==================== uart_rx_deserializer_flat
### src/rtl/uart_rx_deserializer_if.sv
// Word handoff from the UART receiver to the RX FIFO write port.
interface uart_rx_deserializer_if #(
    parameter int DATASIZE = 20
);
    logic [DATASIZE-1:0] data_o;
    logic                valid_o;
    logic                ready_i;

    // Receiver drives the word, FIFO side drives ready.
    modport master (output data_o, output valid_o, input ready_i);
    modport slave  (input data_o, input valid_o, output ready_i);
endinterface

### src/rtl/uart_rx_deserializer.sv
// UART receive front end: synchronizes rx_i, recovers 8N1-style frames of
// DATASIZE data bits (LSB first, one stop bit) and holds each word in a
// single-entry output buffer with a valid/ready handshake.
module uart_rx_deserializer #(
    parameter int DATASIZE    = 20,
    parameter int SYNC_STAGES = 2
) (
    input  logic                  avl_clk_i,
    input  logic                  avl_reset_i,
    input  logic [15:0]           clk_per_bit_i,
    input  logic                  rx_i,
    uart_rx_deserializer_if.master rx_if,
    output logic                  frame_err_o,
    output logic                  overrun_o,
    output logic                  busy_o
);
    localparam int IW = $clog2(DATASIZE);
    localparam logic [IW-1:0] LAST_BIT = IW'(DATASIZE - 1);

    typedef enum logic [2:0] {IDLE, START, DATA, STOP, WAIT_HIGH} state_t;

    state_t                     state;
    logic [SYNC_STAGES-1:0]     sync_q;
    logic                       rx_s;
    logic [15:0]                cpb;
    logic [15:0]                cnt;
    logic [IW-1:0]              bit_idx;
    logic [DATASIZE-1:0]        shift;
    logic [DATASIZE-1:0]        data_q;
    logic                       valid_q;
    logic [15:0]                cpb_eff;
    logic [15:0]                half_m1;
    logic [15:0]                cpb_m1;

    assign rx_s    = sync_q[SYNC_STAGES-1];
    // Divisors below 4 leave no room for a mid-bit sample, so clamp them.
    assign cpb_eff = (clk_per_bit_i < 16'd4) ? 16'd4 : clk_per_bit_i;
    assign half_m1 = (cpb >> 1) - 16'd1;
    assign cpb_m1  = cpb - 16'd1;

    assign rx_if.data_o  = data_q;
    assign rx_if.valid_o = valid_q;

    // Metastability synchronizer; resets to the idle (high) line level.
    always_ff @(posedge avl_clk_i or negedge avl_reset_i) begin
        if (!avl_reset_i) sync_q <= '1;
        else              sync_q <= {sync_q[SYNC_STAGES-2:0], rx_i};
    end

    // Frame FSM, shift register and single-entry output buffer.
    always_ff @(posedge avl_clk_i or negedge avl_reset_i) begin
        if (!avl_reset_i) begin
            state       <= IDLE;
            cpb         <= '0;
            cnt         <= '0;
            bit_idx     <= '0;
            shift       <= '0;
            data_q      <= '0;
            valid_q     <= 1'b0;
            frame_err_o <= 1'b0;
            overrun_o   <= 1'b0;
            busy_o      <= 1'b0;
        end else begin
            frame_err_o <= 1'b0;
            overrun_o   <= 1'b0;
            // Consumer takes the word; a load below in the same cycle wins.
            if (valid_q && rx_if.ready_i) valid_q <= 1'b0;

            case (state)
                IDLE: begin
                    if (!rx_s) begin
                        state  <= START;
                        cnt    <= '0;
                        cpb    <= cpb_eff;   // frozen for the whole frame
                        busy_o <= 1'b1;
                    end
                end
                START: begin
                    if (cnt == half_m1) begin
                        if (!rx_s) begin
                            state   <= DATA;
                            cnt     <= '0;
                            bit_idx <= '0;
                        end else begin
                            // Too short to be a start bit: treat as noise.
                            state  <= IDLE;
                            busy_o <= 1'b0;
                        end
                    end else begin
                        cnt <= cnt + 16'd1;
                    end
                end
                DATA: begin
                    if (cnt == cpb_m1) begin
                        cnt   <= '0;
                        shift <= {rx_s, shift[DATASIZE-1:1]};  // LSB arrives first
                        if (bit_idx == LAST_BIT) state <= STOP;
                        else                     bit_idx <= bit_idx + 1'b1;
                    end else begin
                        cnt <= cnt + 16'd1;
                    end
                end
                STOP: begin
                    if (cnt == cpb_m1) begin
                        cnt <= '0;
                        if (rx_s) begin
                            state  <= IDLE;
                            busy_o <= 1'b0;
                            if (!valid_q || rx_if.ready_i) begin
                                data_q  <= shift;
                                valid_q <= 1'b1;
                            end else begin
                                overrun_o <= 1'b1;
                            end
                        end else begin
                            frame_err_o <= 1'b1;
                            state       <= WAIT_HIGH;
                        end
                    end else begin
                        cnt <= cnt + 16'd1;
                    end
                end
                WAIT_HIGH: begin
                    // A line stuck low must not look like a fresh start bit.
                    if (rx_s) begin
                        state  <= IDLE;
                        busy_o <= 1'b0;
                    end
                end
                default: begin
                    state  <= IDLE;
                    busy_o <= 1'b0;
                end
            endcase
        end
    end
endmodule

### src/flat_wrapper.sv
// flat-port wrapper written by rule: the top's interface ports become plain ports
module uart_rx_deserializer_flat 
#(
    parameter int DATASIZE    = 20,
    parameter int SYNC_STAGES = 2
)
  (avl_clk_i, avl_reset_i, clk_per_bit_i, rx_i, frame_err_o, overrun_o, busy_o, rx_if_data_o, rx_if_valid_o, rx_if_ready_i);
  uart_rx_deserializer_if #(.DATASIZE(DATASIZE)) rx_if_i ();
  input  logic avl_clk_i;
  input  logic avl_reset_i;
  input  logic [15:0] clk_per_bit_i;
  input  logic rx_i;
  output logic frame_err_o;
  output logic overrun_o;
  output logic busy_o;
  output wire logic [$bits(rx_if_i.data_o)-1:0] rx_if_data_o;
  output wire logic [$bits(rx_if_i.valid_o)-1:0] rx_if_valid_o;
  input wire logic [$bits(rx_if_i.ready_i)-1:0] rx_if_ready_i;
  assign rx_if_data_o = rx_if_i.data_o;
  assign rx_if_valid_o = rx_if_i.valid_o;
  assign rx_if_i.ready_i = rx_if_ready_i;
  uart_rx_deserializer #(.DATASIZE(DATASIZE), .SYNC_STAGES(SYNC_STAGES)) u_core (.avl_clk_i(avl_clk_i), .avl_reset_i(avl_reset_i), .clk_per_bit_i(clk_per_bit_i), .rx_i(rx_i), .rx_if(rx_if_i), .frame_err_o(frame_err_o), .overrun_o(overrun_o), .busy_o(busy_o));
endmodule
### config.mk
export PLATFORM = sky130hd
export DESIGN_NAME = uart_rx_deserializer_flat
export DESIGN_NICKNAME = d
export VERILOG_FILES = /design/src/rtl/uart_rx_deserializer_if.sv /design/src/rtl/uart_rx_deserializer.sv /design/src/flat_wrapper.sv
export SDC_FILE = /design/constraint.sdc
export NUM_CORES = 1
export LEC_CHECK = 0
export CORE_MARGIN = 5
export CORE_UTILIZATION = 45
export DETAILED_ROUTE_END_ITERATION = 7
export GPL_ROUTABILITY_DRIVEN = 0
export HOLD_SLACK_MARGIN = 0.12
export PLACE_DENSITY = 0.66
export SYNTH_ARGS = -nofsm -noshare
export SYNTH_HDL_FRONTEND = slang
export SYNTH_SLANG_ARGS = --single-unit
export TNS_END_PERCENT = 30
### constraint.sdc
create_clock -name avl_clk_i -period 4.1 [get_ports avl_clk_i]
set_clock_uncertainty 0.05 [all_clocks]
set_input_delay 0.615 -clock avl_clk_i [delete_from_list [all_inputs] [get_ports avl_clk_i]]
set_output_delay 0.615 -clock avl_clk_i [all_outputs]
set_load 0.1 [all_outputs]
### Wires at chosen ports, followed through buffers, uart_rx_deserializer_flat

Scale bar: 20 um.
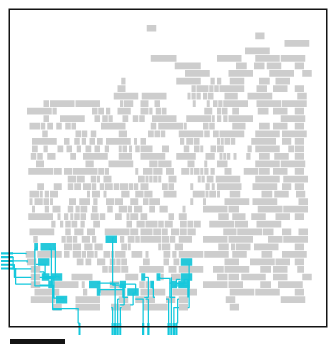
- cyan: `clk_per_bit_i` (bits 16; direction input; end cells 20; buffers 16; wire 415 um)

==> notes.md <==
Notes on the physical design

The flow ran to the end, and the final reports show no timing, DRC or antenna violations. After layout, the buffer instance count without clock buffers stands at 49. The hold violation total from the final report is 0. The power of the clock network is 558 uW. The worst setup path is of the reg2reg kind. The fraction of the cycle the final worst path needs is 0.908. In the Yosys report the total cell count is 457. The post-synth count of flops with an enable pin is 0. Per the detail_route report, vias per standard cell equal 5.61. The clock share of power is 0.205. The placed instance area is 5360 um^2. STA classifies the critical path endpoint as a flop.

Once layout is complete, the utilization of the core stands at 0.516. Excluding fillers, the count of instances in the completed layout stands at 635. The startpoint of the tightest hold check path is u_core.sync_q[0]$_DFF_PN1_. The total power density per cell area is 491 nW/um^2. The power report lists cell-internal power as 1.64 mW.

In this run, post-CTS hold repair placed 0 buffers. The power consumed by sequential cells is 1.27 mW. Looking at the clock tree report, the H-tree level count equals 3.

The overflow left after global routing is 0. The worst register-to-register path ends at u_core.rx_if.data_o[16]$_DFFE_PN0P_. The post-synthesis instance area is 4870 um^2. Routed signal wires occupy layers up through met4. The final hold slack is 0.307 ns. The main area contributors are sky130_fd_sc_hd__dfrtp_1 43%, sky130_fd_sc_hd__mux2_2 7.2%, sky130_fd_sc_hd__mux2_4 6.2%. Compared with the post-synthesis result, the final layout area differs by 13.8%.
### Signal wires by layer, uart_rx_deserializer_flat

Two of the layers only.
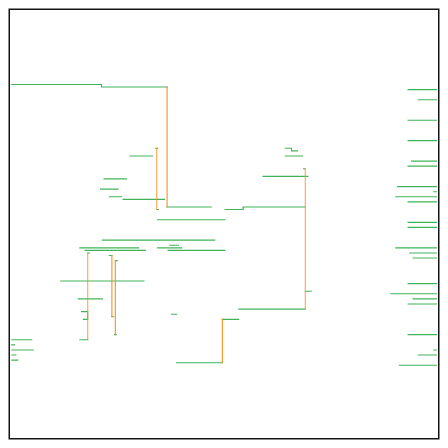
- green: M3 (wire length 487 um)
- orange: M4 (wire length 156 um)

[registers in the layout (all words and copies together) (netlist names)]
name                  count
u_core.frame_err_o        1
u_core.busy_o             1
u_core.bit_idx            5
u_core.sync_q             2
u_core.shift             20
u_core.state              3
u_core.cnt               16
u_core.rx_if.data_o      20
u_core.rx_if.valid_o      1
u_core.overrun_o          1
u_core.cpb               16
[kinds of logic after synthesis]
| kind of cell | count (synthesis) | synth area share |
|---|---|---|
| multiplexers | 53 | 0.137 |
| XOR/XNOR | 30 | 0.0540 |
| buffers and inverters | 40 | 0.0439 |
| adder cells (fa/ha/maj) | 4 | 0.0103 |
| AND/OR/NAND/NOR | 152 | 0.186 |
| flip-flops | 86 | 0.442 |
| AND-OR/OR-AND | 92 | 0.126 |
[placed cells by master (no fill, tap or decap), drive strengths merged, types with 4 or more instances in the layout]
master         count
dfrtp             84
mux2              51
clkdlybuf4s50     42
nand2             24
nor2              21
a21oi             20
o21ai             20
a31oi             18
and3              17
xor2              16
xnor2             14
inv               14
nand3             12
or2               12
nor4              11
clkbuf            10
nor3               9
nand2b             9
or3                8
buf                7
nand4              5
o211ai             5
and4               4
ha                 4
or4                4
o22ai              4

==================== timer_int_ctrl
<file path="config.mk">
export PLATFORM = sky130hd
export DESIGN_NAME = timer_int_ctrl
export DESIGN_NICKNAME = d
export VERILOG_FILES = /design/src/rtl/timer_int_ctrl.sv
export SDC_FILE = /design/constraint.sdc
export NUM_CORES = 1
export LEC_CHECK = 0
export CAP_MARGIN = 0
export CORE_ASPECT_RATIO = 1.2
export CORE_MARGIN = 2
export CORE_UTILIZATION = 37
export DETAILED_ROUTE_END_ITERATION = 16
export GPL_TIMING_DRIVEN = 0
export PLACE_DENSITY = 0.82
export SLEW_MARGIN = 5
export SYNTH_ARGS = -nofsm -noshare
export SYNTH_HDL_FRONTEND = slang
export SYNTH_SLANG_ARGS = --single-unit
</file>
<file path="constraint.sdc">
create_clock -name pclk -period 2.6 [get_ports pclk]
set_input_delay 0.78 -clock pclk [delete_from_list [all_inputs] [get_ports pclk]]
set_output_delay 0.78 -clock pclk [all_outputs]
set_load 0.01 [all_outputs]
</file>
<file path="src/rtl/timer_int_ctrl.sv">
// Timer interrupt controller: APB-mapped IER/ISR/IVR, edge-detected OVF/UDF flags, IDLE/REQ/SERVICE request FSM.
// Optional event counter ECR at 0x03 is built only when TIMER_INT_EVCNT_EN is defined.
module timer_int_ctrl (
  input  logic       pclk,
  input  logic       presetn,
  input  logic       psel,
  input  logic       penable,
  input  logic       pwrite,
  input  logic [7:0] paddr,
  input  logic [7:0] pwdata,
  output logic [7:0] prdata,
  output logic       pready,
  output logic       pslverr,
  input  logic       ovf_i,
  input  logic       udf_i,
  output logic       irq_o,
  input  logic       irq_ack_i,
  output logic [7:0] vec_o,
  output logic [1:0] fsm_state
);

  typedef enum logic [1:0] {
    IDLE    = 2'd0,
    REQ     = 2'd1,
    SERVICE = 2'd2
  } state_t;

  state_t     state, state_next;
  logic [1:0] ier, isr, isr_next, pend, set_bits, w1c_bits;
  logic       ovf_q, udf_q, armed;
  logic       ovf_edge, udf_edge;
  logic       svc_udf, svc_live, svc_flag, load_vec;
  logic       access, wr, bad;
  logic       sel_ier, sel_isr, sel_ivr, sel_ecr;
  logic       unused_wdata;

  // APB: valid access when psel & penable; always ready, errors flagged in the same access cycle.
  assign access  = psel & penable;
  assign wr      = access & pwrite & ~bad;
  assign sel_ier = (paddr == 8'h00);
  assign sel_isr = (paddr == 8'h01);
  assign sel_ivr = (paddr == 8'h02);
  assign bad     = ~(sel_ier | sel_isr | sel_ivr | sel_ecr) | (pwrite & sel_ivr);
  assign pready  = 1'b1;
  assign pslverr = access & bad;
  assign unused_wdata = ^pwdata[7:2];

  // armed stays low for the first cycle after reset so inputs already high are not seen as edges
  assign ovf_edge = armed & ovf_i & ~ovf_q;
  assign udf_edge = armed & udf_i & ~udf_q;
  assign set_bits = {udf_edge, ovf_edge};
  assign w1c_bits = (wr & sel_isr) ? pwdata[1:0] : 2'b00;
  assign isr_next = set_bits | (isr & ~w1c_bits);
  assign pend     = isr & ier;
  assign svc_live = svc_udf ? pend[1] : pend[0];
  assign svc_flag = svc_udf ? isr[1] : isr[0];

`ifdef TIMER_INT_EVCNT_EN
  logic [7:0] ecr;
  logic [8:0] ecr_sum;
  assign sel_ecr = (paddr == 8'h03);
  assign ecr_sum = {1'b0, ecr} + {8'd0, ovf_edge} + {8'd0, udf_edge};

  always_ff @(posedge pclk) begin
    if (!presetn)              ecr <= 8'h00;
    else if (wr && sel_ecr)    ecr <= 8'h00;
    else if (ecr_sum[8])       ecr <= 8'hFF;
    else                       ecr <= ecr_sum[7:0];
  end
`else
  assign sel_ecr = 1'b0;
`endif

  always_comb begin
    prdata = 8'h00;
    if (access && !pwrite && !bad) begin
      if (sel_ier)      prdata = {6'd0, ier};
      else if (sel_isr) prdata = {6'd0, isr};
      else if (sel_ivr) prdata = vec_o;
`ifdef TIMER_INT_EVCNT_EN
      else if (sel_ecr) prdata = ecr;
`endif
    end
  end

  always_comb begin
    state_next = state;
    load_vec   = 1'b0;
    case (state)
      IDLE: begin
        if (|pend) begin
          state_next = REQ;
          load_vec   = 1'b1;
        end
      end
      REQ: begin
        if (irq_ack_i)      state_next = SERVICE;
        else if (!svc_live) state_next = IDLE;
      end
      SERVICE: begin
        if (!svc_flag) state_next = IDLE;
      end
      default: state_next = IDLE;
    endcase
  end

  always_ff @(posedge pclk) begin
    if (!presetn) begin
      state   <= IDLE;
      ier     <= 2'b00;
      isr     <= 2'b00;
      ovf_q   <= 1'b0;
      udf_q   <= 1'b0;
      armed   <= 1'b0;
      svc_udf <= 1'b0;
      vec_o   <= 8'h00;
    end else begin
      state <= state_next;
      isr   <= isr_next;
      ovf_q <= ovf_i;
      udf_q <= udf_i;
      armed <= 1'b1;
      if (wr && sel_ier) ier <= pwdata[1:0];
      // OVF wins when both are pending
      if (load_vec) begin
        svc_udf <= ~pend[0];
        vec_o   <= pend[0] ? 8'h10 : 8'h11;
      end
    end
  end

  assign irq_o     = (state == REQ);
  assign fsm_state = state;

endmodule

</file>
### Wires at chosen ports, followed through buffers, timer_int_ctrl

Scale bar: 10 um.
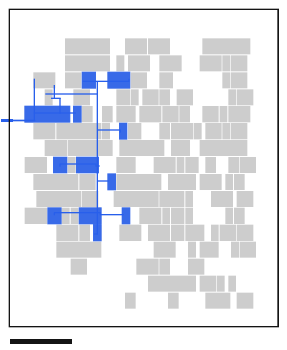
- blue: `presetn` (bits 1; direction input; end cells 12; buffers 2; wire 87.7 um)
number of buffers inserted by port buffering: 26
I/O pin total: 45

==> notes.md <==
Notes on the physical design

The family with the most delay on the worst path is simple AND/OR/NAND/NOR gates. For this run, the share of the core covered by cells in the final layout is 0.625. The top logic cell family in the synthesized netlist is simple AND/OR/NAND/NOR gates. The tightest min-delay check is of the reg2reg type.

The startpoint of the tightest hold check path is ier[0]$_SDFFE_PN0P_. The area fraction in and, or, nand and nor cells after synthesis is 0.253. The run finished with clean final reports. The final report lists a non-filler cell total of 139.

In this run the maximum-capacitance check reported violations numbering 0. The worst-case clock buffer depth is 2. The routed design shows a wire length per standard cell of 11.9 um.

Hold analysis shows the worst path with a depth of 2. The total vias in the final route is 669. Dividing the final minimum period by the clock period gives 0.988.

Per the skew report, the later register of the worst-skew pair sees a clock latency of 0.27 ns. The via count normalized by instance count is 4.81. The cell with the largest stage delay on the worst path is sky130_fd_sc_hd__and4bb_2. In this run the standard cell core region covers 1660 um^2. The post-route minimum period is 2.57 ns. The final-layout clock buffer total is 4. The maximum number of pins on one net before global-route repair is 11.

The design draws 364 uW. By instance count after routing, the leading logic cell types are 15 x sky130_fd_sc_hd__buf_4, 12 x sky130_fd_sc_hd__conb_1, 11 x sky130_fd_sc_hd__dfxtp_1, 11 x sky130_fd_sc_hd__clkdlybuf4s50_1, 9 x sky130_fd_sc_hd__nand2_1. 0 antenna diodes ended up in the layout. The clock tree from TritonCTS is done. The cell area after layout is 1040 um^2.

The end-of-flow timing check tallies setup violations at 0. The placed instance area is 993 um^2. The number of global-route vias before repair came to 604. The OpenROAD warning count is 33.
[worst min-delay path, delay by kind of cell (launching register included)]
| kind | cells | cell delay [ns] |
|---|---|---|
| DFF | 1 | 0.35 |
| and+or+nand+nor | 1 | 0.07 |
| muxes | 1 | 0.06 |
[metal layers]
layer	track usage	wire, um	vias up
met4	0.0707	31	0
met5	0	0	-
met1	0.155	672	299
met2	0.255	827	27
li1	-	-	339
met3	0.0288	118	4
[cells in the mapped netlist, drive strengths merged]
cell and count:
a21oi 2, a22o 1, a2bb2oi 1, a311oi 1
a31oi 2, and2 3, and4bb 1, buf 13
clkbuf 1, conb 2, dfxtp 11, inv 2
mux2i 5, nand2 10, nand3 1, nand3b 2
nand4 1, nor2 4, nor2b 3, nor3 1
nor4 3, o211a 1, o21ai 3, o21bai 2
o311a 2, o31ai 1
[repair_timing]
| action | CTS | global route |
|---|---|---|
| setup endpoints to repair | 4 | 4 |
| resized | 31 | 17 |
| hold buffers | 0 | 0 |
| buffers inserted | 1 | 1 |
| pin swaps | 5 | 4 |
[where the power goes]
part	total, mW	internal [mW]	switching, mW
Sequential	0.178	0.173	0.00457
Clock	0.114	0.0594	0.0543
Combinational	0.0731	0.0395	0.0336

==================== dial_counter
==> config.mk <==
export PLATFORM = sky130hd
export DESIGN_NAME = dial_counter
export DESIGN_NICKNAME = d
export VERILOG_FILES = /design/src/rtl/dial_counter.sv
export SDC_FILE = /design/constraint.sdc
export NUM_CORES = 1
export LEC_CHECK = 0
export CAP_MARGIN = 20
export CORE_MARGIN = 1.5
export CORE_UTILIZATION = 42
export DETAILED_ROUTE_END_ITERATION = 10
export GPL_ROUTABILITY_DRIVEN = 1
export GPL_TIMING_DRIVEN = 0
export PLACE_DENSITY_LB_ADDON = 0.2
export SLEW_MARGIN = 20
export SYNTH_ARGS = -nofsm -noshare
export SYNTH_HDL_FRONTEND = slang
export SYNTH_SLANG_ARGS = --single-unit
==> constraint.sdc <==
create_clock -name clk -period 3.05 [get_ports clk]
set_input_delay 0.61 -clock clk [delete_from_list [all_inputs] [get_ports clk]]
set_output_delay 0.61 -clock clk [all_outputs]
set_load 0.03 [all_outputs]
==> src/rtl/dial_counter.sv <==
// rtl/dial_counter.sv - circular dial rotation counter with land/pass tallies and valid/ready command handshake
// Optional DIAL_FAST_WRAP_EN: a STEP cycle with remaining >= DIAL_SIZE consumes a whole revolution in one edge.
module dial_counter #(
    parameter int STEP_W    = 10,
    parameter int COUNT_W   = 11,
    parameter int DIAL_SIZE = 100,
    parameter int POS_W     = 7,
    parameter int START_POS = 50
) (
    input  logic               clk,
    input  logic               rst,
    input  logic               valid,
    output logic               ready,
    input  logic               step_direction,
    input  logic [STEP_W-1:0]  step_count,
    output logic [POS_W-1:0]   position,
    output logic [COUNT_W-1:0] land_count,
    output logic [COUNT_W-1:0] pass_count,
    output logic               done,
    output logic               overflow
);

    localparam logic [1:0] S_IDLE = 2'd0;
    localparam logic [1:0] S_STEP = 2'd1;
    localparam logic [1:0] S_DONE = 2'd2;

    localparam logic [POS_W-1:0]   POS_LAST  = POS_W'(DIAL_SIZE - 1);
    localparam logic [POS_W-1:0]   POS_START = POS_W'(START_POS);
    localparam logic [COUNT_W-1:0] COUNT_MAX = '1;
    localparam logic [STEP_W-1:0]  REV_STEPS = STEP_W'(DIAL_SIZE);

    logic [1:0]        state;
    logic              dir;
    logic [STEP_W-1:0] remaining;
    logic [POS_W-1:0]  pos_next;
    logic              do_wrap;

    assign ready = (state == S_IDLE);
    assign done  = (state == S_DONE);

    always_comb begin
        pos_next = position;
        if (dir) begin
            pos_next = (position == POS_LAST) ? '0 : position + 1'b1;
        end else begin
            pos_next = (position == '0) ? POS_LAST : position - 1'b1;
        end
    end

`ifdef DIAL_FAST_WRAP_EN
    // A full revolution leaves position unchanged and crosses 0 exactly once.
    assign do_wrap = (32'(remaining) >= 32'(DIAL_SIZE));
`else
    assign do_wrap = 1'b0;
`endif

    always_ff @(posedge clk) begin
        if (rst) begin
            state      <= S_IDLE;
            dir        <= 1'b0;
            remaining  <= '0;
            position   <= POS_START;
            land_count <= '0;
            pass_count <= '0;
            overflow   <= 1'b0;
        end else begin
            case (state)
                S_IDLE: begin
                    if (valid) begin
                        dir       <= step_direction;
                        remaining <= step_count;
                        state     <= (step_count != '0) ? S_STEP : S_DONE;
                    end
                end
                S_STEP: begin
                    if (do_wrap) begin
                        remaining <= remaining - REV_STEPS;
                        if (pass_count == COUNT_MAX) overflow <= 1'b1;
                        else                         pass_count <= pass_count + 1'b1;
                        if (remaining == REV_STEPS) state <= S_DONE;
                    end else begin
                        position  <= pos_next;
                        remaining <= remaining - 1'b1;
                        if (pos_next == '0) begin
                            if (pass_count == COUNT_MAX) overflow <= 1'b1;
                            else                         pass_count <= pass_count + 1'b1;
                        end
                        if (remaining == STEP_W'(1)) state <= S_DONE;
                    end
                end
                S_DONE: begin
                    if (position == '0) begin
                        if (land_count == COUNT_MAX) overflow <= 1'b1;
                        else                         land_count <= land_count + 1'b1;
                    end
                    state <= S_IDLE;
                end
                default: state <= S_IDLE;
            endcase
        end
    end

endmodule

### Register map, names as in the netlist, dial_counter

Other sequential cells in the stronger gray, the rest of the logic in the fainter gray.
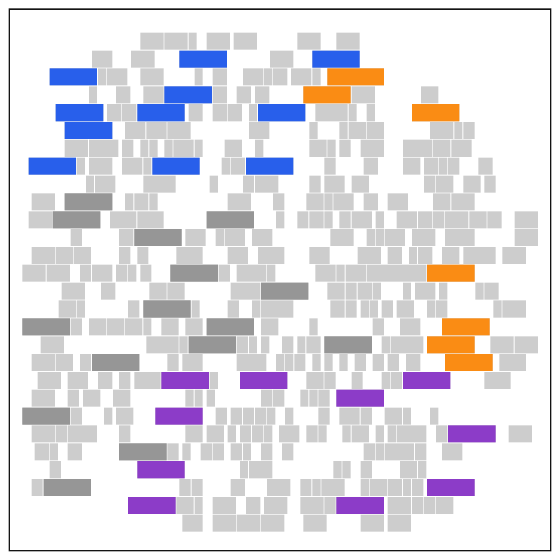
- blue: `land_count` (flops 11)
- orange: `position` (flops 7)
- purple: `remaining` (flops 10)
- not colored: 15
FF+latch area: 865 um^2
sequential fraction of total cell area: 0.261
Core Util, Final: 0.554

==> Yosys cell counts, types with 8 or more instances <==
library cell and number:
sky130_fd_sc_hd__a21oi_1 26, sky130_fd_sc_hd__clkbuf_1 22, sky130_fd_sc_hd__dfxtp_1 43, sky130_fd_sc_hd__ha_1 9, sky130_fd_sc_hd__inv_1 14, sky130_fd_sc_hd__nand2_1 25
sky130_fd_sc_hd__nand3_1 16, sky130_fd_sc_hd__nor2_1 34, sky130_fd_sc_hd__nor3_1 9, sky130_fd_sc_hd__o21ai_0 18, sky130_fd_sc_hd__o31ai_1 9, sky130_fd_sc_hd__or4_1 8
==> routing by layer <==
| metal | share of wire | vias up |
|---|---|---|
| met1 | 0.49 | 1259 |
| met5 | 0 | - |
| met2 | 0.45 | 71 |
| met3 | 0.050 | 6 |
| li1 | - | 1353 |
| met4 | 0.011 | 0 |
==> stage by stage <==
stage / instances / area [um^2] / setup slack (ns)
after detailed placement: 457 / 3170 / -0.191
final: 468 / 3320 / 0.0785
after floorplan: 338 / 2640 / 0.00298
after global routing: 468 / 3320 / -0.00860
after global placement: 457 / 3170 / -0.189
after CTS: 465 / 3290 / 0.0178
==> notes.md <==
Notes on the physical design

The library cells used most frequently in the layout, excluding fill and tap cells, are 44 x sky130_fd_sc_hd__clkdlybuf4s50_1, 42 x sky130_fd_sc_hd__dfxtp_1, 34 x sky130_fd_sc_hd__nor2_1. The slew at the pin with the worst max-slew slack is 0.562 ns. The combinational-cell power consumption is 462 uW.

The family with the most delay on the worst path is simple AND/OR/NAND/NOR gates. The flow ran to the end, and the final reports show no timing, DRC or antenna violations. At the end of the flow, the number of nets in the layout was 416. The layout summary lists the proportion of cells stronger than drive strength 1 as 0.0712. The number of global-route vias before repair came to 2,378.

Multi-input logic gates represent a cell area share of 0.487. The depth of the CTS H-tree is 2. The maximum number of pins on one net before global-route repair is 14.

The worst-case clock buffer depth is 2. In this run the power spent charging and discharging nets is 518 uW. Checking max transition, the worst relative margin is 0.625.

Per the STA report, the cell with the highest stage delay on the worst path is sky130_fd_sc_hd__or4_4. Per the detail_route report, the via count comes to 2,689. Cell internal power was estimated by the tool at 944 uW. The area of the core is 5990 um^2. The CTS buffer count is 5. The first global-routing pass estimated 11,400 um of wire.

The launching point of the worst reg2reg path is position[0]$_SDFFE_PP0P_. The post-synthesis xor/xnor area fraction is 0.0332. The nature of the critical path startpoint is a flop. The biggest slice of the area belongs to multi-input combinational cells.

STA lists the startpoint of the worst hold path as state[0]$_SDFFE_PP0P_. The cell-mix breakdown from Yosys lists the simple-gate area share as 0.284. The clock skew is 0.00810 ns. The path depth of the worst reg2reg path is 10.

According to the Yosys statistics, the synthesized design has a chip area of 2640 um^2.

==================== load_store_unit
### Register map, names as in the netlist, load_store_unit

Other sequential cells in the stronger gray, the rest of the logic in the fainter gray.
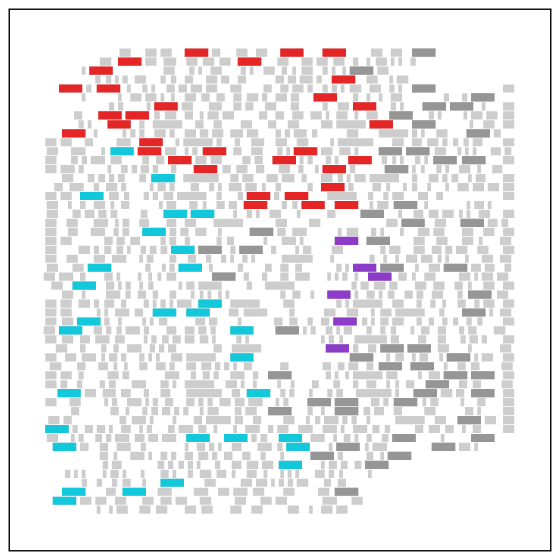
### Wires at chosen ports, followed through buffers, load_store_unit

Scale bar: 50 um.
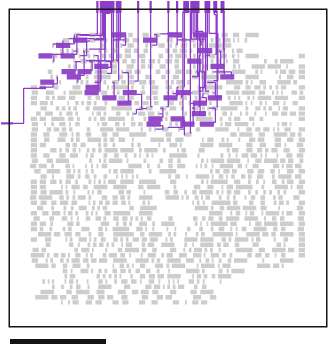
### Placement view, load_store_unit

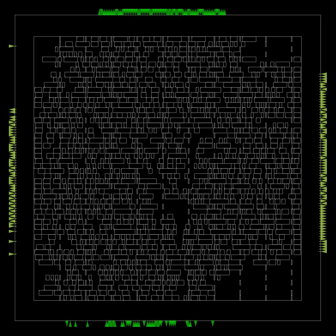
<file path="src/rtl/load_store_unit.sv">
// Load/store unit: effective address, alignment check, one word-aligned memory access, load extension.
// Latency: 3 cycles accept->response on a hit, 1 cycle for misaligned/illegal, TIMEOUT_CYCLES+2 on timeout.
// Backpressure: one op in flight; req_ready only in IDLE, response held until resp_ready.
module load_store_unit #(
    parameter int ADDR_WIDTH     = 32,
    parameter int DATA_WIDTH     = 32,
    parameter int TIMEOUT_CYCLES = 16
) (
    input  logic                    clk,
    input  logic                    rst,
    input  logic                    req_valid,
    output logic                    req_ready,
    input  logic                    req_is_store,
    input  logic [2:0]              req_funct3,
    input  logic [ADDR_WIDTH-1:0]   req_base,
    input  logic [11:0]             req_offset,
    input  logic [DATA_WIDTH-1:0]   req_store_data,
    input  logic [4:0]              req_rd,
    output logic                    resp_valid,
    input  logic                    resp_ready,
    output logic [DATA_WIDTH-1:0]   resp_data,
    output logic [4:0]              resp_rd,
    output logic                    resp_is_load,
    output logic [1:0]              resp_err,
    output logic [ADDR_WIDTH-1:0]   dmem_addr,
    output logic [DATA_WIDTH-1:0]   dmem_write_data,
    output logic                    dmem_read,
    output logic                    dmem_write,
    output logic [3:0]              dmem_byte_enable,
    input  logic [DATA_WIDTH-1:0]   dmem_read_data,
    input  logic                    dmem_ready
);

    localparam int CW = $clog2(TIMEOUT_CYCLES + 1);
    localparam logic [CW-1:0] CNT_LAST = CW'(TIMEOUT_CYCLES - 1);

    localparam logic [1:0] ERR_OK    = 2'b00;
    localparam logic [1:0] ERR_ALIGN = 2'b01;
    localparam logic [1:0] ERR_FAULT = 2'b10;
    localparam logic [1:0] ERR_ILL   = 2'b11;

    typedef enum logic [1:0] {
        S_IDLE,
        S_ISSUE,
        S_WAIT,
        S_RESP
    } state_t;

    // Only what the WAIT state needs to format the returning word.
    typedef struct packed {
        logic [1:0] ea_lo;
        logic [2:0] funct3;
        logic       is_store;
    } op_t;

    state_t                  state;
    op_t                     op;
    logic [CW-1:0]           wait_cnt;
    logic [ADDR_WIDTH-1:0]   ea;
    logic                    f3_legal;
    logic                    ea_aligned;

    function automatic logic legal_funct3(input logic is_store, input logic [2:0] f3);
        if (is_store)
            return (f3 == 3'b000) || (f3 == 3'b001) || (f3 == 3'b010);
        return (f3 == 3'b000) || (f3 == 3'b001) || (f3 == 3'b010) ||
               (f3 == 3'b100) || (f3 == 3'b101);
    endfunction

    // funct3[1:0] encodes access size for both signed and unsigned loads.
    function automatic logic is_aligned(input logic [1:0] size, input logic [1:0] lo);
        case (size)
            2'b01:   return !lo[0];
            2'b10:   return lo == 2'b00;
            default: return 1'b1;
        endcase
    endfunction

    function automatic logic [3:0] lane_enable(input logic is_store, input logic [1:0] size,
                                               input logic [1:0] lo);
        if (!is_store)
            return 4'b1111;
        case (size)
            2'b00:   return 4'b0001 << lo;
            2'b01:   return 4'b0011 << lo;
            default: return 4'b1111;
        endcase
    endfunction

    function automatic logic [31:0] lane_data(input logic is_store, input logic [1:0] size,
                                              input logic [31:0] d);
        if (!is_store)
            return 32'h0;
        case (size)
            2'b00:   return {4{d[7:0]}};
            2'b01:   return {2{d[15:0]}};
            default: return d;
        endcase
    endfunction

    function automatic logic [31:0] load_format(input logic [2:0] f3, input logic [1:0] lo,
                                                input logic [31:0] word);
        logic [31:0] s;
        s = word >> {lo, 3'b000};
        case (f3)
            3'b000:  return {{24{s[7]}}, s[7:0]};
            3'b001:  return {{16{s[15]}}, s[15:0]};
            3'b010:  return s;
            3'b100:  return {24'h0, s[7:0]};
            3'b101:  return {16'h0, s[15:0]};
            default: return 32'h0;
        endcase
    endfunction

    always_comb begin
        ea         = req_base + {{(ADDR_WIDTH-12){req_offset[11]}}, req_offset};
        f3_legal   = legal_funct3(req_is_store, req_funct3);
        ea_aligned = is_aligned(req_funct3[1:0], ea[1:0]);
    end

    assign req_ready = (state == S_IDLE) && !rst;

    always_ff @(posedge clk) begin
        if (rst) begin
            state            <= S_IDLE;
            op               <= '0;
            wait_cnt         <= '0;
            resp_valid       <= 1'b0;
            resp_data        <= '0;
            resp_rd          <= '0;
            resp_is_load     <= 1'b0;
            resp_err         <= ERR_OK;
            dmem_addr        <= '0;
            dmem_write_data  <= '0;
            dmem_read        <= 1'b0;
            dmem_write       <= 1'b0;
            dmem_byte_enable <= '0;
        end else begin
            case (state)
                S_IDLE: begin
                    if (req_valid) begin
                        op.ea_lo     <= ea[1:0];
                        op.funct3    <= req_funct3;
                        op.is_store  <= req_is_store;
                        resp_rd      <= req_rd;
                        resp_is_load <= !req_is_store;
                        resp_data    <= '0;
                        if (!f3_legal) begin
                            resp_err   <= ERR_ILL;
                            resp_valid <= 1'b1;
                            state      <= S_RESP;
                        end else if (!ea_aligned) begin
                            resp_err   <= ERR_ALIGN;
                            resp_valid <= 1'b1;
                            state      <= S_RESP;
                        end else begin
                            dmem_addr        <= {ea[ADDR_WIDTH-1:2], 2'b00};
                            dmem_read        <= !req_is_store;
                            dmem_write       <= req_is_store;
                            dmem_byte_enable <= lane_enable(req_is_store, req_funct3[1:0], ea[1:0]);
                            dmem_write_data  <= lane_data(req_is_store, req_funct3[1:0], req_store_data);
                            state            <= S_ISSUE;
                        end
                    end
                end
                S_ISSUE: begin
                    dmem_read  <= 1'b0;
                    dmem_write <= 1'b0;
                    wait_cnt   <= '0;
                    state      <= S_WAIT;
                end
                S_WAIT: begin
                    if (dmem_ready) begin
                        resp_data  <= op.is_store ? '0 : load_format(op.funct3, op.ea_lo, dmem_read_data);
                        resp_err   <= ERR_OK;
                        resp_valid <= 1'b1;
                        state      <= S_RESP;
                    end else if (wait_cnt == CNT_LAST) begin
                        resp_data  <= '0;
                        resp_err   <= ERR_FAULT;
                        resp_valid <= 1'b1;
                        state      <= S_RESP;
                    end else begin
                        wait_cnt <= wait_cnt + 1'b1;
                    end
                end
                S_RESP: begin
                    if (resp_ready) begin
                        resp_valid <= 1'b0;
                        state      <= S_IDLE;
                    end
                end
                default: state <= S_IDLE;
            endcase
        end
    end

endmodule
</file>
<file path="config.mk">
export PLATFORM = sky130hd
export DESIGN_NAME = load_store_unit
export DESIGN_NICKNAME = d
export VERILOG_FILES = /design/src/rtl/load_store_unit.sv
export SDC_FILE = /design/constraint.sdc
export NUM_CORES = 1
export LEC_CHECK = 0
export CELL_PAD_IN_SITES_DETAIL_PLACEMENT = 1
export CELL_PAD_IN_SITES_GLOBAL_PLACEMENT = 1
export CORE_MARGIN = 10
export CORE_UTILIZATION = 35
export CTS_BUF_LIST = sky130_fd_sc_hd__clkbuf_16
export DETAILED_ROUTE_END_ITERATION = 16
export HOLD_SLACK_MARGIN = 0.03
export PLACE_DENSITY = 0.8
export SLEW_MARGIN = 20
export SYNTH_ARGS = -nofsm -noshare
export SYNTH_HDL_FRONTEND = slang
export SYNTH_SLANG_ARGS = --single-unit
</file>
<file path="constraint.sdc">
create_clock -name clk -period 4.5 [get_ports clk]
set_clock_uncertainty 0.1 [all_clocks]
set_input_delay 0.45 -clock clk [delete_from_list [all_inputs] [get_ports clk]]
set_output_delay 0.45 -clock clk [all_outputs]
set_load 0.005 [all_outputs]
</file>
==> notes.md <==
Notes on the physical design

The internal power is 2.66 mW. The end point of the most critical hold path is resp_data[23]$_SDFFE_PP0P_. The number of synthesized flops with an enable pin is 0. After clock tree synthesis, the clock-pin slew on the worst setup and hold paths is 0.06 ns. The data required time of the worst path is 4.73 ns. Counting I/O delays and the setup requirement, the final critical path takes 3.51 ns. Headroom to the max-slew limit came out at 0.303. The endpoint kind of the worst setup timing path is a flop.

For the completed layout, the total cell area is recorded as 10,300 um^2. The share of total power dissipated in the clock network is 0.364. The combinational-cell power consumption is 1.30 mW. Per the synth stats, the flop cell with the highest instance count is sky130_fd_sc_hd__dfxtp_1. The switching part of the total power is 0.335. The die extent in y is 164 um. The buffering stage count on the worst path with inverters included is 1. Before any placement, the netlist area is recorded as 7250 um^2. The number of DRC violations after detailed-routing iteration 0 is 541.

For reference, the most critical setup path is categorized as in2reg. The flow ran to the end, and the final reports show no timing, DRC or antenna violations. The worst hold path belongs to the class reg2reg.

The finished design was reported to have a net count of 1,280. The power consumed by sequential cells is 1.25 mW. The worst register-to-register path has a setup slack of 1.88 ns. The power of the clock network is 1.46 mW. At the worst endpoint, the arrival time is 3.74 ns. By area the synthesized netlist is led by sky130_fd_sc_hd__dfxtp_1 34%, sky130_fd_sc_hd__a21oi_1 7.7%, sky130_fd_sc_hd__ha_1 7.1%. The number of DRC violations after detailed routing is 0. The startpoint of the tightest hold check path is resp_data[23]$_SDFFE_PP0P_. The total stage count of the critical path is 9. The post-placement cell area is 9720 um^2. The wire length of the first global-routing pass is 44,600 um. The power report attributes to the sequential group a share of 0.311.

The die covers 26,900 um^2. The cell type contributing the most total cell area after synthesis is sky130_fd_sc_hd__dfxtp_1. The most common library cell in the layout ignoring fill and taps is sky130_fd_sc_hd__clkdlybuf4s50_1. The horizontal die dimension is 164 um. Hold is met by 0.349 ns. Per the detail_route report, routed wire per instance is 20.7 um. The number of global-route vias before repair is 7,986. The clock insertion delay at the later pin of the skew report is 0.41 ns.
Notes on 'Register map, names as in the netlist' of load_store_unit above:
- cyan: `dmem_addr` (flops 30)
- red: `dmem_write_data` (flops 32)
- purple: `op` (flops 6)
sequential fraction of total cell area: 0.236
FF+latch area: 2440 um^2

Notes on 'Wires at chosen ports, followed through buffers' of load_store_unit above:
- purple: `dmem_write_data` (bits 32; direction output; end cells 32; buffers 32; wire 1,550 um)
number of buffers inserted by port buffering: 231
I/O pin total: 234

Notes on 'Placement view' of load_store_unit above:
number of well-tap cells placed: 270
standard-cell rows: 52
core outline area: 20,300 um^2
non-filler cells in the finished layout: 1,399

-- per-layer routing --
metal | part of all wire | global-route usage
met1 | 0.43 | 0.255
met2 | 0.49 | 0.357
met3 | 0.058 | 0.0473
met4 | 0.014 | 0.0565
met5 | 0 | 0
-- logic make-up after synthesis --
group                      share of synthesized area
AOI/OAI and AO/OA                              0.281
xor gates and xnor gates                      0.0230
adders and majority gates                     0.0735
buffers and inverters                         0.0475
DFF                                            0.337
muxes                                         0.0373
other                                       0.000517
and+or+nand+nor                                0.200
-- flip-flops by register name, indices dropped and copies added, names as in the netlist --
| signal | count |
|---|---|
| dmem_write | 1 |
| resp_valid | 1 |
| resp_is_load | 1 |
| dmem_read | 1 |
| resp_rd | 5 |
| wait_cnt | 5 |
| state | 2 |
| dmem_write_data | 32 |
| dmem_byte_enable | 4 |
| resp_err | 2 |
| resp_data | 32 |
| dmem_addr | 30 |
| op | 6 |
-- cell type report --
cell class              count  area (um^2)  share of cell area
clock buffers              17          425              0.0411
clock inverters            15          199              0.0192
inverters                  14         52.6             0.00508
multi-input cells         718         4470               0.432
flip-flops and latches    122         2440               0.236
well taps                 270          338              0.0327
repair buffers            243         2410               0.233

==================== rd_ptr_sync_ctrl
### Met2 routing, rd_ptr_sync_ctrl

Scale bar: 10 um.
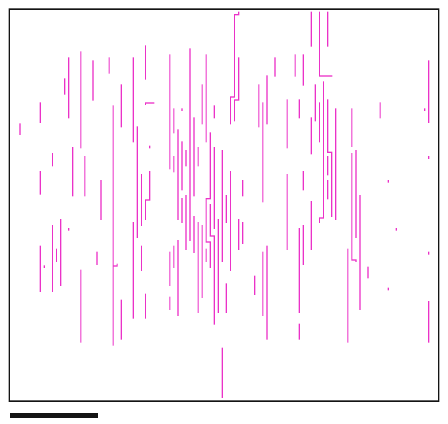
### Wires at chosen ports, followed through buffers, rd_ptr_sync_ctrl

Scale bar: 10 um.
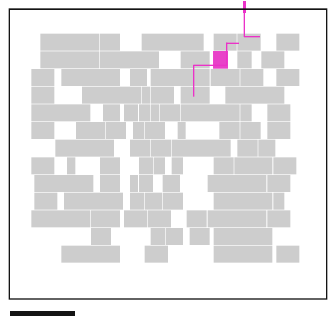
### src/rtl/rd_ptr_sync_ctrl.sv
// Read-side pointer control for the async FIFO: synchronizes the write
// Gray pointer, owns the read pointer, and derives empty/level/underflow.
module rd_ptr_sync_ctrl #(
   parameter int AW          = 3,
   parameter int SYNC_STAGES = 2
) (
   input  logic          clk,
   input  logic          resetb,
   input  logic [AW:0]   wgray_async,
   input  logic          rd_req,
   output logic          rd_en,
   output logic [AW-1:0] raddr,
   output logic [AW:0]   rgray,
   output logic          empty,
   output logic [AW:0]   level,
   output logic          underflow
);

   logic [SYNC_STAGES-1:0][AW:0] wsync;
   logic [AW:0] wgray_s;
   logic [AW:0] wbin_s;
   logic [AW:0] rbin;
   logic [AW:0] rbin_next;
   logic [AW:0] rgray_next;

   function automatic logic [AW:0] gray2bin(input logic [AW:0] g);
      logic [AW:0] b;
      b[AW] = g[AW];
      for (int i = AW - 1; i >= 0; i--) begin
         b[i] = b[i+1] ^ g[i];
      end
      return b;
   endfunction

   // Plain flop chain: no logic between stages keeps the Gray code
   // single-bit-change property intact across the crossing.
   always_ff @(posedge clk or negedge resetb) begin
      if (!resetb) begin
         wsync <= '0;
      end else begin
         wsync <= {wsync[SYNC_STAGES-2:0], wgray_async};
      end
   end

   assign wgray_s    = wsync[SYNC_STAGES-1];
   assign wbin_s     = gray2bin(wgray_s);
   assign rd_en      = rd_req & ~empty;
   assign rbin_next  = rbin + {{AW{1'b0}}, rd_en};
   assign rgray_next = rbin_next ^ (rbin_next >> 1);
   assign raddr      = rbin[AW-1:0];

   // Flags are computed from the post-pop pointer so the last pop
   // raises empty on the same edge.
   always_ff @(posedge clk or negedge resetb) begin
      if (!resetb) begin
         rbin      <= '0;
         rgray     <= '0;
         empty     <= 1'b1;
         level     <= '0;
         underflow <= 1'b0;
      end else begin
         rbin      <= rbin_next;
         rgray     <= rgray_next;
         empty     <= (rgray_next == wgray_s);
         level     <= wbin_s - rbin_next;
         underflow <= rd_req & empty;
      end
   end

endmodule
### config.mk
export PLATFORM = sky130hd
export DESIGN_NAME = rd_ptr_sync_ctrl
export DESIGN_NICKNAME = d
export VERILOG_FILES = /design/src/rtl/rd_ptr_sync_ctrl.sv
export SDC_FILE = /design/constraint.sdc
export NUM_CORES = 1
export LEC_CHECK = 0
export CORE_ASPECT_RATIO = 0.9
export CORE_MARGIN = 3
export CORE_UTILIZATION = 54
export CTS_BUF_LIST = sky130_fd_sc_hd__clkbuf_4 sky130_fd_sc_hd__clkbuf_8
export DETAILED_ROUTE_END_ITERATION = 8
export PLACE_DENSITY = 0.92
export SLEW_MARGIN = 40
export SYNTH_ARGS = -nofsm -noshare
export SYNTH_HDL_FRONTEND = slang
export SYNTH_SLANG_ARGS = --single-unit
### constraint.sdc
create_clock -name clk -period 3.6 [get_ports clk]
set_input_delay 0.72 -clock clk [delete_from_list [all_inputs] [get_ports clk]]
set_output_delay 0.72 -clock clk [all_outputs]
set_load 0.05 [all_outputs]
==> notes.md <==
Notes on the physical design

The final non-filler cell total is 110. Pins over their slew limit in the final report were tallied at 0. The number of buffers inserted for hold repair after clock tree synthesis is 0. The worst setup path is launched from an input pin. The first detailed-routing pass ran for 2 iterations. The largest single stage delay on the critical path is 0.84 ns. The maximum clock frequency is 336 MHz. The path depth of the worst reg2reg path is 8. The first global-routing pass estimated 2180 um of wire. The number of DRC violations after detailed-routing iteration 0 is 8. The die extent in y is 44.4 um.

The flow ran to the end, and the final reports show no timing, DRC or antenna violations. The synthesized netlist net count is 78. The setup-violating endpoint count in the final report is 0.
## Picture notes: 'Met2 routing' of rd_ptr_sync_ctrl
- longest straight run: 27.2 um
- nets with wire on the layer: 85
- wire length on this layer: 646 um
- main direction: vertical
routed via count: 534
global routing usage on met2: 0.244
WL final: 1300 um

## Picture notes: 'Wires at chosen ports, followed through buffers' of rd_ptr_sync_ctrl
- magenta: `rd_en` (bits 1; direction output; end cells 1; buffers 1; wire 21.2 um)

## state kept, by name (all words and copies together), names as in the netlist
register / flops
underflow: 1
wgray_s: 4
rgray: 3
empty: 1
rbin: 4
level: 4
wsync: 4
## cell type report
| cell class | count | area [um^2] | share of cell area |
|---|---|---|---|
| Multi-Input combinational cell | 40 | 330 | 0.295 |
| Tap cell | 22 | 27.5 | 0.0246 |
| Timing Repair Buffer | 20 | 195 | 0.174 |
| Clock buffer | 4 | 30.0 | 0.0268 |
| Inverter | 3 | 11.3 | 0.0100 |
| Sequential cell | 21 | 527 | 0.470 |
## worst max path at each step
| stage | startpoint | to | slack, ns |
|---|---|---|---|
| 5_1_grt | rd_req | rd_en | 0.55 |
| 3_3_place_gp | rd_req | rd_en | 0.67 |
| 2_1_floorplan | rd_req | level[2]$_DFF_PN0_ | 0.69 |
| 6_report | rd_req | rd_en | 0.62 |
| 4_1_cts | rd_req | rd_en | 0.62 |
| 3_5_place_dp | rd_req | rd_en | 0.63 |
## layer usage
| metal | wire (um) | global-route usage |
|---|---|---|
| met1 | 558 | 0.151 |
| met2 | 646 | 0.244 |
| met3 | 76 | 0.0370 |
| met4 | 19 | 0.0511 |
| met5 | 0 | 0 |

==================== jtag_scan_ctrl
`config.mk`:
```
export PLATFORM = sky130hd
export DESIGN_NAME = jtag_scan_ctrl
export DESIGN_NICKNAME = d
export VERILOG_FILES = /design/src/rtl/jtag_pkg.sv /design/src/rtl/jtag_tap_tracker.sv /design/src/rtl/jtag_scan_ctrl.sv
export SDC_FILE = /design/constraint.sdc
export NUM_CORES = 1
export LEC_CHECK = 0
export CORE_UTILIZATION = 40
export CTS_CLUSTER_SIZE = 25
export DETAILED_ROUTE_END_ITERATION = 12
export GPL_TIMING_DRIVEN = 0
export PLACE_DENSITY = 0.74
export SLEW_MARGIN = 20
export SYNTH_ARGS = -nofsm -noshare
export SYNTH_HDL_FRONTEND = slang
export SYNTH_SLANG_ARGS = --single-unit
```
`constraint.sdc`:
```
create_clock -name tck -period 3.17 [get_ports tck]
set_input_delay 0.4755 -clock tck [delete_from_list [all_inputs] [get_ports tck]]
set_output_delay 0.4755 -clock tck [all_outputs]
set_load 0.01 [all_outputs]
```
`src/rtl/jtag_pkg.sv`:
```
// jtag_pkg: shared types for the JTAG scan controller.
//   tap_state_e  - IEEE 1149.1 TAP states, standard 4-bit encoding
//   cmd_type_e   - command opcodes accepted by jtag_scan_ctrl
//   ctrl_state_e - controller sequencing states
//   pre_last/pre_tms - TMS preamble tables (RESET uses the preamble as its whole body)
package jtag_pkg;

  localparam int MAX_LEN_DEF = 32;

  typedef enum logic [3:0] {
    EXIT2_DR         = 4'h0,
    EXIT1_DR         = 4'h1,
    SHIFT_DR         = 4'h2,
    PAUSE_DR         = 4'h3,
    SELECT_IR_SCAN   = 4'h4,
    UPDATE_DR        = 4'h5,
    CAPTURE_DR       = 4'h6,
    SELECT_DR_SCAN   = 4'h7,
    EXIT2_IR         = 4'h8,
    EXIT1_IR         = 4'h9,
    SHIFT_IR         = 4'hA,
    PAUSE_IR         = 4'hB,
    RUN_TEST_IDLE    = 4'hC,
    UPDATE_IR        = 4'hD,
    CAPTURE_IR       = 4'hE,
    TEST_LOGIC_RESET = 4'hF
  } tap_state_e;

  typedef enum logic [1:0] {
    RESET   = 2'd0,
    IR_SCAN = 2'd1,
    DR_SCAN = 2'd2,
    IDLE    = 2'd3
  } cmd_type_e;

  typedef enum logic [2:0] {
    INIT, READY, PRE, SHIFT, POST, IDLE_CNT, DONE
  } ctrl_state_e;

  // Index of the final preamble step: IR 1,1,0,0 / DR 1,0,0 / RESET 1,1,1,1,1,0
  function automatic logic [2:0] pre_last(cmd_type_e t);
    case (t)
      IR_SCAN: return 3'd3;
      DR_SCAN: return 3'd2;
      default: return 3'd5;
    endcase
  endfunction

  function automatic logic pre_tms(cmd_type_e t, logic [2:0] step);
    case (t)
      IR_SCAN: return step < 3'd2;
      DR_SCAN: return step == 3'd0;
      default: return step < 3'd5;
    endcase
  endfunction

endpackage

```
`src/rtl/jtag_tap_tracker.sv`:
```
// jtag_tap_tracker: mirror of the target's 16-state TAP controller.
//   tck, trst_n - clock, async active-low reset (mirror -> TEST_LOGIC_RESET)
//   tms         - TMS value presented to the target this cycle
//   tap_state   - registered mirrored TAP state
module jtag_tap_tracker
  import jtag_pkg::*;
(
  input  logic       tck,
  input  logic       trst_n,
  input  logic       tms,
  output tap_state_e tap_state
);

  tap_state_e nxt;

  always_comb begin
    nxt = tap_state;
    case (tap_state)
      TEST_LOGIC_RESET: nxt = tms ? TEST_LOGIC_RESET : RUN_TEST_IDLE;
      RUN_TEST_IDLE:    nxt = tms ? SELECT_DR_SCAN   : RUN_TEST_IDLE;
      SELECT_DR_SCAN:   nxt = tms ? SELECT_IR_SCAN   : CAPTURE_DR;
      CAPTURE_DR:       nxt = tms ? EXIT1_DR         : SHIFT_DR;
      SHIFT_DR:         nxt = tms ? EXIT1_DR         : SHIFT_DR;
      EXIT1_DR:         nxt = tms ? UPDATE_DR        : PAUSE_DR;
      PAUSE_DR:         nxt = tms ? EXIT2_DR         : PAUSE_DR;
      EXIT2_DR:         nxt = tms ? UPDATE_DR        : SHIFT_DR;
      UPDATE_DR:        nxt = tms ? SELECT_DR_SCAN   : RUN_TEST_IDLE;
      SELECT_IR_SCAN:   nxt = tms ? TEST_LOGIC_RESET : CAPTURE_IR;
      CAPTURE_IR:       nxt = tms ? EXIT1_IR         : SHIFT_IR;
      SHIFT_IR:         nxt = tms ? EXIT1_IR         : SHIFT_IR;
      EXIT1_IR:         nxt = tms ? UPDATE_IR        : PAUSE_IR;
      PAUSE_IR:         nxt = tms ? EXIT2_IR         : PAUSE_IR;
      EXIT2_IR:         nxt = tms ? UPDATE_IR        : SHIFT_IR;
      UPDATE_IR:        nxt = tms ? SELECT_DR_SCAN   : RUN_TEST_IDLE;
      default:          nxt = TEST_LOGIC_RESET;
    endcase
  end

  always_ff @(posedge tck or negedge trst_n)
    if (!trst_n) tap_state <= TEST_LOGIC_RESET;
    else         tap_state <= nxt;

endmodule

```
`src/rtl/jtag_scan_ctrl.sv`:
```
// jtag_scan_ctrl: command-driven JTAG sequencer (RESET / IR_SCAN / DR_SCAN / IDLE).
//   tck, trst_n          - clock, async active-low reset
//   cmd_valid/cmd_ready  - command handshake; accepted only in READY (TAP in RTI)
//   cmd_type/len/data    - opcode, bit/cycle count, TDI payload (LSB first)
//   tms, tdi             - registered JTAG drives; tdo - target data out
//   rsp_valid            - one-cycle completion pulse
//   rsp_data, rsp_err    - captured TDO (LSB first) / illegal scan length, held until next rsp
//   busy                 - not in READY
//   tap_state            - mirrored target TAP state
module jtag_scan_ctrl
  import jtag_pkg::*;
#(
  parameter int MAX_LEN = MAX_LEN_DEF,
  parameter int LEN_W   = 6
) (
  input  logic               tck,
  input  logic               trst_n,
  input  logic               cmd_valid,
  output logic               cmd_ready,
  input  cmd_type_e          cmd_type,
  input  logic [LEN_W-1:0]   cmd_len,
  input  logic [MAX_LEN-1:0] cmd_data,
  output logic               tms,
  output logic               tdi,
  input  logic               tdo,
  output logic               rsp_valid,
  output logic [MAX_LEN-1:0] rsp_data,
  output logic               rsp_err,
  output logic               busy,
  output tap_state_e         tap_state
);

  ctrl_state_e        state_q, state_d;
  cmd_type_e          typ_q, typ_d;
  logic [LEN_W-1:0]   len_q, len_d, cnt_q, cnt_d;
  logic [2:0]         step_q, step_d;
  logic [MAX_LEN-1:0] sr_q, sr_d, rsp_data_d;
  logic               rsp_err_d, tms_d, tdi_d;

  jtag_tap_tracker u_tap (
    .tck       (tck),
    .trst_n    (trst_n),
    .tms       (tms),
    .tap_state (tap_state)
  );

  assign cmd_ready = (state_q == READY);
  assign busy      = ~cmd_ready;
  assign rsp_valid = (state_q == DONE);

  always_comb begin
    state_d    = state_q;
    typ_d      = typ_q;
    len_d      = len_q;
    cnt_d      = cnt_q;
    step_d     = step_q;
    sr_d       = sr_q;
    rsp_data_d = rsp_data;
    rsp_err_d  = rsp_err;
    case (state_q)
      // tms is already 0 from the first INIT cycle; TAP reaches RTI on this edge
      INIT: if (!tms) state_d = READY;
      READY: if (cmd_valid) begin
        typ_d  = cmd_type;
        len_d  = cmd_len;
        step_d = '0;
        // bits above len are cleared so the capture lands right-aligned with zero fill
        for (int j = 0; j < MAX_LEN; j++) sr_d[j] = cmd_data[j] & (j < int'(cmd_len));
        case (cmd_type)
          RESET: state_d = PRE;
          IDLE: begin
            if (cmd_len == '0) begin
              state_d    = DONE;
              rsp_data_d = '0;
              rsp_err_d  = 1'b0;
            end else begin
              state_d = IDLE_CNT;
              cnt_d   = cmd_len - LEN_W'(1);
            end
          end
          default: begin
            if (cmd_len == '0 || int'(cmd_len) > MAX_LEN) begin
              state_d    = DONE;
              rsp_data_d = '0;
              rsp_err_d  = 1'b1;
            end else begin
              state_d = PRE;
            end
          end
        endcase
      end
      PRE: begin
        if (step_q == pre_last(typ_q)) begin
          if (typ_q == RESET) begin
            state_d    = DONE;
            rsp_data_d = '0;
            rsp_err_d  = 1'b0;
          end else begin
            state_d = SHIFT;
            cnt_d   = len_q - LEN_W'(1);
          end
        end else begin
          step_d = step_q + 3'd1;
        end
      end
      SHIFT: begin
        // TDI leaves from bit 0; TDO enters at bit len-1 so after len shifts
        // the first captured bit sits at bit 0
        sr_d = sr_q >> 1;
        for (int j = 0; j < MAX_LEN; j++)
          if (j == int'(len_q) - 1) sr_d[j] = tdo;
        if (cnt_q == '0) begin
          state_d = POST;
          step_d  = '0;
        end else begin
          cnt_d = cnt_q - LEN_W'(1);
        end
      end
      POST: begin
        if (step_q == 3'd1) begin
          state_d    = DONE;
          rsp_data_d = sr_q;
          rsp_err_d  = 1'b0;
        end else begin
          step_d = step_q + 3'd1;
        end
      end
      IDLE_CNT: begin
        if (cnt_q == '0) begin
          state_d    = DONE;
          rsp_data_d = '0;
          rsp_err_d  = 1'b0;
        end else begin
          cnt_d = cnt_q - LEN_W'(1);
        end
      end
      DONE:    state_d = READY;
      default: state_d = INIT;
    endcase

    // tms/tdi are registered, so decode them from the state being entered
    tms_d = 1'b0;
    tdi_d = 1'b0;
    case (state_d)
      PRE:   tms_d = pre_tms(typ_d, step_d);
      SHIFT: begin
        tms_d = (cnt_d == '0);
        tdi_d = sr_d[0];
      end
      POST:  tms_d = (step_d == 3'd0);
      default: ;
    endcase
  end

  always_ff @(posedge tck or negedge trst_n) begin
    if (!trst_n) begin
      state_q  <= INIT;
      typ_q    <= RESET;
      len_q    <= '0;
      cnt_q    <= '0;
      step_q   <= '0;
      sr_q     <= '0;
      tms      <= 1'b1;
      tdi      <= 1'b0;
      rsp_data <= '0;
      rsp_err  <= 1'b0;
    end else begin
      state_q  <= state_d;
      typ_q    <= typ_d;
      len_q    <= len_d;
      cnt_q    <= cnt_d;
      step_q   <= step_d;
      sr_q     <= sr_d;
      tms      <= tms_d;
      tdi      <= tdi_d;
      rsp_data <= rsp_data_d;
      rsp_err  <= rsp_err_d;
    end
  end

endmodule

```
==> notes.md <==
Notes on the physical design

Each instance of the synthesized netlist takes up on average 8.58 um^2. The placed instance area is 6680 um^2. The report puts the cell count of the worst reg-to-reg path at 9. Per the detailed-route log, wirelength across all metal layers totals 16,900 um.

For this run, the script counts the antenna cells in the layout as 0. After detailed routing, the met3 layer carries 1310 um of wire. The synthesis report names the predominant flop master as sky130_fd_sc_hd__dfrtp_1. The multiplexer area fraction after synthesis is 0.0632.

The flow ran to the end, and the final reports show no timing, DRC or antenna violations. Timing would allow up to 336 MHz. The OpenROAD warning count is 36. The total power density per cell area is 950 nW/um^2.

The post-synthesis xor/xnor area fraction is 0.0125. The net count of the finished layout is 808. The global router reports that the layer with the highest usage is met2. The global-route usage over all layers is 0.242. The area fraction in and, or, nand and nor cells after synthesis is 0.213. After routing the design area is 7000 um^2. The nature of the critical path startpoint is an input pin.

Entering global routing, the biggest net connects 77 pins. The horizontal die dimension is 120 um. Compared with the post-synthesis result, the final layout area differs by 25.3%. Across the run, the number of max-cap violations was 0. The startpoint of the tightest hold check path is rsp_data[14]$_DFFE_PN0P_. The most popular library cell in the synthesized design by count is sky130_fd_sc_hd__nand2_1. On the worst setup and hold paths after CTS, the clock-pin slew comes to 0.07 ns. The endpoint of the worst hold path is reported as rsp_data[14]$_DFFE_PN0P_. The number of synthesized flops with an enable pin is 0. The fraction of met1 tracks used by global routing is 0.342.

In the placement report, post-DP HPWL is listed as 12,700 um. The first detailed-routing pass ran for 5 iterations. The slew check shows that the tightest pin keeps a relative margin of 0.492. The number of antenna violations at the first check in global routing was 0. The data required time of the worst path is 3.44 ns.

In this run the deepest clock path goes through 2 buffers. The final timing summary puts the cycle share of the worst path at 0.940. The synthesis report lists the most area-consuming cells as sky130_fd_sc_hd__dfrtp_1 39%, sky130_fd_sc_hd__nand2_1 8.1%, sky130_fd_sc_hd__o21ai_0 6.5%.

The most common library cell in the layout ignoring fill and taps is sky130_fd_sc_hd__nand2_1. At the floorplan stage, the core utilization is reported as 0.415. The share of synthesized area occupied by flip-flops and latches is 0.409. The compound-gate portion of the synthesized area is 0.215. The cell type contributing the most total cell area after synthesis is sky130_fd_sc_hd__dfrtp_1. The mapped netlist covers 5590 um^2. The fraction of synthesized cell area taken by the top area cell type is 0.385. Looking at the max-slew report, the worst-margin pin has a slew of 0.760 ns.
## per-stage QoR
step                      worst slack (ns)  total power [mW]  hold WS, ns  setup TNS (ns)
final                                0.190              6.65        0.480               0
after global routing              -0.00337              7.11        0.511        -0.00625
after global placement               -1.82              5.41        0.466         -167.11
after CTS                           0.0805              6.59        0.487               0
after floorplan                      0.784              4.24        0.180               0
after detailed placement            -0.282              5.46        0.323           -8.25
## flip-flops by register name, summed over array words and instances (netlist names)
name	count
state_q	3
len_q	6
typ_q	2
rsp_err	1
u_tap.tap_state	4
sr_q	32
rsp_data	32
tdi	1
step_q	3
tms	1
cnt_q	6
## power breakdown
part           internal, mW  switching (mW)
clock                 0.622           0.491
sequential             1.63           0.402
combinational          1.38            2.13
total                  3.62            3.02
## cell type report
type / count / area [um^2]
inverter: 25 / 93.8
buffer: 48 / 196
timing repair buffer: 86 / 880
sequential: 91 / 2280
clock buffer: 10 / 229
tap: 176 / 220
fill: 1303 / 6450
multi-input combinational: 487 / 3020
clock inverter: 6 / 72.6
## worst max-delay path, delay by kind of cell
kind                       cells  cell delay (ns)
and+or+nand+nor                4             0.66
adders and majority gates      1             0.32
AOI/OAI and AO/OA              3             0.81
buffers and inverters          3             0.97
### Register map, names as in the netlist, jtag_scan_ctrl

Other sequential cells in the stronger gray, the rest of the logic in the fainter gray.
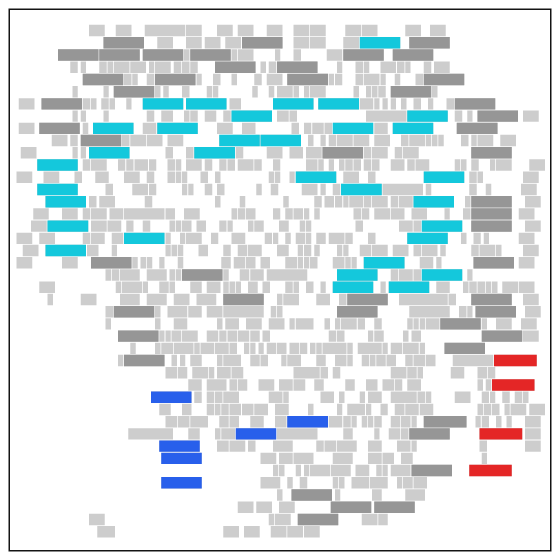
- red: `u_tap.tap_state` (flops 4; where lower right)
- blue: `cnt_q` (flops 6)
- cyan: `sr_q` (flops 32)
- not colored: 49
Core Util, Final: 0.520
power in sequential cells: 2.03 mW

### Wires at chosen ports, followed through buffers, jtag_scan_ctrl

Scale bar: 20 um.
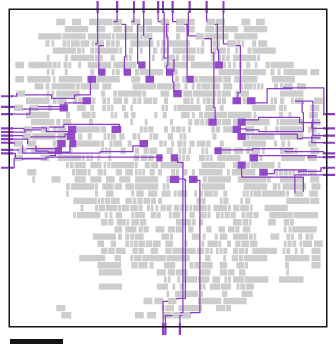
- purple: `cmd_data` (bits 32; direction input; end cells 32; buffers 32; wire 1,180 um)


==================== rfe_enroll_ctrl_flat
### Wires at chosen ports, followed through buffers, rfe_enroll_ctrl_flat

Scale bar: 100 um.
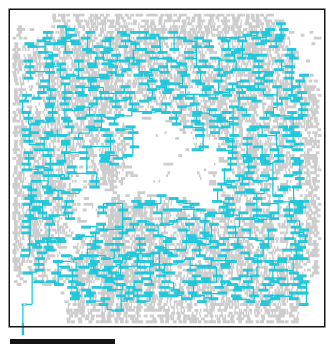
### Met2 routing, rfe_enroll_ctrl_flat

Scale bar: 100 um.
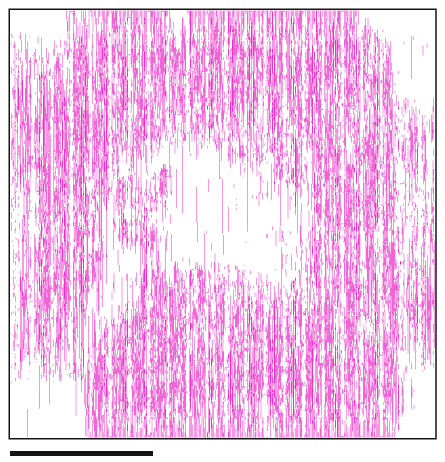
===== config.mk =====
export PLATFORM = sky130hd
export DESIGN_NAME = rfe_enroll_ctrl_flat
export DESIGN_NICKNAME = d
export VERILOG_FILES = /design/src/rtl/rfe_enroll_ctrl_if.sv /design/src/rtl/rfe_enroll_ctrl.sv /design/src/flat_wrapper.sv
export SDC_FILE = /design/constraint.sdc
export NUM_CORES = 2
export LEC_CHECK = 0
export ABC_AREA = 1
export CORE_AREA = 2 2 296 298
export CTS_CLUSTER_SIZE = 28
export DETAILED_ROUTE_END_ITERATION = 8
export DIE_AREA = 0 0 298 300
export GPL_TIMING_DRIVEN = 0
export PLACE_DENSITY = 0.7
export SYNTH_ARGS = -nofsm -noshare
export SYNTH_HDL_FRONTEND = slang
export SYNTH_SLANG_ARGS = --single-unit

===== constraint.sdc =====
create_clock -name clk -period 3.5 [get_ports clk]
set_clock_uncertainty 0.05 [all_clocks]
set_input_delay 0.875 -clock clk [delete_from_list [all_inputs] [get_ports clk]]
set_output_delay 0.875 -clock clk [all_outputs]
set_load 0.01 [all_outputs]

===== src/rtl/rfe_enroll_ctrl_if.sv =====
// Helper-data stream link from the enrollment sequencer toward the NVM writer.
// Word valid/ready handshake, with the last-word flag and the word index alongside.
interface rfe_enroll_ctrl_if #(
  parameter int OUT_W = 32,
  parameter int IDX_W = 5
);
  logic             valid;
  logic             ready;
  logic [OUT_W-1:0] data;
  logic             last;
  logic [IDX_W-1:0] index;

  modport master (output valid, data, last, index, input ready);
  modport slave  (input valid, data, last, index, output ready);
endinterface


===== src/rtl/rfe_enroll_ctrl.sv =====
// Enrollment sequencer: pulses the fuzzy-extractor generator, waits for completion with a timeout,
// captures the public helper data and streams it out word by word.
module rfe_enroll_ctrl #(
  parameter int BLOCKS         = 22,
  parameter int N              = 32,
  parameter int OUT_W          = 32,
  parameter int TIMEOUT_CYCLES = 4096
) (
  input  logic                  clk,
  input  logic                  rst_n,
  input  logic                  i_start,
  input  logic                  i_abort,
  output logic                  o_busy,
  output logic                  o_done,
  output logic                  o_error,
  output logic                  o_gen_enable,
  input  logic                  i_gen_complete,
  input  logic [BLOCKS*N-1:0]   i_gen_helper_data,
  rfe_enroll_ctrl_if.master     hd
);

  localparam int HD_W  = BLOCKS * N;
  localparam int WORDS = (HD_W + OUT_W - 1) / OUT_W;
  localparam int IDX_W = (WORDS > 1) ? $clog2(WORDS) : 1;
  localparam int CNT_W = $clog2(TIMEOUT_CYCLES);
  localparam logic [IDX_W-1:0] LAST_IDX = IDX_W'(WORDS - 1);
  localparam logic [CNT_W-1:0] CNT_MAX  = CNT_W'(TIMEOUT_CYCLES - 1);

  typedef enum logic [2:0] {
    S_IDLE,
    S_ARM,
    S_WAIT,
    S_STREAM,
    S_DONE
  } state_t;

  state_t                 r_state;
  logic [HD_W-1:0]        r_buf;
  logic [IDX_W-1:0]       r_idx;
  logic [CNT_W-1:0]       r_cnt;
  logic                   r_busy;
  logic                   r_done;
  logic                   r_error;
  logic                   r_gen_enable;
  logic                   r_valid;

  logic                   w_hs;
  logic [WORDS*OUT_W-1:0] w_buf_pad;
  logic [OUT_W-1:0]       w_word;

  assign w_hs = r_valid & hd.ready;

  // NOTE: every register here uses <= so all branches see the pre-edge values of their neighbours.
  always_ff @(posedge clk or negedge rst_n) begin
    if (!rst_n) begin
      r_state      <= S_IDLE;
      // NOTE: the shadow buffer is reset too, so hd_data reads zero after reset instead of stale helper data.
      r_buf        <= '0;
      r_idx        <= '0;
      r_cnt        <= '0;
      r_busy       <= 1'b0;
      r_done       <= 1'b0;
      r_error      <= 1'b0;
      r_gen_enable <= 1'b0;
      r_valid      <= 1'b0;
    end else begin
      r_done       <= 1'b0;
      r_gen_enable <= 1'b0;
      if (r_state != S_IDLE && i_abort) begin
        // Abort outranks every in-flight event, including the final handshake.
        r_state <= S_IDLE;
        r_busy  <= 1'b0;
        r_error <= 1'b1;
        r_valid <= 1'b0;
      end else begin
        case (r_state)
          S_IDLE: begin
            if (i_start) begin
              r_state      <= S_ARM;
              r_busy       <= 1'b1;
              r_error      <= 1'b0;
              r_gen_enable <= 1'b1;
            end
          end
          S_ARM: begin
            r_cnt   <= '0;
            r_state <= S_WAIT;
          end
          S_WAIT: begin
            if (i_gen_complete) begin
              r_buf   <= i_gen_helper_data;
              r_idx   <= '0;
              r_valid <= 1'b1;
              r_state <= S_STREAM;
            end else if (r_cnt == CNT_MAX) begin
              r_error <= 1'b1;
              r_busy  <= 1'b0;
              r_state <= S_IDLE;
            end else begin
              r_cnt <= r_cnt + 1'b1;
            end
          end
          S_STREAM: begin
            if (w_hs) begin
              if (r_idx == LAST_IDX) begin
                r_valid <= 1'b0;
                r_done  <= 1'b1;
                r_state <= S_DONE;
              end else begin
                r_idx <= r_idx + 1'b1;
              end
            end
          end
          S_DONE: begin
            r_busy  <= 1'b0;
            r_state <= S_IDLE;
          end
          default: begin
            r_busy  <= 1'b0;
            r_valid <= 1'b0;
            r_state <= S_IDLE;
          end
        endcase
      end
    end
  end

  // NOTE: defaults first so no path through this block leaves a variable unassigned (no latches).
  always_comb begin
    w_buf_pad             = '0;
    w_buf_pad[HD_W-1:0]   = r_buf;
    w_word                = '0;
    for (int w = 0; w < WORDS; w++) begin
      if (r_idx == IDX_W'(w)) w_word = w_buf_pad[w*OUT_W +: OUT_W];
    end
  end

  assign hd.valid     = r_valid;
  assign hd.data      = w_word;
  assign hd.last      = r_valid && (r_idx == LAST_IDX);
  assign hd.index     = r_idx;

  assign o_busy       = r_busy;
  assign o_done       = r_done;
  assign o_error      = r_error;
  assign o_gen_enable = r_gen_enable;

endmodule

===== src/flat_wrapper.sv =====
// flat-port wrapper written by rule: the top's interface ports become plain ports
module rfe_enroll_ctrl_flat 
#(
  parameter int BLOCKS         = 22,
  parameter int N              = 32,
  parameter int OUT_W          = 32,
  parameter int TIMEOUT_CYCLES = 4096
)
  (clk, rst_n, i_start, i_abort, o_busy, o_done, o_error, o_gen_enable, i_gen_complete, i_gen_helper_data, hd_valid, hd_data, hd_last, hd_index, hd_ready);
  rfe_enroll_ctrl_if #(.OUT_W(OUT_W)) hd_i ();
  input  logic clk;
  input  logic rst_n;
  input  logic i_start;
  input  logic i_abort;
  output logic o_busy;
  output logic o_done;
  output logic o_error;
  output logic o_gen_enable;
  input  logic i_gen_complete;
  input  logic [BLOCKS*N-1:0] i_gen_helper_data;
  output wire logic [$bits(hd_i.valid)-1:0] hd_valid;
  output wire logic [$bits(hd_i.data)-1:0] hd_data;
  output wire logic [$bits(hd_i.last)-1:0] hd_last;
  output wire logic [$bits(hd_i.index)-1:0] hd_index;
  input wire logic [$bits(hd_i.ready)-1:0] hd_ready;
  assign hd_valid = hd_i.valid;
  assign hd_data = hd_i.data;
  assign hd_last = hd_i.last;
  assign hd_index = hd_i.index;
  assign hd_i.ready = hd_ready;
  rfe_enroll_ctrl #(.BLOCKS(BLOCKS), .N(N), .OUT_W(OUT_W), .TIMEOUT_CYCLES(TIMEOUT_CYCLES)) u_core (.clk(clk), .rst_n(rst_n), .i_start(i_start), .i_abort(i_abort), .o_busy(o_busy), .o_done(o_done), .o_error(o_error), .o_gen_enable(o_gen_enable), .i_gen_complete(i_gen_complete), .i_gen_helper_data(i_gen_helper_data), .hd(hd_i));
endmodule

==> notes.md <==
Notes on the physical design

The top logic cell family in the synthesized netlist is simple AND/OR/NAND/NOR gates. STA classifies the critical path startpoint as a flop. The share of total power dissipated in sequential elements is 0.298.

The final critical-path setup slack is -1.64 ns. The layout overhead on the synthesized area is 43.3%. The number of DRC violations after detailed-routing iteration 0 is 3,523. The compound-gate portion of the synthesized area is 0.0938. For this design the top-level I/O count stands at 753.

The tree is rooted in a sky130_fd_sc_hd__clkbuf_16. The final weighted congestion in routability-driven placement is 1.01. The critical path in this run is classified as reg2out.

The final reports fail on setup timing. The sequential fraction of total cell area is 0.357. The clock transition time at the flip-flop clock pins of the worst setup and hold paths is 0.06 ns. The half-perimeter wire length after placement is 119,000 um. The endpoint kind of the worst setup timing path is a primary output. According to the cell report, the number of logic gates is 3,321. The endpoint identified for the worst register-to-register timing path is u_core.r_buf[347]$_DFFE_PN0P_. The setup-violating endpoint count in the final report is 33. The detailed router used layers up to and including met5.

The flow ran to the end, but the final reports show violations. Switching power as a fraction of the total was reported as 0.448. The total of cells resized after clock tree synthesis is 689.

The per-cell routed wire length is 21.8 um.
About 'Wires at chosen ports, followed through buffers' of rfe_enroll_ctrl_flat:
- cyan: `rst_n` (bits 1; direction input; end cells 729; buffers 7; wire 5,430 um)

About 'Met2 routing' of rfe_enroll_ctrl_flat:
- longest straight run: 106 um
- wire length on this layer: 71.4 mm
- share of all routed wire: 46%
- main direction: vertical
- nets with wire on the layer: 5,452

registers in the layout (all words and copies together), names as in the netlist:
signal,flops
u_core.o_error,1
u_core.r_state,3
u_core.o_busy,1
u_core.hd.valid,1
u_core.hd.index,5
u_core.o_done,1
u_core.r_cnt,12
u_core.r_buf,704
u_core.o_gen_enable,1
stage by stage:
step                instance area, um^2  hold WS, ns  std cells  TNS, ns
finish                            51100        0.241       7058   -48.28
global route                      51100        0.290       7056   -52.27
CTS                               49800        0.233       7038   -49.70
detailed placement                44800        0.403       6855  -460.00
global placement                  44600        0.398       6849        -
floorplan                         35600        0.384       4942        0
worst max-delay path: cells and delay by family, from the launching register on:
| family | cells | cell delay (ns) |
|---|---|---|
| AOI/OAI and AO/OA | 2 | 0.24 |
| adders and majority gates | 1 | 0.14 |
| buffers and inverters | 6 | 0.63 |
| DFF | 1 | 0.46 |
| and+or+nand+nor | 21 | 2.10 |
metal layers:
metal | track usage | vias to the layer above
li1 | - | 16900
met2 | 0.543 | 1765
met3 | 0.0616 | 419
met1 | 0.416 | 17300
met5 | 0 | -
met4 | 0.204 | 22

==================== addsub_issue
==> config.mk <==
export PLATFORM = sky130hd
export DESIGN_NAME = addsub_issue
export DESIGN_NICKNAME = d
export VERILOG_FILES = /design/src/rtl/addsub_pkg.sv /design/src/rtl/addsub_issue_timer.sv /design/src/rtl/addsub_issue.sv
export SDC_FILE = /design/constraint.sdc
export NUM_CORES = 1
export LEC_CHECK = 0
export ABC_AREA = 1
export CAP_MARGIN = 30
export CORE_MARGIN = 5
export CORE_UTILIZATION = 37
export DETAILED_ROUTE_END_ITERATION = 8
export PLACE_DENSITY = 0.86
export SLEW_MARGIN = 40
export SYNTH_ARGS = -nofsm -noshare
export SYNTH_HDL_FRONTEND = slang
export SYNTH_SLANG_ARGS = --single-unit
==> constraint.sdc <==
create_clock -name clk -period 1.2 [get_ports clk]
set_input_delay 0.3 -clock clk [delete_from_list [all_inputs] [get_ports clk]]
set_output_delay 0.3 -clock clk [all_outputs]
set_load 0.1 [all_outputs]
==> src/rtl/addsub_pkg.sv <==
// Shared types and constants for the ADD_SUB issue stage.
package addsub_pkg;

  localparam int unsigned DATA_W  = 32;
  localparam int unsigned MODE1_W = 2;
  localparam int unsigned MODE2_W = 3;

  localparam logic [1:0] USE_U0   = 2'b01;
  localparam logic [1:0] USE_U1   = 2'b10;
  localparam logic [1:0] USE_NONE = 2'b00;

  localparam int unsigned MODE2_SUB_BIT = 2;

  typedef enum logic [2:0] {
    IDLE  = 3'd0,
    ISSUE = 3'd1,
    WAIT  = 3'd2,
    WB    = 3'd3,
    DRAIN = 3'd4
  } state_e;

  // Operand/mode bundle held for ADD_SUB while an op is in flight
  typedef struct packed {
    logic [DATA_W-1:0]  op1;
    logic [DATA_W-1:0]  op2;
    logic [MODE1_W-1:0] mode1;
    logic [MODE2_W-1:0] mode2;
  } op_t;

  // Unit-select code for the round-robin pointer (0 -> unit0, 1 -> unit1)
  function automatic logic [1:0] use_code(input logic ptr);
    return ptr ? USE_U1 : USE_U0;
  endfunction

endpackage

==> src/rtl/addsub_issue_timer.sv <==
// WAIT-state watchdog: counts enabled cycles, flags the last allowed one.
module addsub_issue_timer #(
  parameter int unsigned TIMEOUT = 8
) (
  input  logic clk,
  input  logic rst,
  input  logic clr,
  input  logic en,
  output logic expire_c
);

  localparam int unsigned CNT_W = (TIMEOUT > 1) ? $clog2(TIMEOUT) : 1;

  logic [CNT_W-1:0] cnt;

  // Cycle counter; saturates at the expiry value
  always_ff @(posedge clk or negedge rst) begin
    if (!rst) begin
      cnt <= '0;
    end else if (clr) begin
      cnt <= '0;
    end else if (en && !expire_c) begin
      cnt <= cnt + CNT_W'(1);
    end
  end

  assign expire_c = (cnt == CNT_W'(TIMEOUT - 1));

endmodule

==> src/rtl/addsub_issue.sv <==
// Issue/writeback stage in front of the two-unit ADD_SUB block.
module addsub_issue
  import addsub_pkg::*;
#(
  parameter int unsigned TAG_W   = 5,
  parameter int unsigned TIMEOUT = 8
) (
  input  logic               clk,
  input  logic               rst,
  input  logic               req_valid,
  output logic               req_ready,
  input  logic [DATA_W-1:0]  req_op1,
  input  logic [DATA_W-1:0]  req_op2,
  input  logic [MODE1_W-1:0] req_mode1,
  input  logic [MODE2_W-1:0] req_mode2,
  input  logic [TAG_W-1:0]   req_tag,
  input  logic               kill,
  output logic [DATA_W-1:0]  as_op1,
  output logic [DATA_W-1:0]  as_op2,
  output logic               as_start,
  output logic [1:0]         as_use,
  output logic [MODE1_W-1:0] as_mode1,
  output logic [MODE2_W-1:0] as_mode2,
  input  logic               as_done,
  input  logic [DATA_W-1:0]  as_res,
  output logic               wb_valid,
  input  logic               wb_ready,
  output logic [DATA_W-1:0]  wb_data,
  output logic [TAG_W-1:0]   wb_tag,
  output logic               err
);

  state_e           state_q;
  state_e           state_d;
  op_t              hold_q;
  logic [TAG_W-1:0] tag_q;
  logic             ptr_q;

  logic hold_we;
  logic res_we;
  logic ptr_toggle;
  logic err_d;
  logic timer_clr;
  logic timer_en;
  logic timer_expire_c;

  addsub_issue_timer #(
    .TIMEOUT (TIMEOUT)
  ) u_timer (
    .clk      (clk),
    .rst      (rst),
    .clr      (timer_clr),
    .en       (timer_en),
    .expire_c (timer_expire_c)
  );

  // State register
  always_ff @(posedge clk or negedge rst) begin
    if (!rst) begin
      state_q <= IDLE;
    end else begin
      state_q <= state_d;
    end
  end

  // Next-state and datapath control; kill takes priority over done
  always_comb begin
    state_d    = state_q;
    hold_we    = 1'b0;
    res_we     = 1'b0;
    ptr_toggle = 1'b0;
    err_d      = 1'b0;
    timer_clr  = 1'b0;
    timer_en   = 1'b0;
    case (state_q)
      IDLE: begin
        if (req_valid) begin
          hold_we = 1'b1;
          state_d = ISSUE;
        end
      end
      ISSUE: begin
        timer_clr = 1'b1;
        state_d   = kill ? DRAIN : WAIT;
      end
      WAIT: begin
        if (kill) begin
          state_d = DRAIN;
        end else if (as_done) begin
          res_we     = 1'b1;
          ptr_toggle = 1'b1;
          state_d    = WB;
        end else if (timer_expire_c) begin
          err_d   = 1'b1;
          state_d = DRAIN;
        end else begin
          timer_en = 1'b1;
        end
      end
      WB: begin
        if (kill || wb_ready) begin
          state_d = DRAIN;
        end
      end
      DRAIN: begin
        state_d = IDLE;
      end
      default: begin
        state_d = IDLE;
      end
    endcase
  end

  // Hold register, result capture, pointer and registered control outputs
  always_ff @(posedge clk or negedge rst) begin
    if (!rst) begin
      hold_q   <= '0;
      tag_q    <= '0;
      wb_data  <= '0;
      ptr_q    <= 1'b0;
      as_start <= 1'b0;
      as_use   <= USE_NONE;
      wb_valid <= 1'b0;
      err      <= 1'b0;
    end else begin
      if (hold_we) begin
        hold_q <= '{op1: req_op1, op2: req_op2, mode1: req_mode1, mode2: req_mode2};
        tag_q  <= req_tag;
      end
      if (res_we) begin
        wb_data <= as_res;
      end
      if (ptr_toggle) begin
        ptr_q <= ~ptr_q;
      end
      as_start <= (state_d == ISSUE);
      wb_valid <= (state_d == WB);
      err      <= err_d;
      case (state_d)
        ISSUE:   as_use <= use_code(ptr_q);
        WAIT,
        WB:      as_use <= as_use;
        default: as_use <= USE_NONE;
      endcase
    end
  end

  assign req_ready = (state_q == IDLE) && rst;
  assign as_op1    = hold_q.op1;
  assign as_op2    = hold_q.op2;
  assign as_mode1  = hold_q.mode1;
  assign as_mode2  = hold_q.mode2;
  assign wb_tag    = tag_q;

endmodule

### Register map, names as in the netlist, addsub_issue

Other sequential cells in the stronger gray, the rest of the logic in the fainter gray.
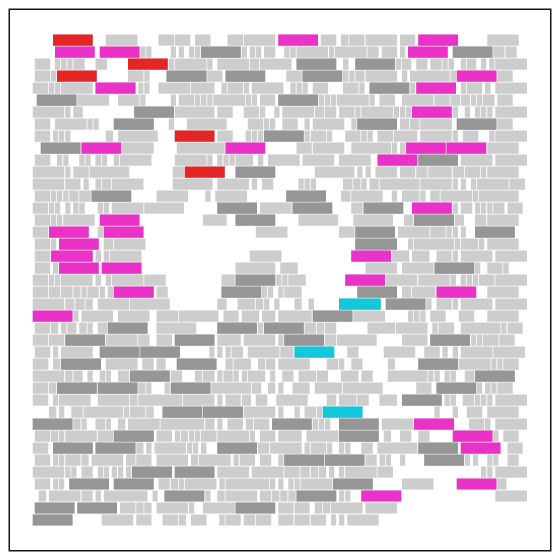
- magenta: `as_op1` (flops 32; where spread over the die)
- cyan: `state_q` (flops 3)
- red: `wb_tag` (flops 5; where upper left)
- not colored: 78
FF+latch area: 2960 um^2

### Placement view, addsub_issue

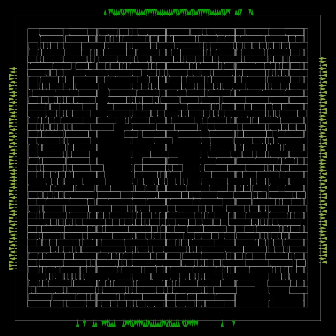
Core Util, Final: 0.793
sequential fraction of total cell area: 0.298
number of well-tap cells placed: 172
non-filler cells in the finished layout: 1,011

==> notes.md <==
Notes on the physical design

The number of antenna violations at the first check in global routing came to 0. The total of cells resized after clock tree synthesis is 36.

The final critical-path setup slack is -0.404 ns. After detailed routing, the met3 layer carries 1270 um of wire. The path depth of the worst reg2reg path is 8. After clock tree synthesis, the flow added hold-fix buffers numbering 0. According to the timing report, the data required time at the worst endpoint equals 0.90 ns. At floorplan, the net count of the design was reported as 634.

The headroom to the max-slew limit is 0.565. According to the timing report, the arrival time at the worst endpoint equals 1.30 ns.

The count of filler cells inserted in the layout is 713. The count of input and output buffers is 223. The area fraction of the largest cell type after synthesis is 0.631. The die covers 15,000 um^2. The horizontal die dimension is 122 um.

The worst-case clock buffer depth is 2. Counting I/O delays and the setup requirement, the final critical path takes 1.60 ns. The tightest hold path in the finished design has a slack of -0.0338 ns.

The setup fix buffers added after clock tree synthesis is 23. Per the post-place timing report, worst setup slack is -0.395 ns. Ranked by total cell area, the synthesized netlist is headed by sky130_fd_sc_hd__dfrtp_1 63%, sky130_fd_sc_hd__nand2_1 24%, sky130_fd_sc_hd__nand3_1 4.1%. The most popular library cell in the synthesized design by count is sky130_fd_sc_hd__nand2_1. The cell-mix breakdown from Yosys lists the adder-cell area share as 0.00535. The instance count of the mapped netlist is 520. In the synthesis report, Yosys lists the chip area as 4680 um^2. The run finished, with violations left. The compound-gate portion of the synthesized area is 0.00428. Across all stage logs, warnings added up to 31. The final antenna diode count is 0. The final report lists the setup-violating endpoint count as 230. For this run, global-route usage on met1 was measured as 0.248.

Yosys reports that the most numerous cell types are 305 x sky130_fd_sc_hd__nand2_1, 118 x sky130_fd_sc_hd__dfrtp_1, 38 x sky130_fd_sc_hd__nand3_1. Post-route period utilization is reported as 1.34. The multiplexer area fraction after synthesis is 0. The hold violation total from the final report is 9.

The CTS buffer count is 17. The cell type contributing the most total cell area after synthesis is sky130_fd_sc_hd__dfrtp_1. The area of the core is 12,500 um^2. The final reports fail on hold timing, setup timing. Routed signal wires occupy layers up through met4.
### Met2 routing, addsub_issue

Scale bar: 20 um.
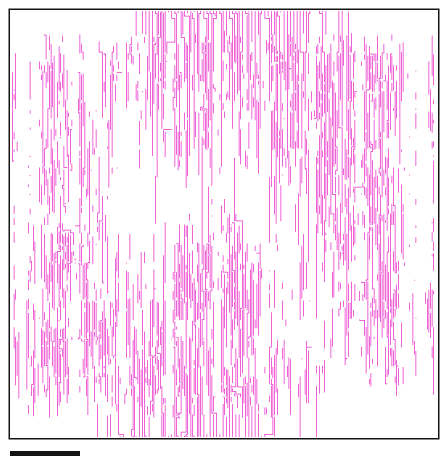
- wire length on this layer: 9,850 um
- nets with wire on the layer: 828
- share of all routed wire: 53%
- main direction: vertical
- longest straight run: 49.1 um
routed via count: 4,818
global routing usage on met2: 0.414
WL final: 18,600 um

[flip-flops by register name (all words and copies together) (netlist names)]
signal       flops
u_timer.cnt      3
wb_data         32
err              1
as_op2          32
as_use           2
ptr_q            1
as_op1          32
wb_valid         1
wb_tag           5
as_start         1
as_mode2         3
as_mode1         2
state_q          3
[final cells by class]
| class | count | area (um^2) | area share |
|---|---|---|---|
| Inverter | 13 | 68.8 | 0.00693 |
| Sequential cell | 118 | 2960 | 0.298 |
| Clock inverter | 9 | 75.1 | 0.00756 |
| Tap cell | 172 | 215 | 0.0217 |
| Clock buffer | 23 | 488 | 0.0492 |
| Multi-Input combinational cell | 363 | 1680 | 0.169 |
| Timing Repair Buffer | 313 | 4440 | 0.447 |
[stage by stage]
step	area (um^2)	hold slack, ns	setup TNS, ns	instances
finish	9920	-0.0338	-41.07	1011
global route	9920	0.0660	-53.00	1011
CTS	9400	0.0316	-32.24	980
detailed placement	8420	0.469	-39.59	920
global placement	8420	0.466	-35.15	920
floorplan	4710	0.00441	-0.262	520

==================== register_file_param
### Wires at chosen ports, followed through buffers, register_file_param

Scale bar: 100 um.
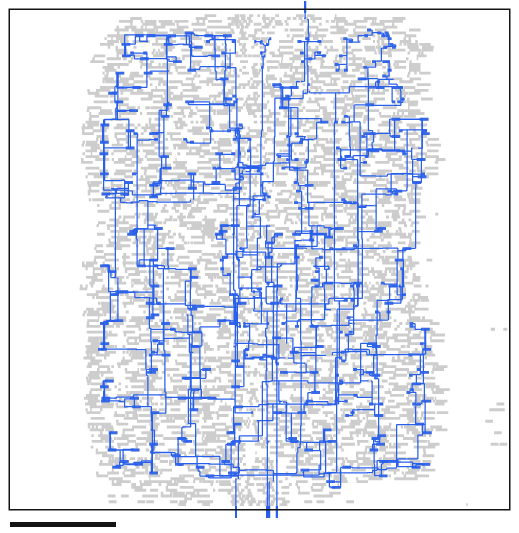
### Met2 routing, register_file_param

Scale bar: 100 um.
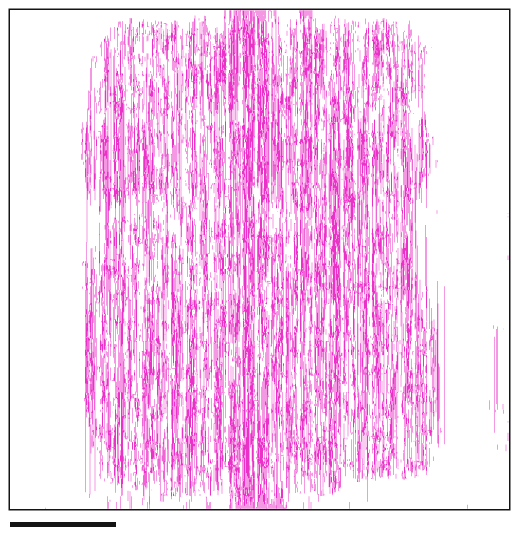
### Placement view, register_file_param

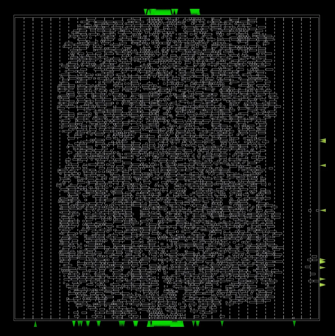
$ cat src/rtl/register_file_param.sv
// Parametrised register file: one write port, two combinational read ports,
// one-hot write strobe, optional hard-wired zero register and write-to-read bypass.
module register_file_param #(
  parameter int WIDTH     = 32,
  parameter int ADDR_BITS = 5,
  parameter int ZERO_REG  = 1,
  parameter int BYPASS    = 1
) (
  input  logic                        Clk,
  input  logic                        Rst,
  input  logic                        WrEn,
  input  logic [ADDR_BITS-1:0]        WrAddr,
  input  logic [WIDTH-1:0]            WrData,
  input  logic [ADDR_BITS-1:0]        RdAddr1,
  output logic [WIDTH-1:0]            RdData1,
  input  logic [ADDR_BITS-1:0]        RdAddr2,
  output logic [WIDTH-1:0]            RdData2,
  output logic [(1<<ADDR_BITS)-1:0]   WrSel
);

  localparam int DEPTH = 1 << ADDR_BITS;

  logic [WIDTH-1:0] regs_q [DEPTH];
  logic [WIDTH-1:0] regs_d [DEPTH];
  logic             wr_zero;

  assign wr_zero = (ZERO_REG != 0) && (WrAddr == '0);

  always_comb begin
    WrSel = '0;
    if (!Rst && WrEn && !wr_zero) begin
      WrSel[WrAddr] = 1'b1;
    end
  end

  always_comb begin
    for (int i = 0; i < DEPTH; i++) begin
      regs_d[i] = WrSel[i] ? WrData : regs_q[i];
    end
  end

  always_ff @(posedge Clk) begin
    for (int i = 0; i < DEPTH; i++) begin
      if (Rst) begin
        regs_q[i] <= '0;
      end else begin
        regs_q[i] <= regs_d[i];
      end
    end
  end

  // Zero-register masking is checked first so it overrides a bypass hit on r0.
  function automatic logic [WIDTH-1:0] read_port(input logic [ADDR_BITS-1:0] addr);
    logic [WIDTH-1:0] val;
    val = regs_q[addr];
    if ((ZERO_REG != 0) && (addr == '0)) begin
      val = '0;
    end else if ((BYPASS != 0) && WrEn && !Rst && (addr == WrAddr)) begin
      val = WrData;
    end
    return val;
  endfunction

  always_comb begin
    RdData1 = read_port(RdAddr1);
    RdData2 = read_port(RdAddr2);
  end

endmodule

$ cat config.mk
export PLATFORM = sky130hd
export DESIGN_NAME = register_file_param
export DESIGN_NICKNAME = d
export VERILOG_FILES = /design/src/rtl/register_file_param.sv
export SDC_FILE = /design/constraint.sdc
export NUM_CORES = 2
export LEC_CHECK = 0
export CAP_MARGIN = 10
export CORE_MARGIN = 1.5
export CORE_UTILIZATION = 25
export CTS_CLUSTER_SIZE = 16
export DETAILED_ROUTE_END_ITERATION = 6
export PLACE_DENSITY = 0.42
export SYNTH_ARGS = -nofsm -noshare
export SYNTH_HDL_FRONTEND = slang
export SYNTH_SLANG_ARGS = --single-unit
$ cat constraint.sdc
create_clock -name Clk -period 3.6 [get_ports Clk]
set_input_delay 0.72 -clock Clk [delete_from_list [all_inputs] [get_ports Clk]]
set_output_delay 0.72 -clock Clk [all_outputs]
set_load 0.05 [all_outputs]
==> notes.md <==
Notes on the physical design

The run finished, with violations left. The final reports fail on setup timing. The power report attributes to the combinational group a share of 0.180. The final critical-path setup slack is -0.170 ns.

Setup violations remaining at the end of the flow were counted as 19. The die is 472 um tall. Overall routing resource usage recorded by global route was 0.205. The number of search-and-repair iterations in the first detailed-routing pass is 5.

The share of total power dissipated in sequential elements is 0.448. The depth of the CTS H-tree is 3. The delay contributed by the slowest stage of the critical path is 0.58 ns. The non-clock inverter instance count of the final layout is 2.

The post-placement cell area is 65,600 um^2. Clock tree synthesis found a total of 1,024 sinks. Leaving out the clock tree, the finished layout contains a buffer count of 873. The finished layout holds 7,319 standard cells, fillers aside.

Summed over the clock group, the power is 11.7 mW. The report lists the number of standard-cell rows as 171. After filler insertion, the fill cell instance count of the layout stands at 21,100.

Setup repair after global routing could not meet its margin everywhere. The worst setup slack after placement is -0.732 ns. The worst setup path is launched from an input pin. The clock transition time at the flip-flop clock pins of the worst setup and hold paths is 0.06 ns.

The final layout reports a setup TNS of -1.03 ns. The sequential fraction of total cell area is 0.425. The wire length of the first global-routing pass is 320,000 um.

The final-report max-slew violation count is 0. The largest registers in the layout are regs_q x1024. In the final layout, flip-flops and latches occupy 30,700 um^2. The placement summary gives the final routability congestion estimate as 0.883. The CTS buffer count is 111.
About 'Wires at chosen ports, followed through buffers' of register_file_param:
- blue: `RdAddr1` (bits 5; direction input; end cells 413; buffers 111; wire 15,400 um)
I/O pin total: 146
number of buffers inserted by port buffering: 144

About 'Met2 routing' of register_file_param:
- longest straight run: 186 um
- main direction: vertical
- share of all routed wire: 48%
WL final: 233,000 um
global routing usage on met2: 0.341

About 'Placement view' of register_file_param:
Core Util, Final: 0.332
number of flip-flops and latches: 1,024

-- synthesized netlist by cell type, drive strengths merged (12+ instances only) --
library cell / count / share of area
and2: 995 / 0.11
buf: 122 / 0.014
mux4: 382 / 0.16
o21ai: 44 / 0.0040
mux2i: 284 / 0.052
nor2: 42 / 0.0030
a22oi: 89 / 0.012
a2111oi: 32 / 0.0082
o221a: 12 / 0.0025
a22o: 62 / 0.0099
or2: 32 / 0.0036
o221ai: 41 / 0.0065
o22ai: 59 / 0.0067
a21oi: 83 / 0.0076
nand3: 28 / 0.0026
edfxtp: 1024 / 0.56
a221oi: 30 / 0.0048
clkbuf: 286 / 0.020
nand2: 22 / 0.0015
-- layer usage --
metal  routed length, um  part of all wire
met1              101000              0.43
met2              113000              0.48
met3               10800             0.046
met4                7950             0.034
met5                  21          0.000090
-- final timing paths --
check,startpoint,cells past startpoint,endpoint
setup / recovery,RdAddr2[0],10,RdData2[2]
hold / removal,Rst,2,regs_q[0][11]$_SDFFCE_PN0P_
-- what timing repair did --
item / in CTS / in global routing
cloned: 8 / 6
gates resized: 292 / 115
endpoints found under the hold margin: 0 / 0
pin swaps: 70 / 57
buffers inserted: 45 / 60
setup endpoints to repair: 67 / 64

==================== johnson_cnt_ctrl
<file path="config.mk">
export PLATFORM = sky130hd
export DESIGN_NAME = johnson_cnt_ctrl
export DESIGN_NICKNAME = d
export VERILOG_FILES = /design/src/rtl/johnson_cnt_ctrl.sv
export SDC_FILE = /design/constraint.sdc
export NUM_CORES = 1
export LEC_CHECK = 0
export CAP_MARGIN = 20
export CORE_MARGIN = 2
export CORE_UTILIZATION = 43
export CTS_CLUSTER_SIZE = 8
export DETAILED_ROUTE_END_ITERATION = 8
export GPL_TIMING_DRIVEN = 0
export MAX_ROUTING_LAYER = met4
export PLACE_DENSITY_LB_ADDON = 0.1
export SLEW_MARGIN = 10
export SYNTH_ARGS = -nofsm -noshare
export SYNTH_HDL_FRONTEND = slang
export SYNTH_SLANG_ARGS = --single-unit
export TNS_END_PERCENT = 5
</file>
<file path="constraint.sdc">
create_clock -name clk -period 3.3 [get_ports clk]
set_clock_uncertainty 0.05 [all_clocks]
set_input_delay 0.66 -clock clk [delete_from_list [all_inputs] [get_ports clk]]
set_output_delay 0.66 -clock clk [all_outputs]
set_load 0.02 [all_outputs]
</file>
<file path="src/rtl/johnson_cnt_ctrl.sv">
`default_nettype none
// ============================================================================
// Module      : johnson_cnt_ctrl
// Description : Parametrised Johnson (twisted-ring) counter. It steps forward
//               or in reverse under enable, and it has a synchronous clear and
//               a synchronous load. It detects illegal ring states and illegal
//               load values, and it can optionally correct them. It also
//               produces a registered phase index and a one-cycle wrap pulse.
//               The counter walks a glitch-free sequence of 2*WIDTH states.
// Revision    : 1.0 - initial release
// ----------------------------------------------------------------------------
// Parameters:
//   WIDTH        ring length in flops (2..32)
//   SELF_CORRECT 1 = illegal states/loads are forced to all-zeros
//                0 = no correction (the illegal flag is still raised)
//   PW           phase index width, derived, do not override
// Ports:
//   clk        in   rising-edge clock
//   rst_n      in   asynchronous active-low reset
//   en         in   step enable
//   dir_up     in   1 = forward step, 0 = reverse step
//   clr        in   synchronous clear (highest priority)
//   load       in   synchronous load of load_val
//   load_val   in   [WIDTH]  value to load
//   o_cnt      out  [WIDTH]  registered ring state
//   o_phase    out  [PW]     registered phase index of o_cnt
//   o_wrap     out  one-cycle pulse on a sequence wrap
//   o_illegal  out  one-cycle pulse on an illegal state/load
// ============================================================================
module johnson_cnt_ctrl #(
    parameter int WIDTH        = 4,
    parameter int SELF_CORRECT = 1,
    parameter int PW           = $clog2(2 * WIDTH)
) (
    input  logic             clk,
    input  logic             rst_n,
    input  logic             en,
    input  logic             dir_up,
    input  logic             clr,
    input  logic             load,
    input  logic [WIDTH-1:0] load_val,
    output logic [WIDTH-1:0] o_cnt,
    output logic [PW-1:0]    o_phase,
    output logic             o_wrap,
    output logic             o_illegal
);

    localparam logic [PW:0]      c_NSTATES = (PW + 1)'(2 * WIDTH);
    // The ring state 0..01 is the last phase (2*WIDTH-1) of the forward sequence.
    localparam logic [WIDTH-1:0] c_LAST    = WIDTH'(1);

    logic [WIDTH-1:0] r_cnt;
    logic [PW-1:0]    r_phase;
    logic             r_wrap;
    logic             r_illegal;

    logic [WIDTH-1:0] w_fwd;
    logic [WIDTH-1:0] w_rev;
    logic [WIDTH-1:0] w_step;
    logic [WIDTH-1:0] w_fix_load;
    logic [WIDTH-1:0] w_fix_step;
    logic             w_cur_legal;
    logic             w_load_legal;
    logic [WIDTH-1:0] w_cnt_nxt;
    logic [PW-1:0]    w_phase_nxt;
    logic             w_wrap_nxt;
    logic             w_illegal_nxt;

    // A legal Johnson word has at most one boundary between adjacent bits
    // (1..10..0 or 0..01..1). So the adjacent-bit difference vector must have
    // zero or one bits set.
    function automatic logic is_legal(input logic [WIDTH-1:0] s);
        logic [WIDTH-2:0] diff;
        diff     = s[WIDTH-1:1] ^ s[WIDTH-2:0];
        is_legal = ((diff & (diff - (WIDTH - 1)'(1))) == '0);
    endfunction

    // The phase comes from the popcount. Words that lead with ones (and the
    // all-zeros word) are in the first half of the sequence. Words that lead
    // with zeros are in the second half. For illegal words the result is just
    // the same deterministic arithmetic.
    function automatic logic [PW-1:0] phase_of(input logic [WIDTH-1:0] s);
        logic [PW:0] pop;
        logic [PW:0] ph;
        pop = '0;
        for (int i = 0; i < WIDTH; i++) begin
            pop = pop + (PW + 1)'(s[i]);
        end
        if (s[WIDTH-1] || (s == '0)) begin
            ph = pop;
        end else begin
            ph = c_NSTATES - pop;
        end
        phase_of = ph[PW-1:0];
    endfunction

    assign w_fwd        = {~r_cnt[0], r_cnt[WIDTH-1:1]};
    assign w_rev        = {r_cnt[WIDTH-2:0], ~r_cnt[WIDTH-1]};
    assign w_step       = dir_up ? w_fwd : w_rev;
    assign w_cur_legal  = is_legal(r_cnt);
    assign w_load_legal = is_legal(load_val);

    // These are the targets used when an illegal state or load is seen. With
    // correction, both go to the all-zeros home state. Without correction, the
    // normal action proceeds unchanged.
    generate
        if (SELF_CORRECT != 0) begin : g_correct
            assign w_fix_load = '0;
            assign w_fix_step = '0;
        end else begin : g_no_correct
            assign w_fix_load = load_val;
            assign w_fix_step = w_step;
        end
    endgenerate

    always_comb begin
        w_cnt_nxt     = r_cnt;
        w_wrap_nxt    = 1'b0;
        w_illegal_nxt = 1'b0;
        if (clr) begin
            w_cnt_nxt = '0;
        end else if (load) begin
            if (w_load_legal) begin
                w_cnt_nxt = load_val;
            end else begin
                w_cnt_nxt     = w_fix_load;
                w_illegal_nxt = 1'b1;
            end
        end else if (en) begin
            if (w_cur_legal) begin
                w_cnt_nxt  = w_step;
                // A forward wrap leaves 0..01 and a reverse wrap leaves 0..0.
                w_wrap_nxt = dir_up ? (r_cnt == c_LAST) : (r_cnt == '0);
            end else begin
                w_cnt_nxt     = w_fix_step;
                w_illegal_nxt = 1'b1;
            end
        end
    end

    assign w_phase_nxt = phase_of(w_cnt_nxt);

    always_ff @(posedge clk or negedge rst_n) begin
        if (!rst_n) begin
            r_cnt     <= '0;
            r_phase   <= '0;
            r_wrap    <= 1'b0;
            r_illegal <= 1'b0;
        end else begin
            r_cnt     <= w_cnt_nxt;
            r_phase   <= w_phase_nxt;
            r_wrap    <= w_wrap_nxt;
            r_illegal <= w_illegal_nxt;
        end
    end

    assign o_cnt     = r_cnt;
    assign o_phase   = r_phase;
    assign o_wrap    = r_wrap;
    assign o_illegal = r_illegal;

endmodule
`default_nettype wire

</file>
### Signal wires by layer, johnson_cnt_ctrl

Two of the layers only.
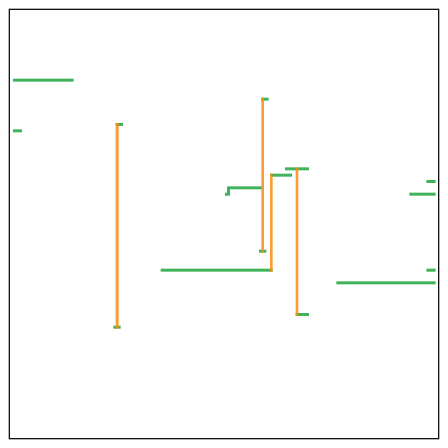
- green: M3 (wire length 43.7 um)
- orange: M4 (wire length 63.9 um)

==> notes.md <==
Notes on the physical design

The wire length on met1 is 767 um. The number of synthesized flops with an enable pin is 0. Detailed routing placed a total of 1040 um of wire on met2. The clock tree from TritonCTS is done.

CTS built an H-tree with a depth of 1. The number of buffers inserted for hold repair after clock tree synthesis is 0. The detailed router used layers up to and including met4. The synthesized netlist was found by Yosys to have 78 cells. The switching part of the total power is 0.346. Hold-check failures listed in the final report amount to 0. The share of the core filled by cells before placement is 0.448. After layout, the design draws a total of 429 uW.

At the worst endpoint, the arrival time is 3.26 ns. The final report lists the setup-violating endpoint count as 0. Of all the cell area in the finished design, non-clock buffers hold 0.257. The worst hold-check path type is in2async.

The count of nets left with antenna violations once routing finished came out at 0. The delay contributed by the slowest stage of the critical path is 0.51 ns. Looking at the critical path, the highest net fanout was 4. The family with the most delay on the worst path is adder cells. The post-synthesis area per instance is 9.70 um^2. The run finished with clean final reports. Among all stages on the critical path, the largest delay is contributed by sky130_fd_sc_hd__fa_1.

The area of the core is 1690 um^2. Static timing analysis puts the maximum clock frequency at 316 MHz. Measured along the y axis, the die boundary spans 46.0 um.

The final weighted congestion in routability-driven placement is 0.763. The area of the die is 2110 um^2. The cell total after placement is 112. In the global route stage, met3 resource usage came out at 0.0198. After floorplanning, the core was divided into 15 placement rows.

The power of the clock network is 84.8 uW. The clock share of power is 0.198. The most critical hold endpoint after final layout shows a slack of 0.636 ns. The number of distinct standard cells referenced by the synthesized netlist is 34. The via count normalized by instance count is 5.38.

The number of global-route vias before repair is 668. The combinational-cell power consumption is 212 uW. Counting plain and timing-repair buffers in the layout gives 35. Per the layout area report, the combinational fraction of cell area is 0.467. 19 I/O pins were placed.
==> kinds of logic (layout without fill, tap and decap cells) <==
kind of cell	after synthesis	count (layout)	synth area share
buffers and inverters	15	51	0.0892
flip-flops	9	9	0.298
XOR/XNOR	2	2	0.0331
adder cells (fa/ha/maj)	8	8	0.142
multiplexers	4	4	0.0578
AND/OR/NAND/NOR	19	19	0.144
AND-OR/OR-AND	21	21	0.236
==> final timing paths <==
path / startpoint / endpoint / slack, ns / cells past startpoint
worst min register to register: o_cnt[2]$_DFF_PN0_ / o_wrap$_DFF_PN0_ / 0.70 / 4
worst max register to register: o_cnt[1]$_DFF_PN0_ / o_phase[1]$_DFF_PN0_ / 0.14 / 12
worst max-delay path: o_cnt[1]$_DFF_PN0_ / o_phase[1]$_DFF_PN0_ / 0.14 / 12
worst min-delay path: rst_n / o_phase[1]$_DFF_PN0_ / 0.64 / 1
min in group clk: clr / o_illegal$_DFF_PN0_ / 0.65 / 2
max in group asynchronous: rst_n / o_cnt[0]$_DFF_PN0_ / 2.26 / 1
==> sequential cells by signal (all words and copies together), names as in the netlist <==
name	cells
o_wrap	1
o_illegal	1
o_cnt	4
o_phase	3

==================== exception_unit
### Signal wires by layer, exception_unit

Two of the layers only.
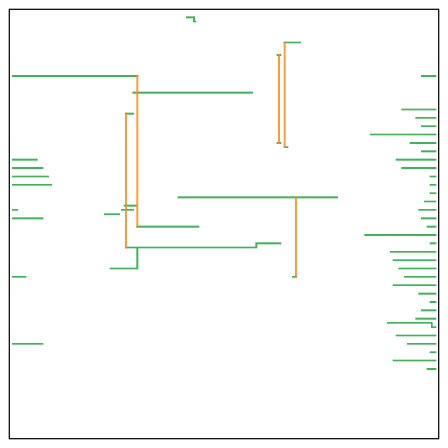
`config.mk`:
```
export PLATFORM = sky130hd
export DESIGN_NAME = exception_unit
export DESIGN_NICKNAME = d
export VERILOG_FILES = /design/src/rtl/exception_unit.sv
export SDC_FILE = /design/constraint.sdc
export NUM_CORES = 1
export LEC_CHECK = 0
export CAP_MARGIN = 20
export CORE_UTILIZATION = 37
export CTS_BUF_LIST = sky130_fd_sc_hd__clkbuf_2
export DETAILED_ROUTE_END_ITERATION = 7
export PLACE_DENSITY_LB_ADDON = 0.15
export SLEW_MARGIN = 30
export SYNTH_ARGS = -nofsm -noshare
export SYNTH_HDL_FRONTEND = slang
export SYNTH_SLANG_ARGS = --single-unit
```
`constraint.sdc`:
```
create_clock -name clk -period 1.63 [get_ports clk]
set_input_delay 0.326 -clock clk [delete_from_list [all_inputs] [get_ports clk]]
set_output_delay 0.326 -clock clk [all_outputs]
set_load 0.03 [all_outputs]
```
`src/rtl/exception_unit.sv`:
```
// Exception/interrupt controller in front of the program counter: detects faults and
// latched interrupts, vectors the PC to 0x0000, and returns to the saved EPC on eret.
module exception_unit #(
  parameter int ADDR_W = 16,
  parameter int CNT_W  = 8
) (
  input  logic              clk,
  input  logic              rst,
  input  logic [ADDR_W-1:0] pc_cur,
  input  logic [ADDR_W-1:0] pc_seq,
  input  logic              err_imisalign,
  input  logic              err_illegal,
  input  logic              err_ovf,
  input  logic              err_dmisalign,
  input  logic              eret,
  input  logic              ext_irq,
  output logic              pc_en,
  output logic [ADDR_W-1:0] pc_in,
  output logic [ADDR_W-1:0] epc,
  output logic [3:0]        cause,
  output logic              in_exc,
  output logic              irq_ack,
  output logic [CNT_W-1:0]  exc_count
);

  typedef enum logic {
    ST_NORMAL  = 1'b0,
    ST_HANDLER = 1'b1
  } state_t;

  localparam logic [3:0] CAUSE_NONE   = 4'd0;
  localparam logic [3:0] CAUSE_IMIS   = 4'd1;
  localparam logic [3:0] CAUSE_ILL    = 4'd2;
  localparam logic [3:0] CAUSE_OVF    = 4'd3;
  localparam logic [3:0] CAUSE_DMIS   = 4'd4;
  localparam logic [3:0] CAUSE_IRQ    = 4'd5;
  localparam logic [3:0] CAUSE_DOUBLE = 4'd7;

  localparam logic [CNT_W-1:0]  CNT_ONE   = {{(CNT_W-1){1'b0}}, 1'b1};
  localparam logic [ADDR_W-1:0] ADDR_ZERO = {ADDR_W{1'b0}};
  localparam logic [CNT_W-1:0]  CNT_ZERO  = {CNT_W{1'b0}};

  // Fixed-priority encoder for synchronous faults; CAUSE_NONE means no fault.
  function automatic logic [3:0] fault_code(input logic imis, input logic ill,
                                            input logic ovf, input logic dmis);
    logic [3:0] code;
    code = CAUSE_NONE;
    if (imis) begin
      code = CAUSE_IMIS;
    end else if (ill) begin
      code = CAUSE_ILL;
    end else if (ovf) begin
      code = CAUSE_OVF;
    end else if (dmis) begin
      code = CAUSE_DMIS;
    end else begin
      code = CAUSE_NONE;
    end
    return code;
  endfunction

  state_t             state_q;
  logic [ADDR_W-1:0]  epc_q;
  logic [3:0]         cause_q;
  logic               in_exc_q;
  logic               irq_ack_q;
  logic [CNT_W-1:0]   exc_count_q;
  logic [CNT_W-1:0]   exc_count_d;
  logic               irq_pending_q;
  logic               irq_prev_q;

  logic               is_normal;
  logic               irq_edge;
  logic               irq_seen;
  logic               ill_eff;
  logic [3:0]         code;
  logic               fault;
  logic               take_irq;
  logic               take;
  logic               do_return;

  // Fault/interrupt decision and the PC steering driven in the same cycle.
  always_comb begin
    is_normal = (state_q == ST_NORMAL);
    irq_edge  = ext_irq & ~irq_prev_q;
    // A rising edge seen this cycle counts as pending immediately.
    irq_seen  = irq_pending_q | irq_edge;
    ill_eff   = err_illegal | (eret & is_normal);
    code      = fault_code(err_imisalign, ill_eff, err_ovf, err_dmisalign);
    fault     = (code != CAUSE_NONE);
    take_irq  = is_normal & irq_seen & ~fault;
    take      = fault | take_irq;
    do_return = ~is_normal & eret & ~fault;
    pc_en     = ~take;
    if (do_return) begin
      pc_in = epc_q;
    end else begin
      pc_in = pc_seq;
    end
    if (take && !(&exc_count_q)) begin
      exc_count_d = exc_count_q + CNT_ONE;
    end else begin
      exc_count_d = exc_count_q;
    end
  end

  // Handler state machine with registered status outputs and interrupt latch.
  always_ff @(posedge clk or negedge rst) begin
    if (!rst) begin
      state_q       <= ST_NORMAL;
      epc_q         <= ADDR_ZERO;
      cause_q       <= CAUSE_NONE;
      in_exc_q      <= 1'b0;
      irq_ack_q     <= 1'b0;
      exc_count_q   <= CNT_ZERO;
      irq_pending_q <= 1'b0;
      irq_prev_q    <= 1'b0;
    end else begin
      irq_prev_q  <= ext_irq;
      irq_ack_q   <= take_irq;
      exc_count_q <= exc_count_d;
      case (state_q)
        ST_NORMAL: begin
          if (fault) begin
            state_q       <= ST_HANDLER;
            in_exc_q      <= 1'b1;
            cause_q       <= code;
            epc_q         <= pc_cur;
            irq_pending_q <= irq_seen;
          end else if (take_irq) begin
            // Resume after the interrupted instruction, hence pc_seq.
            state_q       <= ST_HANDLER;
            in_exc_q      <= 1'b1;
            cause_q       <= CAUSE_IRQ;
            epc_q         <= pc_seq;
            irq_pending_q <= 1'b0;
          end else begin
            irq_pending_q <= irq_seen;
          end
        end
        ST_HANDLER: begin
          irq_pending_q <= irq_seen;
          if (fault) begin
            cause_q <= CAUSE_DOUBLE;
          end else if (do_return) begin
            state_q  <= ST_NORMAL;
            in_exc_q <= 1'b0;
          end else begin
            state_q <= ST_HANDLER;
          end
        end
        default: begin
          state_q       <= ST_NORMAL;
          in_exc_q      <= 1'b0;
          irq_pending_q <= 1'b0;
        end
      endcase
    end
  end

  assign epc       = epc_q;
  assign cause     = cause_q;
  assign in_exc    = in_exc_q;
  assign irq_ack   = irq_ack_q;
  assign exc_count = exc_count_q;

endmodule

```
==> notes.md <==
Notes on the physical design

The total stage count of the critical path is 7. The post-synthesis area per instance is 9.59 um^2. The delay contributed by the slowest stage of the critical path is 0.46 ns.

Per the repair_timing log after CTS, setup buffers inserted total 9. Leaving out fill and tap cells, the most frequent cell in the layout is sky130_fd_sc_hd__clkdlybuf4s50_1. The last timing report of the flow puts the setup violation total at 39.

The combinational-cell power consumption is 1.63 mW. The run finished, with violations left. Per the OpenROAD power report, leakage power amounts to 1.44 nW. The net load switching power is 1.37 mW.

The half-perimeter wire length after placement is 3430 um. The most common flop cell mapped by yosys is sky130_fd_sc_hd__dfrtp_1. Routed signal wires occupy layers up through met4. On the worst setup and hold paths after CTS, the clock-pin slew comes to 0.16 ns. The sequential fraction of total cell area is 0.247. The CTS root buffer is sky130_fd_sc_hd__clkbuf_2. The maximum clock frequency is 436 MHz. The register-to-register path setup slack is -0.23 ns. The net count of the finished layout is 342.

The number of distinct standard cells referenced by the synthesized netlist is 34. Summed over all nets, wire length on met3 after detailed routing comes to 287 um. The final reports fail on setup timing. Leaving out buffers and inverters, the combinational logic in the layout accounts for 1030 um^2. According to the cell report, the number of logic gates is 130. The global-route usage over all layers is 0.239. Counting flops with a built-in enable in the synthesized netlist gives 0. Measured on the final layout, buffering overhead outside the clock network stands at 0.403.

The number of sequential cells in the layout is 32. Of the post-synthesis cell area, the dominant cell type holds 0.474. The final timing report gives a worst setup slack of -0.663 ns.
About 'Signal wires by layer' of exception_unit:
- orange: M4 (wire length 90.4 um)
- green: M3 (wire length 287 um)

==> cells by family after synthesis <==
family                     after synthesis  share of synthesized area
AOI/OAI and AO/OA                       33                      0.129
xor gates and xnor gates                 5                     0.0259
adders and majority gates                1                    0.00741
buffers and inverters                   14                     0.0452
DFF                                     32                      0.474
muxes                                   17                      0.113
other                                    1                    0.00222
and+or+nand+nor                         73                      0.202
==> worst min-delay path by stage <==
stage                                      end                from  cells after the start  slack (ns)
final                      epc[14]$_DFFE_PN0P_                 rst                      2        0.33
after global routing         state_q$_DFF_PN0_                 rst                      2        0.36
after CTS                   epc[9]$_DFFE_PN0P_                 rst                      2        0.33
after detailed placement    in_exc$_DFFE_PN0P_  in_exc$_DFFE_PN0P_                      1        0.47
after global placement      in_exc$_DFFE_PN0P_  in_exc$_DFFE_PN0P_                      1        0.47
after floorplan           cause[0]$_DFFE_PN0P_                 rst                      0        0.03
==> flip-flops by register name (all words and copies together) (netlist names) <==
signal	flops
exc_count	8
cause	3
irq_ack	1
irq_prev_q	1
irq_pending_q	1
state_q	1
epc	16
in_exc	1

==================== spi_slave_driver
**src/rtl/spi_pkg.sv**
```systemverilog
`default_nettype none
// ============================================================================
// spi_pkg : shared state type and SPI mode constants for the SPI slave PHY.
// Rev 1.0
// ============================================================================
package spi_pkg;

  typedef enum logic [0:0] {
    IDLE  = 1'b0,
    FRAME = 1'b1
  } spi_state_t;

  localparam logic SPI_CPOL = 1'b0;
  localparam logic SPI_CPHA = 1'b0;

endpackage : spi_pkg
`default_nettype wire

```
**src/rtl/spi_sync_edge.sv**
```systemverilog
`default_nettype none
// ============================================================================
// spi_sync_edge : multi-stage synchronizer with rise/fall detection.
// Rev 1.0
// ============================================================================
module spi_sync_edge #(
  parameter int STAGES = 2
) (
  input  logic clk,
  input  logic rst,
  input  logic din,
  output logic rise,
  output logic fall
);

  logic [STAGES-1:0] r_sync;
  logic              r_dly;

  // All stages reset low, so a pin already low at reset release shows no edge.
  always_ff @(posedge clk or negedge rst) begin
    if (!rst) begin
      r_sync <= '0;
      r_dly  <= 1'b0;
    end else begin
      r_sync <= {r_sync[STAGES-2:0], din};
      r_dly  <= r_sync[STAGES-1];
    end
  end

  assign rise =  r_sync[STAGES-1] & ~r_dly;
  assign fall = ~r_sync[STAGES-1] &  r_dly;

endmodule : spi_sync_edge
`default_nettype wire

```
**src/rtl/spi_slave_driver.sv**
```systemverilog
`default_nettype none
// ============================================================================
// spi_slave_driver : SPI mode-0 slave PHY (MOSI deserializer, MISO serializer).
// Define SPI_SLAVE_ERR_EN to build the sticky partial-word err flag.
// Rev 1.0
// ============================================================================
module spi_slave_driver
  import spi_pkg::*;
#(
  parameter int DATA_WIDTH  = 8,
  parameter int SYNC_STAGES = 2
) (
  input  logic                  clk,
  input  logic                  rst,
  input  logic [DATA_WIDTH-1:0] data_in,
  output logic [DATA_WIDTH-1:0] data_out,
  output logic                  ready,
  output logic                  start,
  output logic                  stop,
  output logic                  err,
  input  logic                  mosi,
  output logic                  miso,
  input  logic                  sclk,
  input  logic                  cs
);

  localparam int              c_cnt_w = (DATA_WIDTH > 1) ? $clog2(DATA_WIDTH) : 1;
  localparam logic [c_cnt_w-1:0] c_last = c_cnt_w'(DATA_WIDTH - 1);

  spi_state_t              r_state;
  spi_state_t              w_state_nxt;
  logic                    w_start_nxt;
  logic                    w_stop_nxt;
  logic [c_cnt_w-1:0]      r_bit_cnt;
  logic [DATA_WIDTH-2:0]   r_rx_shift;
  logic [DATA_WIDTH-1:0]   r_tx_shift;
  logic [DATA_WIDTH-1:0]   w_rx_word;
  logic [SYNC_STAGES-1:0]  r_mosi_sync;
  logic                    w_mosi_s;
  logic                    w_sclk_rise;
  logic                    w_sclk_fall;
  logic                    w_cs_rise;
  logic                    w_cs_fall;
  logic                    w_sample;
  logic                    w_shift;

  spi_sync_edge #(.STAGES(SYNC_STAGES)) u_sclk_sync (
    .clk  (clk),
    .rst  (rst),
    .din  (sclk),
    .rise (w_sclk_rise),
    .fall (w_sclk_fall)
  );

  spi_sync_edge #(.STAGES(SYNC_STAGES)) u_cs_sync (
    .clk  (clk),
    .rst  (rst),
    .din  (cs),
    .rise (w_cs_rise),
    .fall (w_cs_fall)
  );

  // Same depth as the sclk chain keeps mosi aligned with the sampling edge.
  always_ff @(posedge clk or negedge rst) begin
    if (!rst) r_mosi_sync <= '0;
    else      r_mosi_sync <= {r_mosi_sync[SYNC_STAGES-2:0], mosi};
  end

  assign w_mosi_s  = r_mosi_sync[SYNC_STAGES-1];
  assign w_sample  = (SPI_CPOL ^ SPI_CPHA) ? w_sclk_fall : w_sclk_rise;
  assign w_shift   = (SPI_CPOL ^ SPI_CPHA) ? w_sclk_rise : w_sclk_fall;
  assign w_rx_word = {r_rx_shift, w_mosi_s};

  always_comb begin
    w_state_nxt = r_state;
    w_start_nxt = 1'b0;
    w_stop_nxt  = 1'b0;
    case (r_state)
      IDLE: begin
        if (w_cs_fall) begin
          w_state_nxt = FRAME;
          w_start_nxt = 1'b1;
        end
      end
      FRAME: begin
        if (w_cs_rise) begin
          w_state_nxt = IDLE;
          w_stop_nxt  = 1'b1;
        end
      end
      default: w_state_nxt = IDLE;
    endcase
  end

  // A cs rise takes priority over any sclk edge seen in the same cycle.
  always_ff @(posedge clk or negedge rst) begin
    if (!rst) begin
      r_state    <= IDLE;
      r_bit_cnt  <= '0;
      r_rx_shift <= '0;
      r_tx_shift <= '0;
      data_out   <= '0;
      ready      <= 1'b0;
      start      <= 1'b0;
      stop       <= 1'b0;
    end else begin
      r_state <= w_state_nxt;
      start   <= w_start_nxt;
      stop    <= w_stop_nxt;
      ready   <= 1'b0;
      if (w_start_nxt) begin
        r_tx_shift <= data_in;
        r_bit_cnt  <= '0;
      end else if (w_stop_nxt) begin
        r_bit_cnt  <= '0;
      end else if (r_state == FRAME) begin
        if (w_sample) begin
          r_rx_shift <= w_rx_word[DATA_WIDTH-2:0];
          if (r_bit_cnt == c_last) begin
            r_bit_cnt <= '0;
            data_out  <= w_rx_word;
            ready     <= 1'b1;
          end else begin
            r_bit_cnt <= r_bit_cnt + 1'b1;
          end
        end else if (w_shift) begin
          // Counter at zero means a word just finished: fetch the next one.
          if (r_bit_cnt == '0) r_tx_shift <= data_in;
          else                 r_tx_shift <= {r_tx_shift[DATA_WIDTH-2:0], 1'b0};
        end
      end
    end
  end

  assign miso = (r_state == FRAME) ? r_tx_shift[DATA_WIDTH-1] : 1'b0;

`ifdef SPI_SLAVE_ERR_EN
  logic r_err;

  always_ff @(posedge clk or negedge rst) begin
    if (!rst)                                  r_err <= 1'b0;
    else if (w_start_nxt)                      r_err <= 1'b0;
    else if (w_stop_nxt && (r_bit_cnt != '0))  r_err <= 1'b1;
  end

  assign err = r_err;
`else
  assign err = 1'b0;
`endif

endmodule : spi_slave_driver
`default_nettype wire

```
**config.mk**
```make
export PLATFORM = sky130hd
export DESIGN_NAME = spi_slave_driver
export DESIGN_NICKNAME = d
export VERILOG_FILES = /design/src/rtl/spi_pkg.sv /design/src/rtl/spi_sync_edge.sv /design/src/rtl/spi_slave_driver.sv
export SDC_FILE = /design/constraint.sdc
export NUM_CORES = 1
export LEC_CHECK = 0
export CAP_MARGIN = 10
export CORE_ASPECT_RATIO = 2
export CORE_UTILIZATION = 52
export DETAILED_ROUTE_END_ITERATION = 10
export HOLD_SLACK_MARGIN = 0.1
export PLACE_DENSITY = 0.78
export SYNTH_ARGS = -nofsm -noshare
export SYNTH_HDL_FRONTEND = slang
export SYNTH_SLANG_ARGS = --single-unit
```
**constraint.sdc**
```tcl
create_clock -name clk -period 1.9 [get_ports clk]
set_input_delay 0.38 -clock clk [delete_from_list [all_inputs] [get_ports clk]]
set_output_delay 0.38 -clock clk [all_outputs]
set_load 0.01 [all_outputs]
```
### Placement view, spi_slave_driver

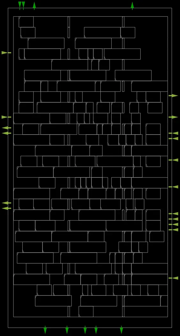
non-filler cells in the finished layout: 187
standard-cell rows: 28
number of flip-flops and latches: 38
Core Util, Final: 0.656

==> notes.md <==
Notes on the physical design

The fraction of met1 tracks used by global routing is 0.182. Looking at the critical path, the highest net fanout was 11. The number of non-clock buffers in the layout is 29. The cell type contributing the most total cell area after synthesis is sky130_fd_sc_hd__dfrtp_1. The most popular library cell in the synthesized design by count is sky130_fd_sc_hd__dfrtp_1. The data required time of the worst path is 1.52 ns. Per the post-CTS timing run, clock transition at the registers of the reported paths is 0.07 ns.

Per the cell usage report, the commonest logic cell in the layout is sky130_fd_sc_hd__dfrtp_1. The area of the core is 2980 um^2. The share of total power dissipated in combinational logic is 0.162. The total of cells resized after clock tree synthesis is 0. In this run, distinct cell masters in the synthesized netlist total 28. Per Yosys stat, the portion of area used by sequential elements is 0.586. The total overflow left after global routing is 0.

The clock skew is 0.00745 ns. Per the layout area report, the combinational gate area comes to 567 um^2. The most common flop cell mapped by yosys is sky130_fd_sc_hd__dfrtp_1. The setup-violating endpoint count in the final report is 0. By count the netlist is led by 38 x sky130_fd_sc_hd__dfrtp_1, 15 x sky130_fd_sc_hd__mux2_2, 8 x sky130_fd_sc_hd__nand3_1. Of all power groups, the one with the highest power is sequential cells. The sequential share of power is 0.542.

The worst-case clock buffer depth is 2. On the critical path the data arrives at 1.42 ns. After the first detailed-routing iteration, the DRC count stood at 23.

Routed signal wires occupy layers up through met4. After routing the design area is 1950 um^2. Across all checked pins, the minimum headroom to the slew limit is 0.660.

The flow ran to the end, and the final reports show no timing, DRC or antenna violations. The layout has 237 filler cells. The final-layout clock buffer total is 7. The final-report max-slew violation count is 0. Averaged over all synthesized cells, the footprint is 12.7 um^2. The placed instance area is 1860 um^2.

The setup fix buffers added after clock tree synthesis is 0. The TritonCTS sink count is 38. The post-CTS hold buffer count recorded in the log is 0. The floorplan step records an initial core utilization of 0.545.

After synthesis, the chip area reported by Yosys is 1620 um^2. The final antenna diode count is 0. Counting cells, the worst reg-to-reg path comes to 4. The layout overhead on the synthesized area is 20.3%. Synthesis produced a netlist with a net count of 145. Setup total negative slack on the finished layout was measured at 0 ns.
-- cells by family after synthesis --
logic type                 count (synthesis)  synth area share
AOI/OAI and AO/OA                         24            0.0932
DFF                                       38             0.586
and+or+nand+nor                           29             0.112
other                                      1           0.00231
buffers and inverters                     16            0.0655
muxes                                     16             0.110
adders and majority gates                  4            0.0308
-- path summary, 6_finish.rpt --
path                                                      start                              end  slack (ns)
worst max-delay path                          r_state$_DFF_PN0_                             miso        0.10
worst min-delay path                                        rst        r_tx_shift[2]$_DFFE_PN0P_        0.12
worst max register to register                r_state$_DFF_PN0_        r_tx_shift[0]$_DFFE_PN0P_        0.25
worst min register to register  u_sclk_sync.r_sync[0]$_DFF_PN0_  u_sclk_sync.r_sync[1]$_DFF_PN0_        0.35
max in group asynchronous                                   rst                r_state$_DFF_PN0_        1.43
min in group clk                u_sclk_sync.r_sync[0]$_DFF_PN0_  u_sclk_sync.r_sync[1]$_DFF_PN0_        0.35
-- critical path: stages (launching register included) --
cell and delay [ns]:
sky130_fd_sc_hd__dfrtp_2 0.46, sky130_fd_sc_hd__and2_1 0.15, sky130_fd_sc_hd__clkdlybuf4s50_1 0.52


## Gallery

Met2 routing.
picture 1
Scale bar: 20 um.
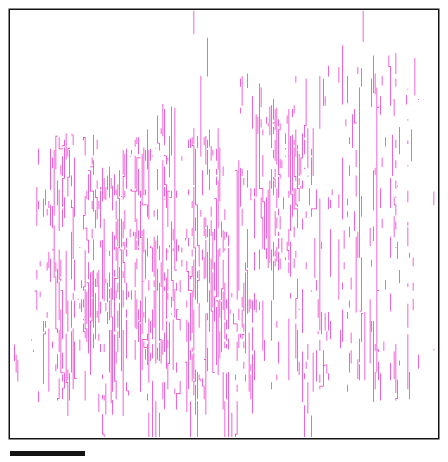
picture 2
Scale bar: 10 um.
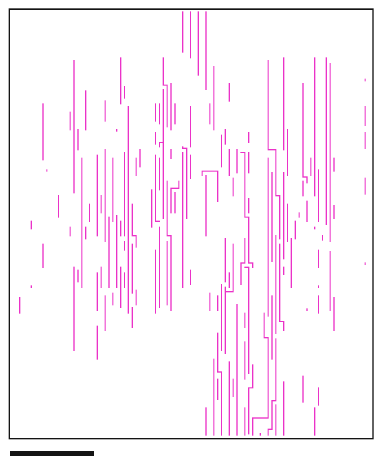
picture 3
Scale bar: 20 um.
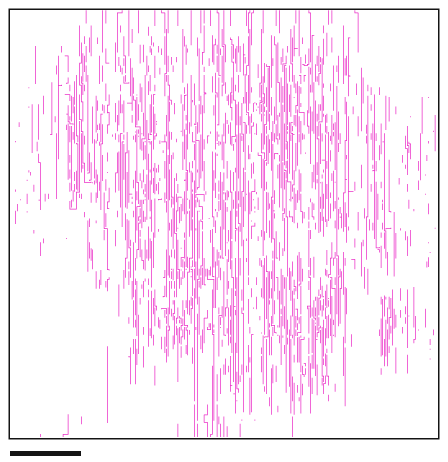
picture 4
Scale bar: 10 um.
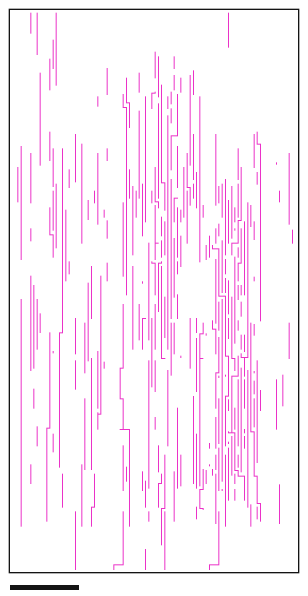
picture 5
Scale bar: 20 um.
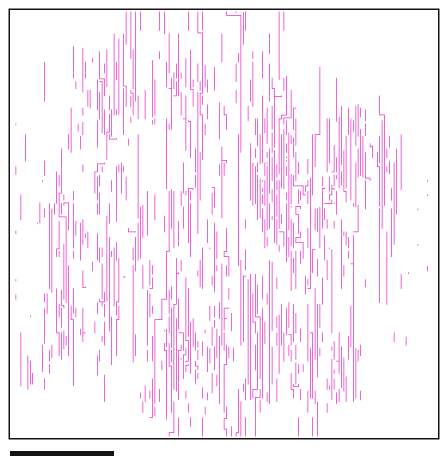
picture 6
Scale bar: 20 um.
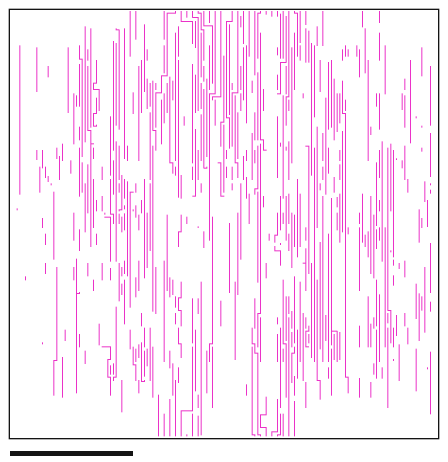
Picture 2 comes from timer_int_ctrl.
Picture 1 comes from uart_rx_deserializer_flat.
Picture 4 comes from spi_slave_driver.
Picture 5 comes from dial_counter.
Picture 6 comes from exception_unit.
Picture 3 comes from jtag_scan_ctrl.
Of these, smallest die: picture 2

Key to picture 2:
- main direction: vertical
- nets with wire on the layer: 125


==> screenshots <==
Wires at chosen ports, followed through buffers.
(a)
Scale bar: 10 um.
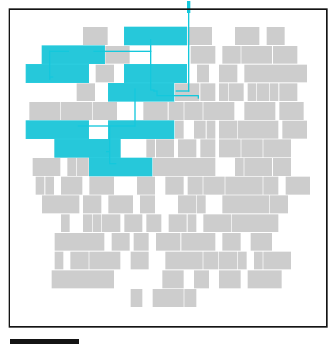
(b)
Scale bar: 20 um.
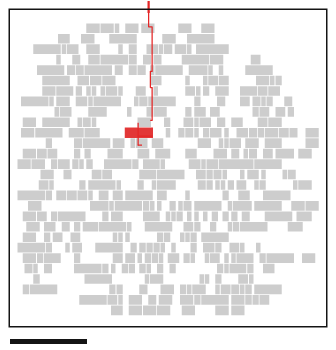
(c)
Scale bar: 10 um.
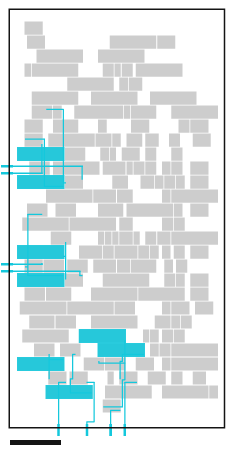
(d)
Scale bar: 20 um.
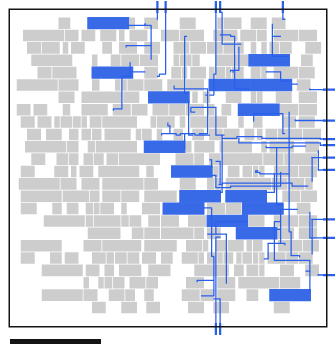
(e)
Scale bar: 20 um.
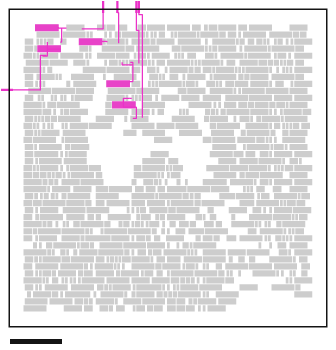
- (b) = dial_counter
- (a) = johnson_cnt_ctrl
- (d) = exception_unit
- (c) = spi_slave_driver
- (e) = addsub_issue

No activity file was given, so power comes from the tool's default toggle rates.
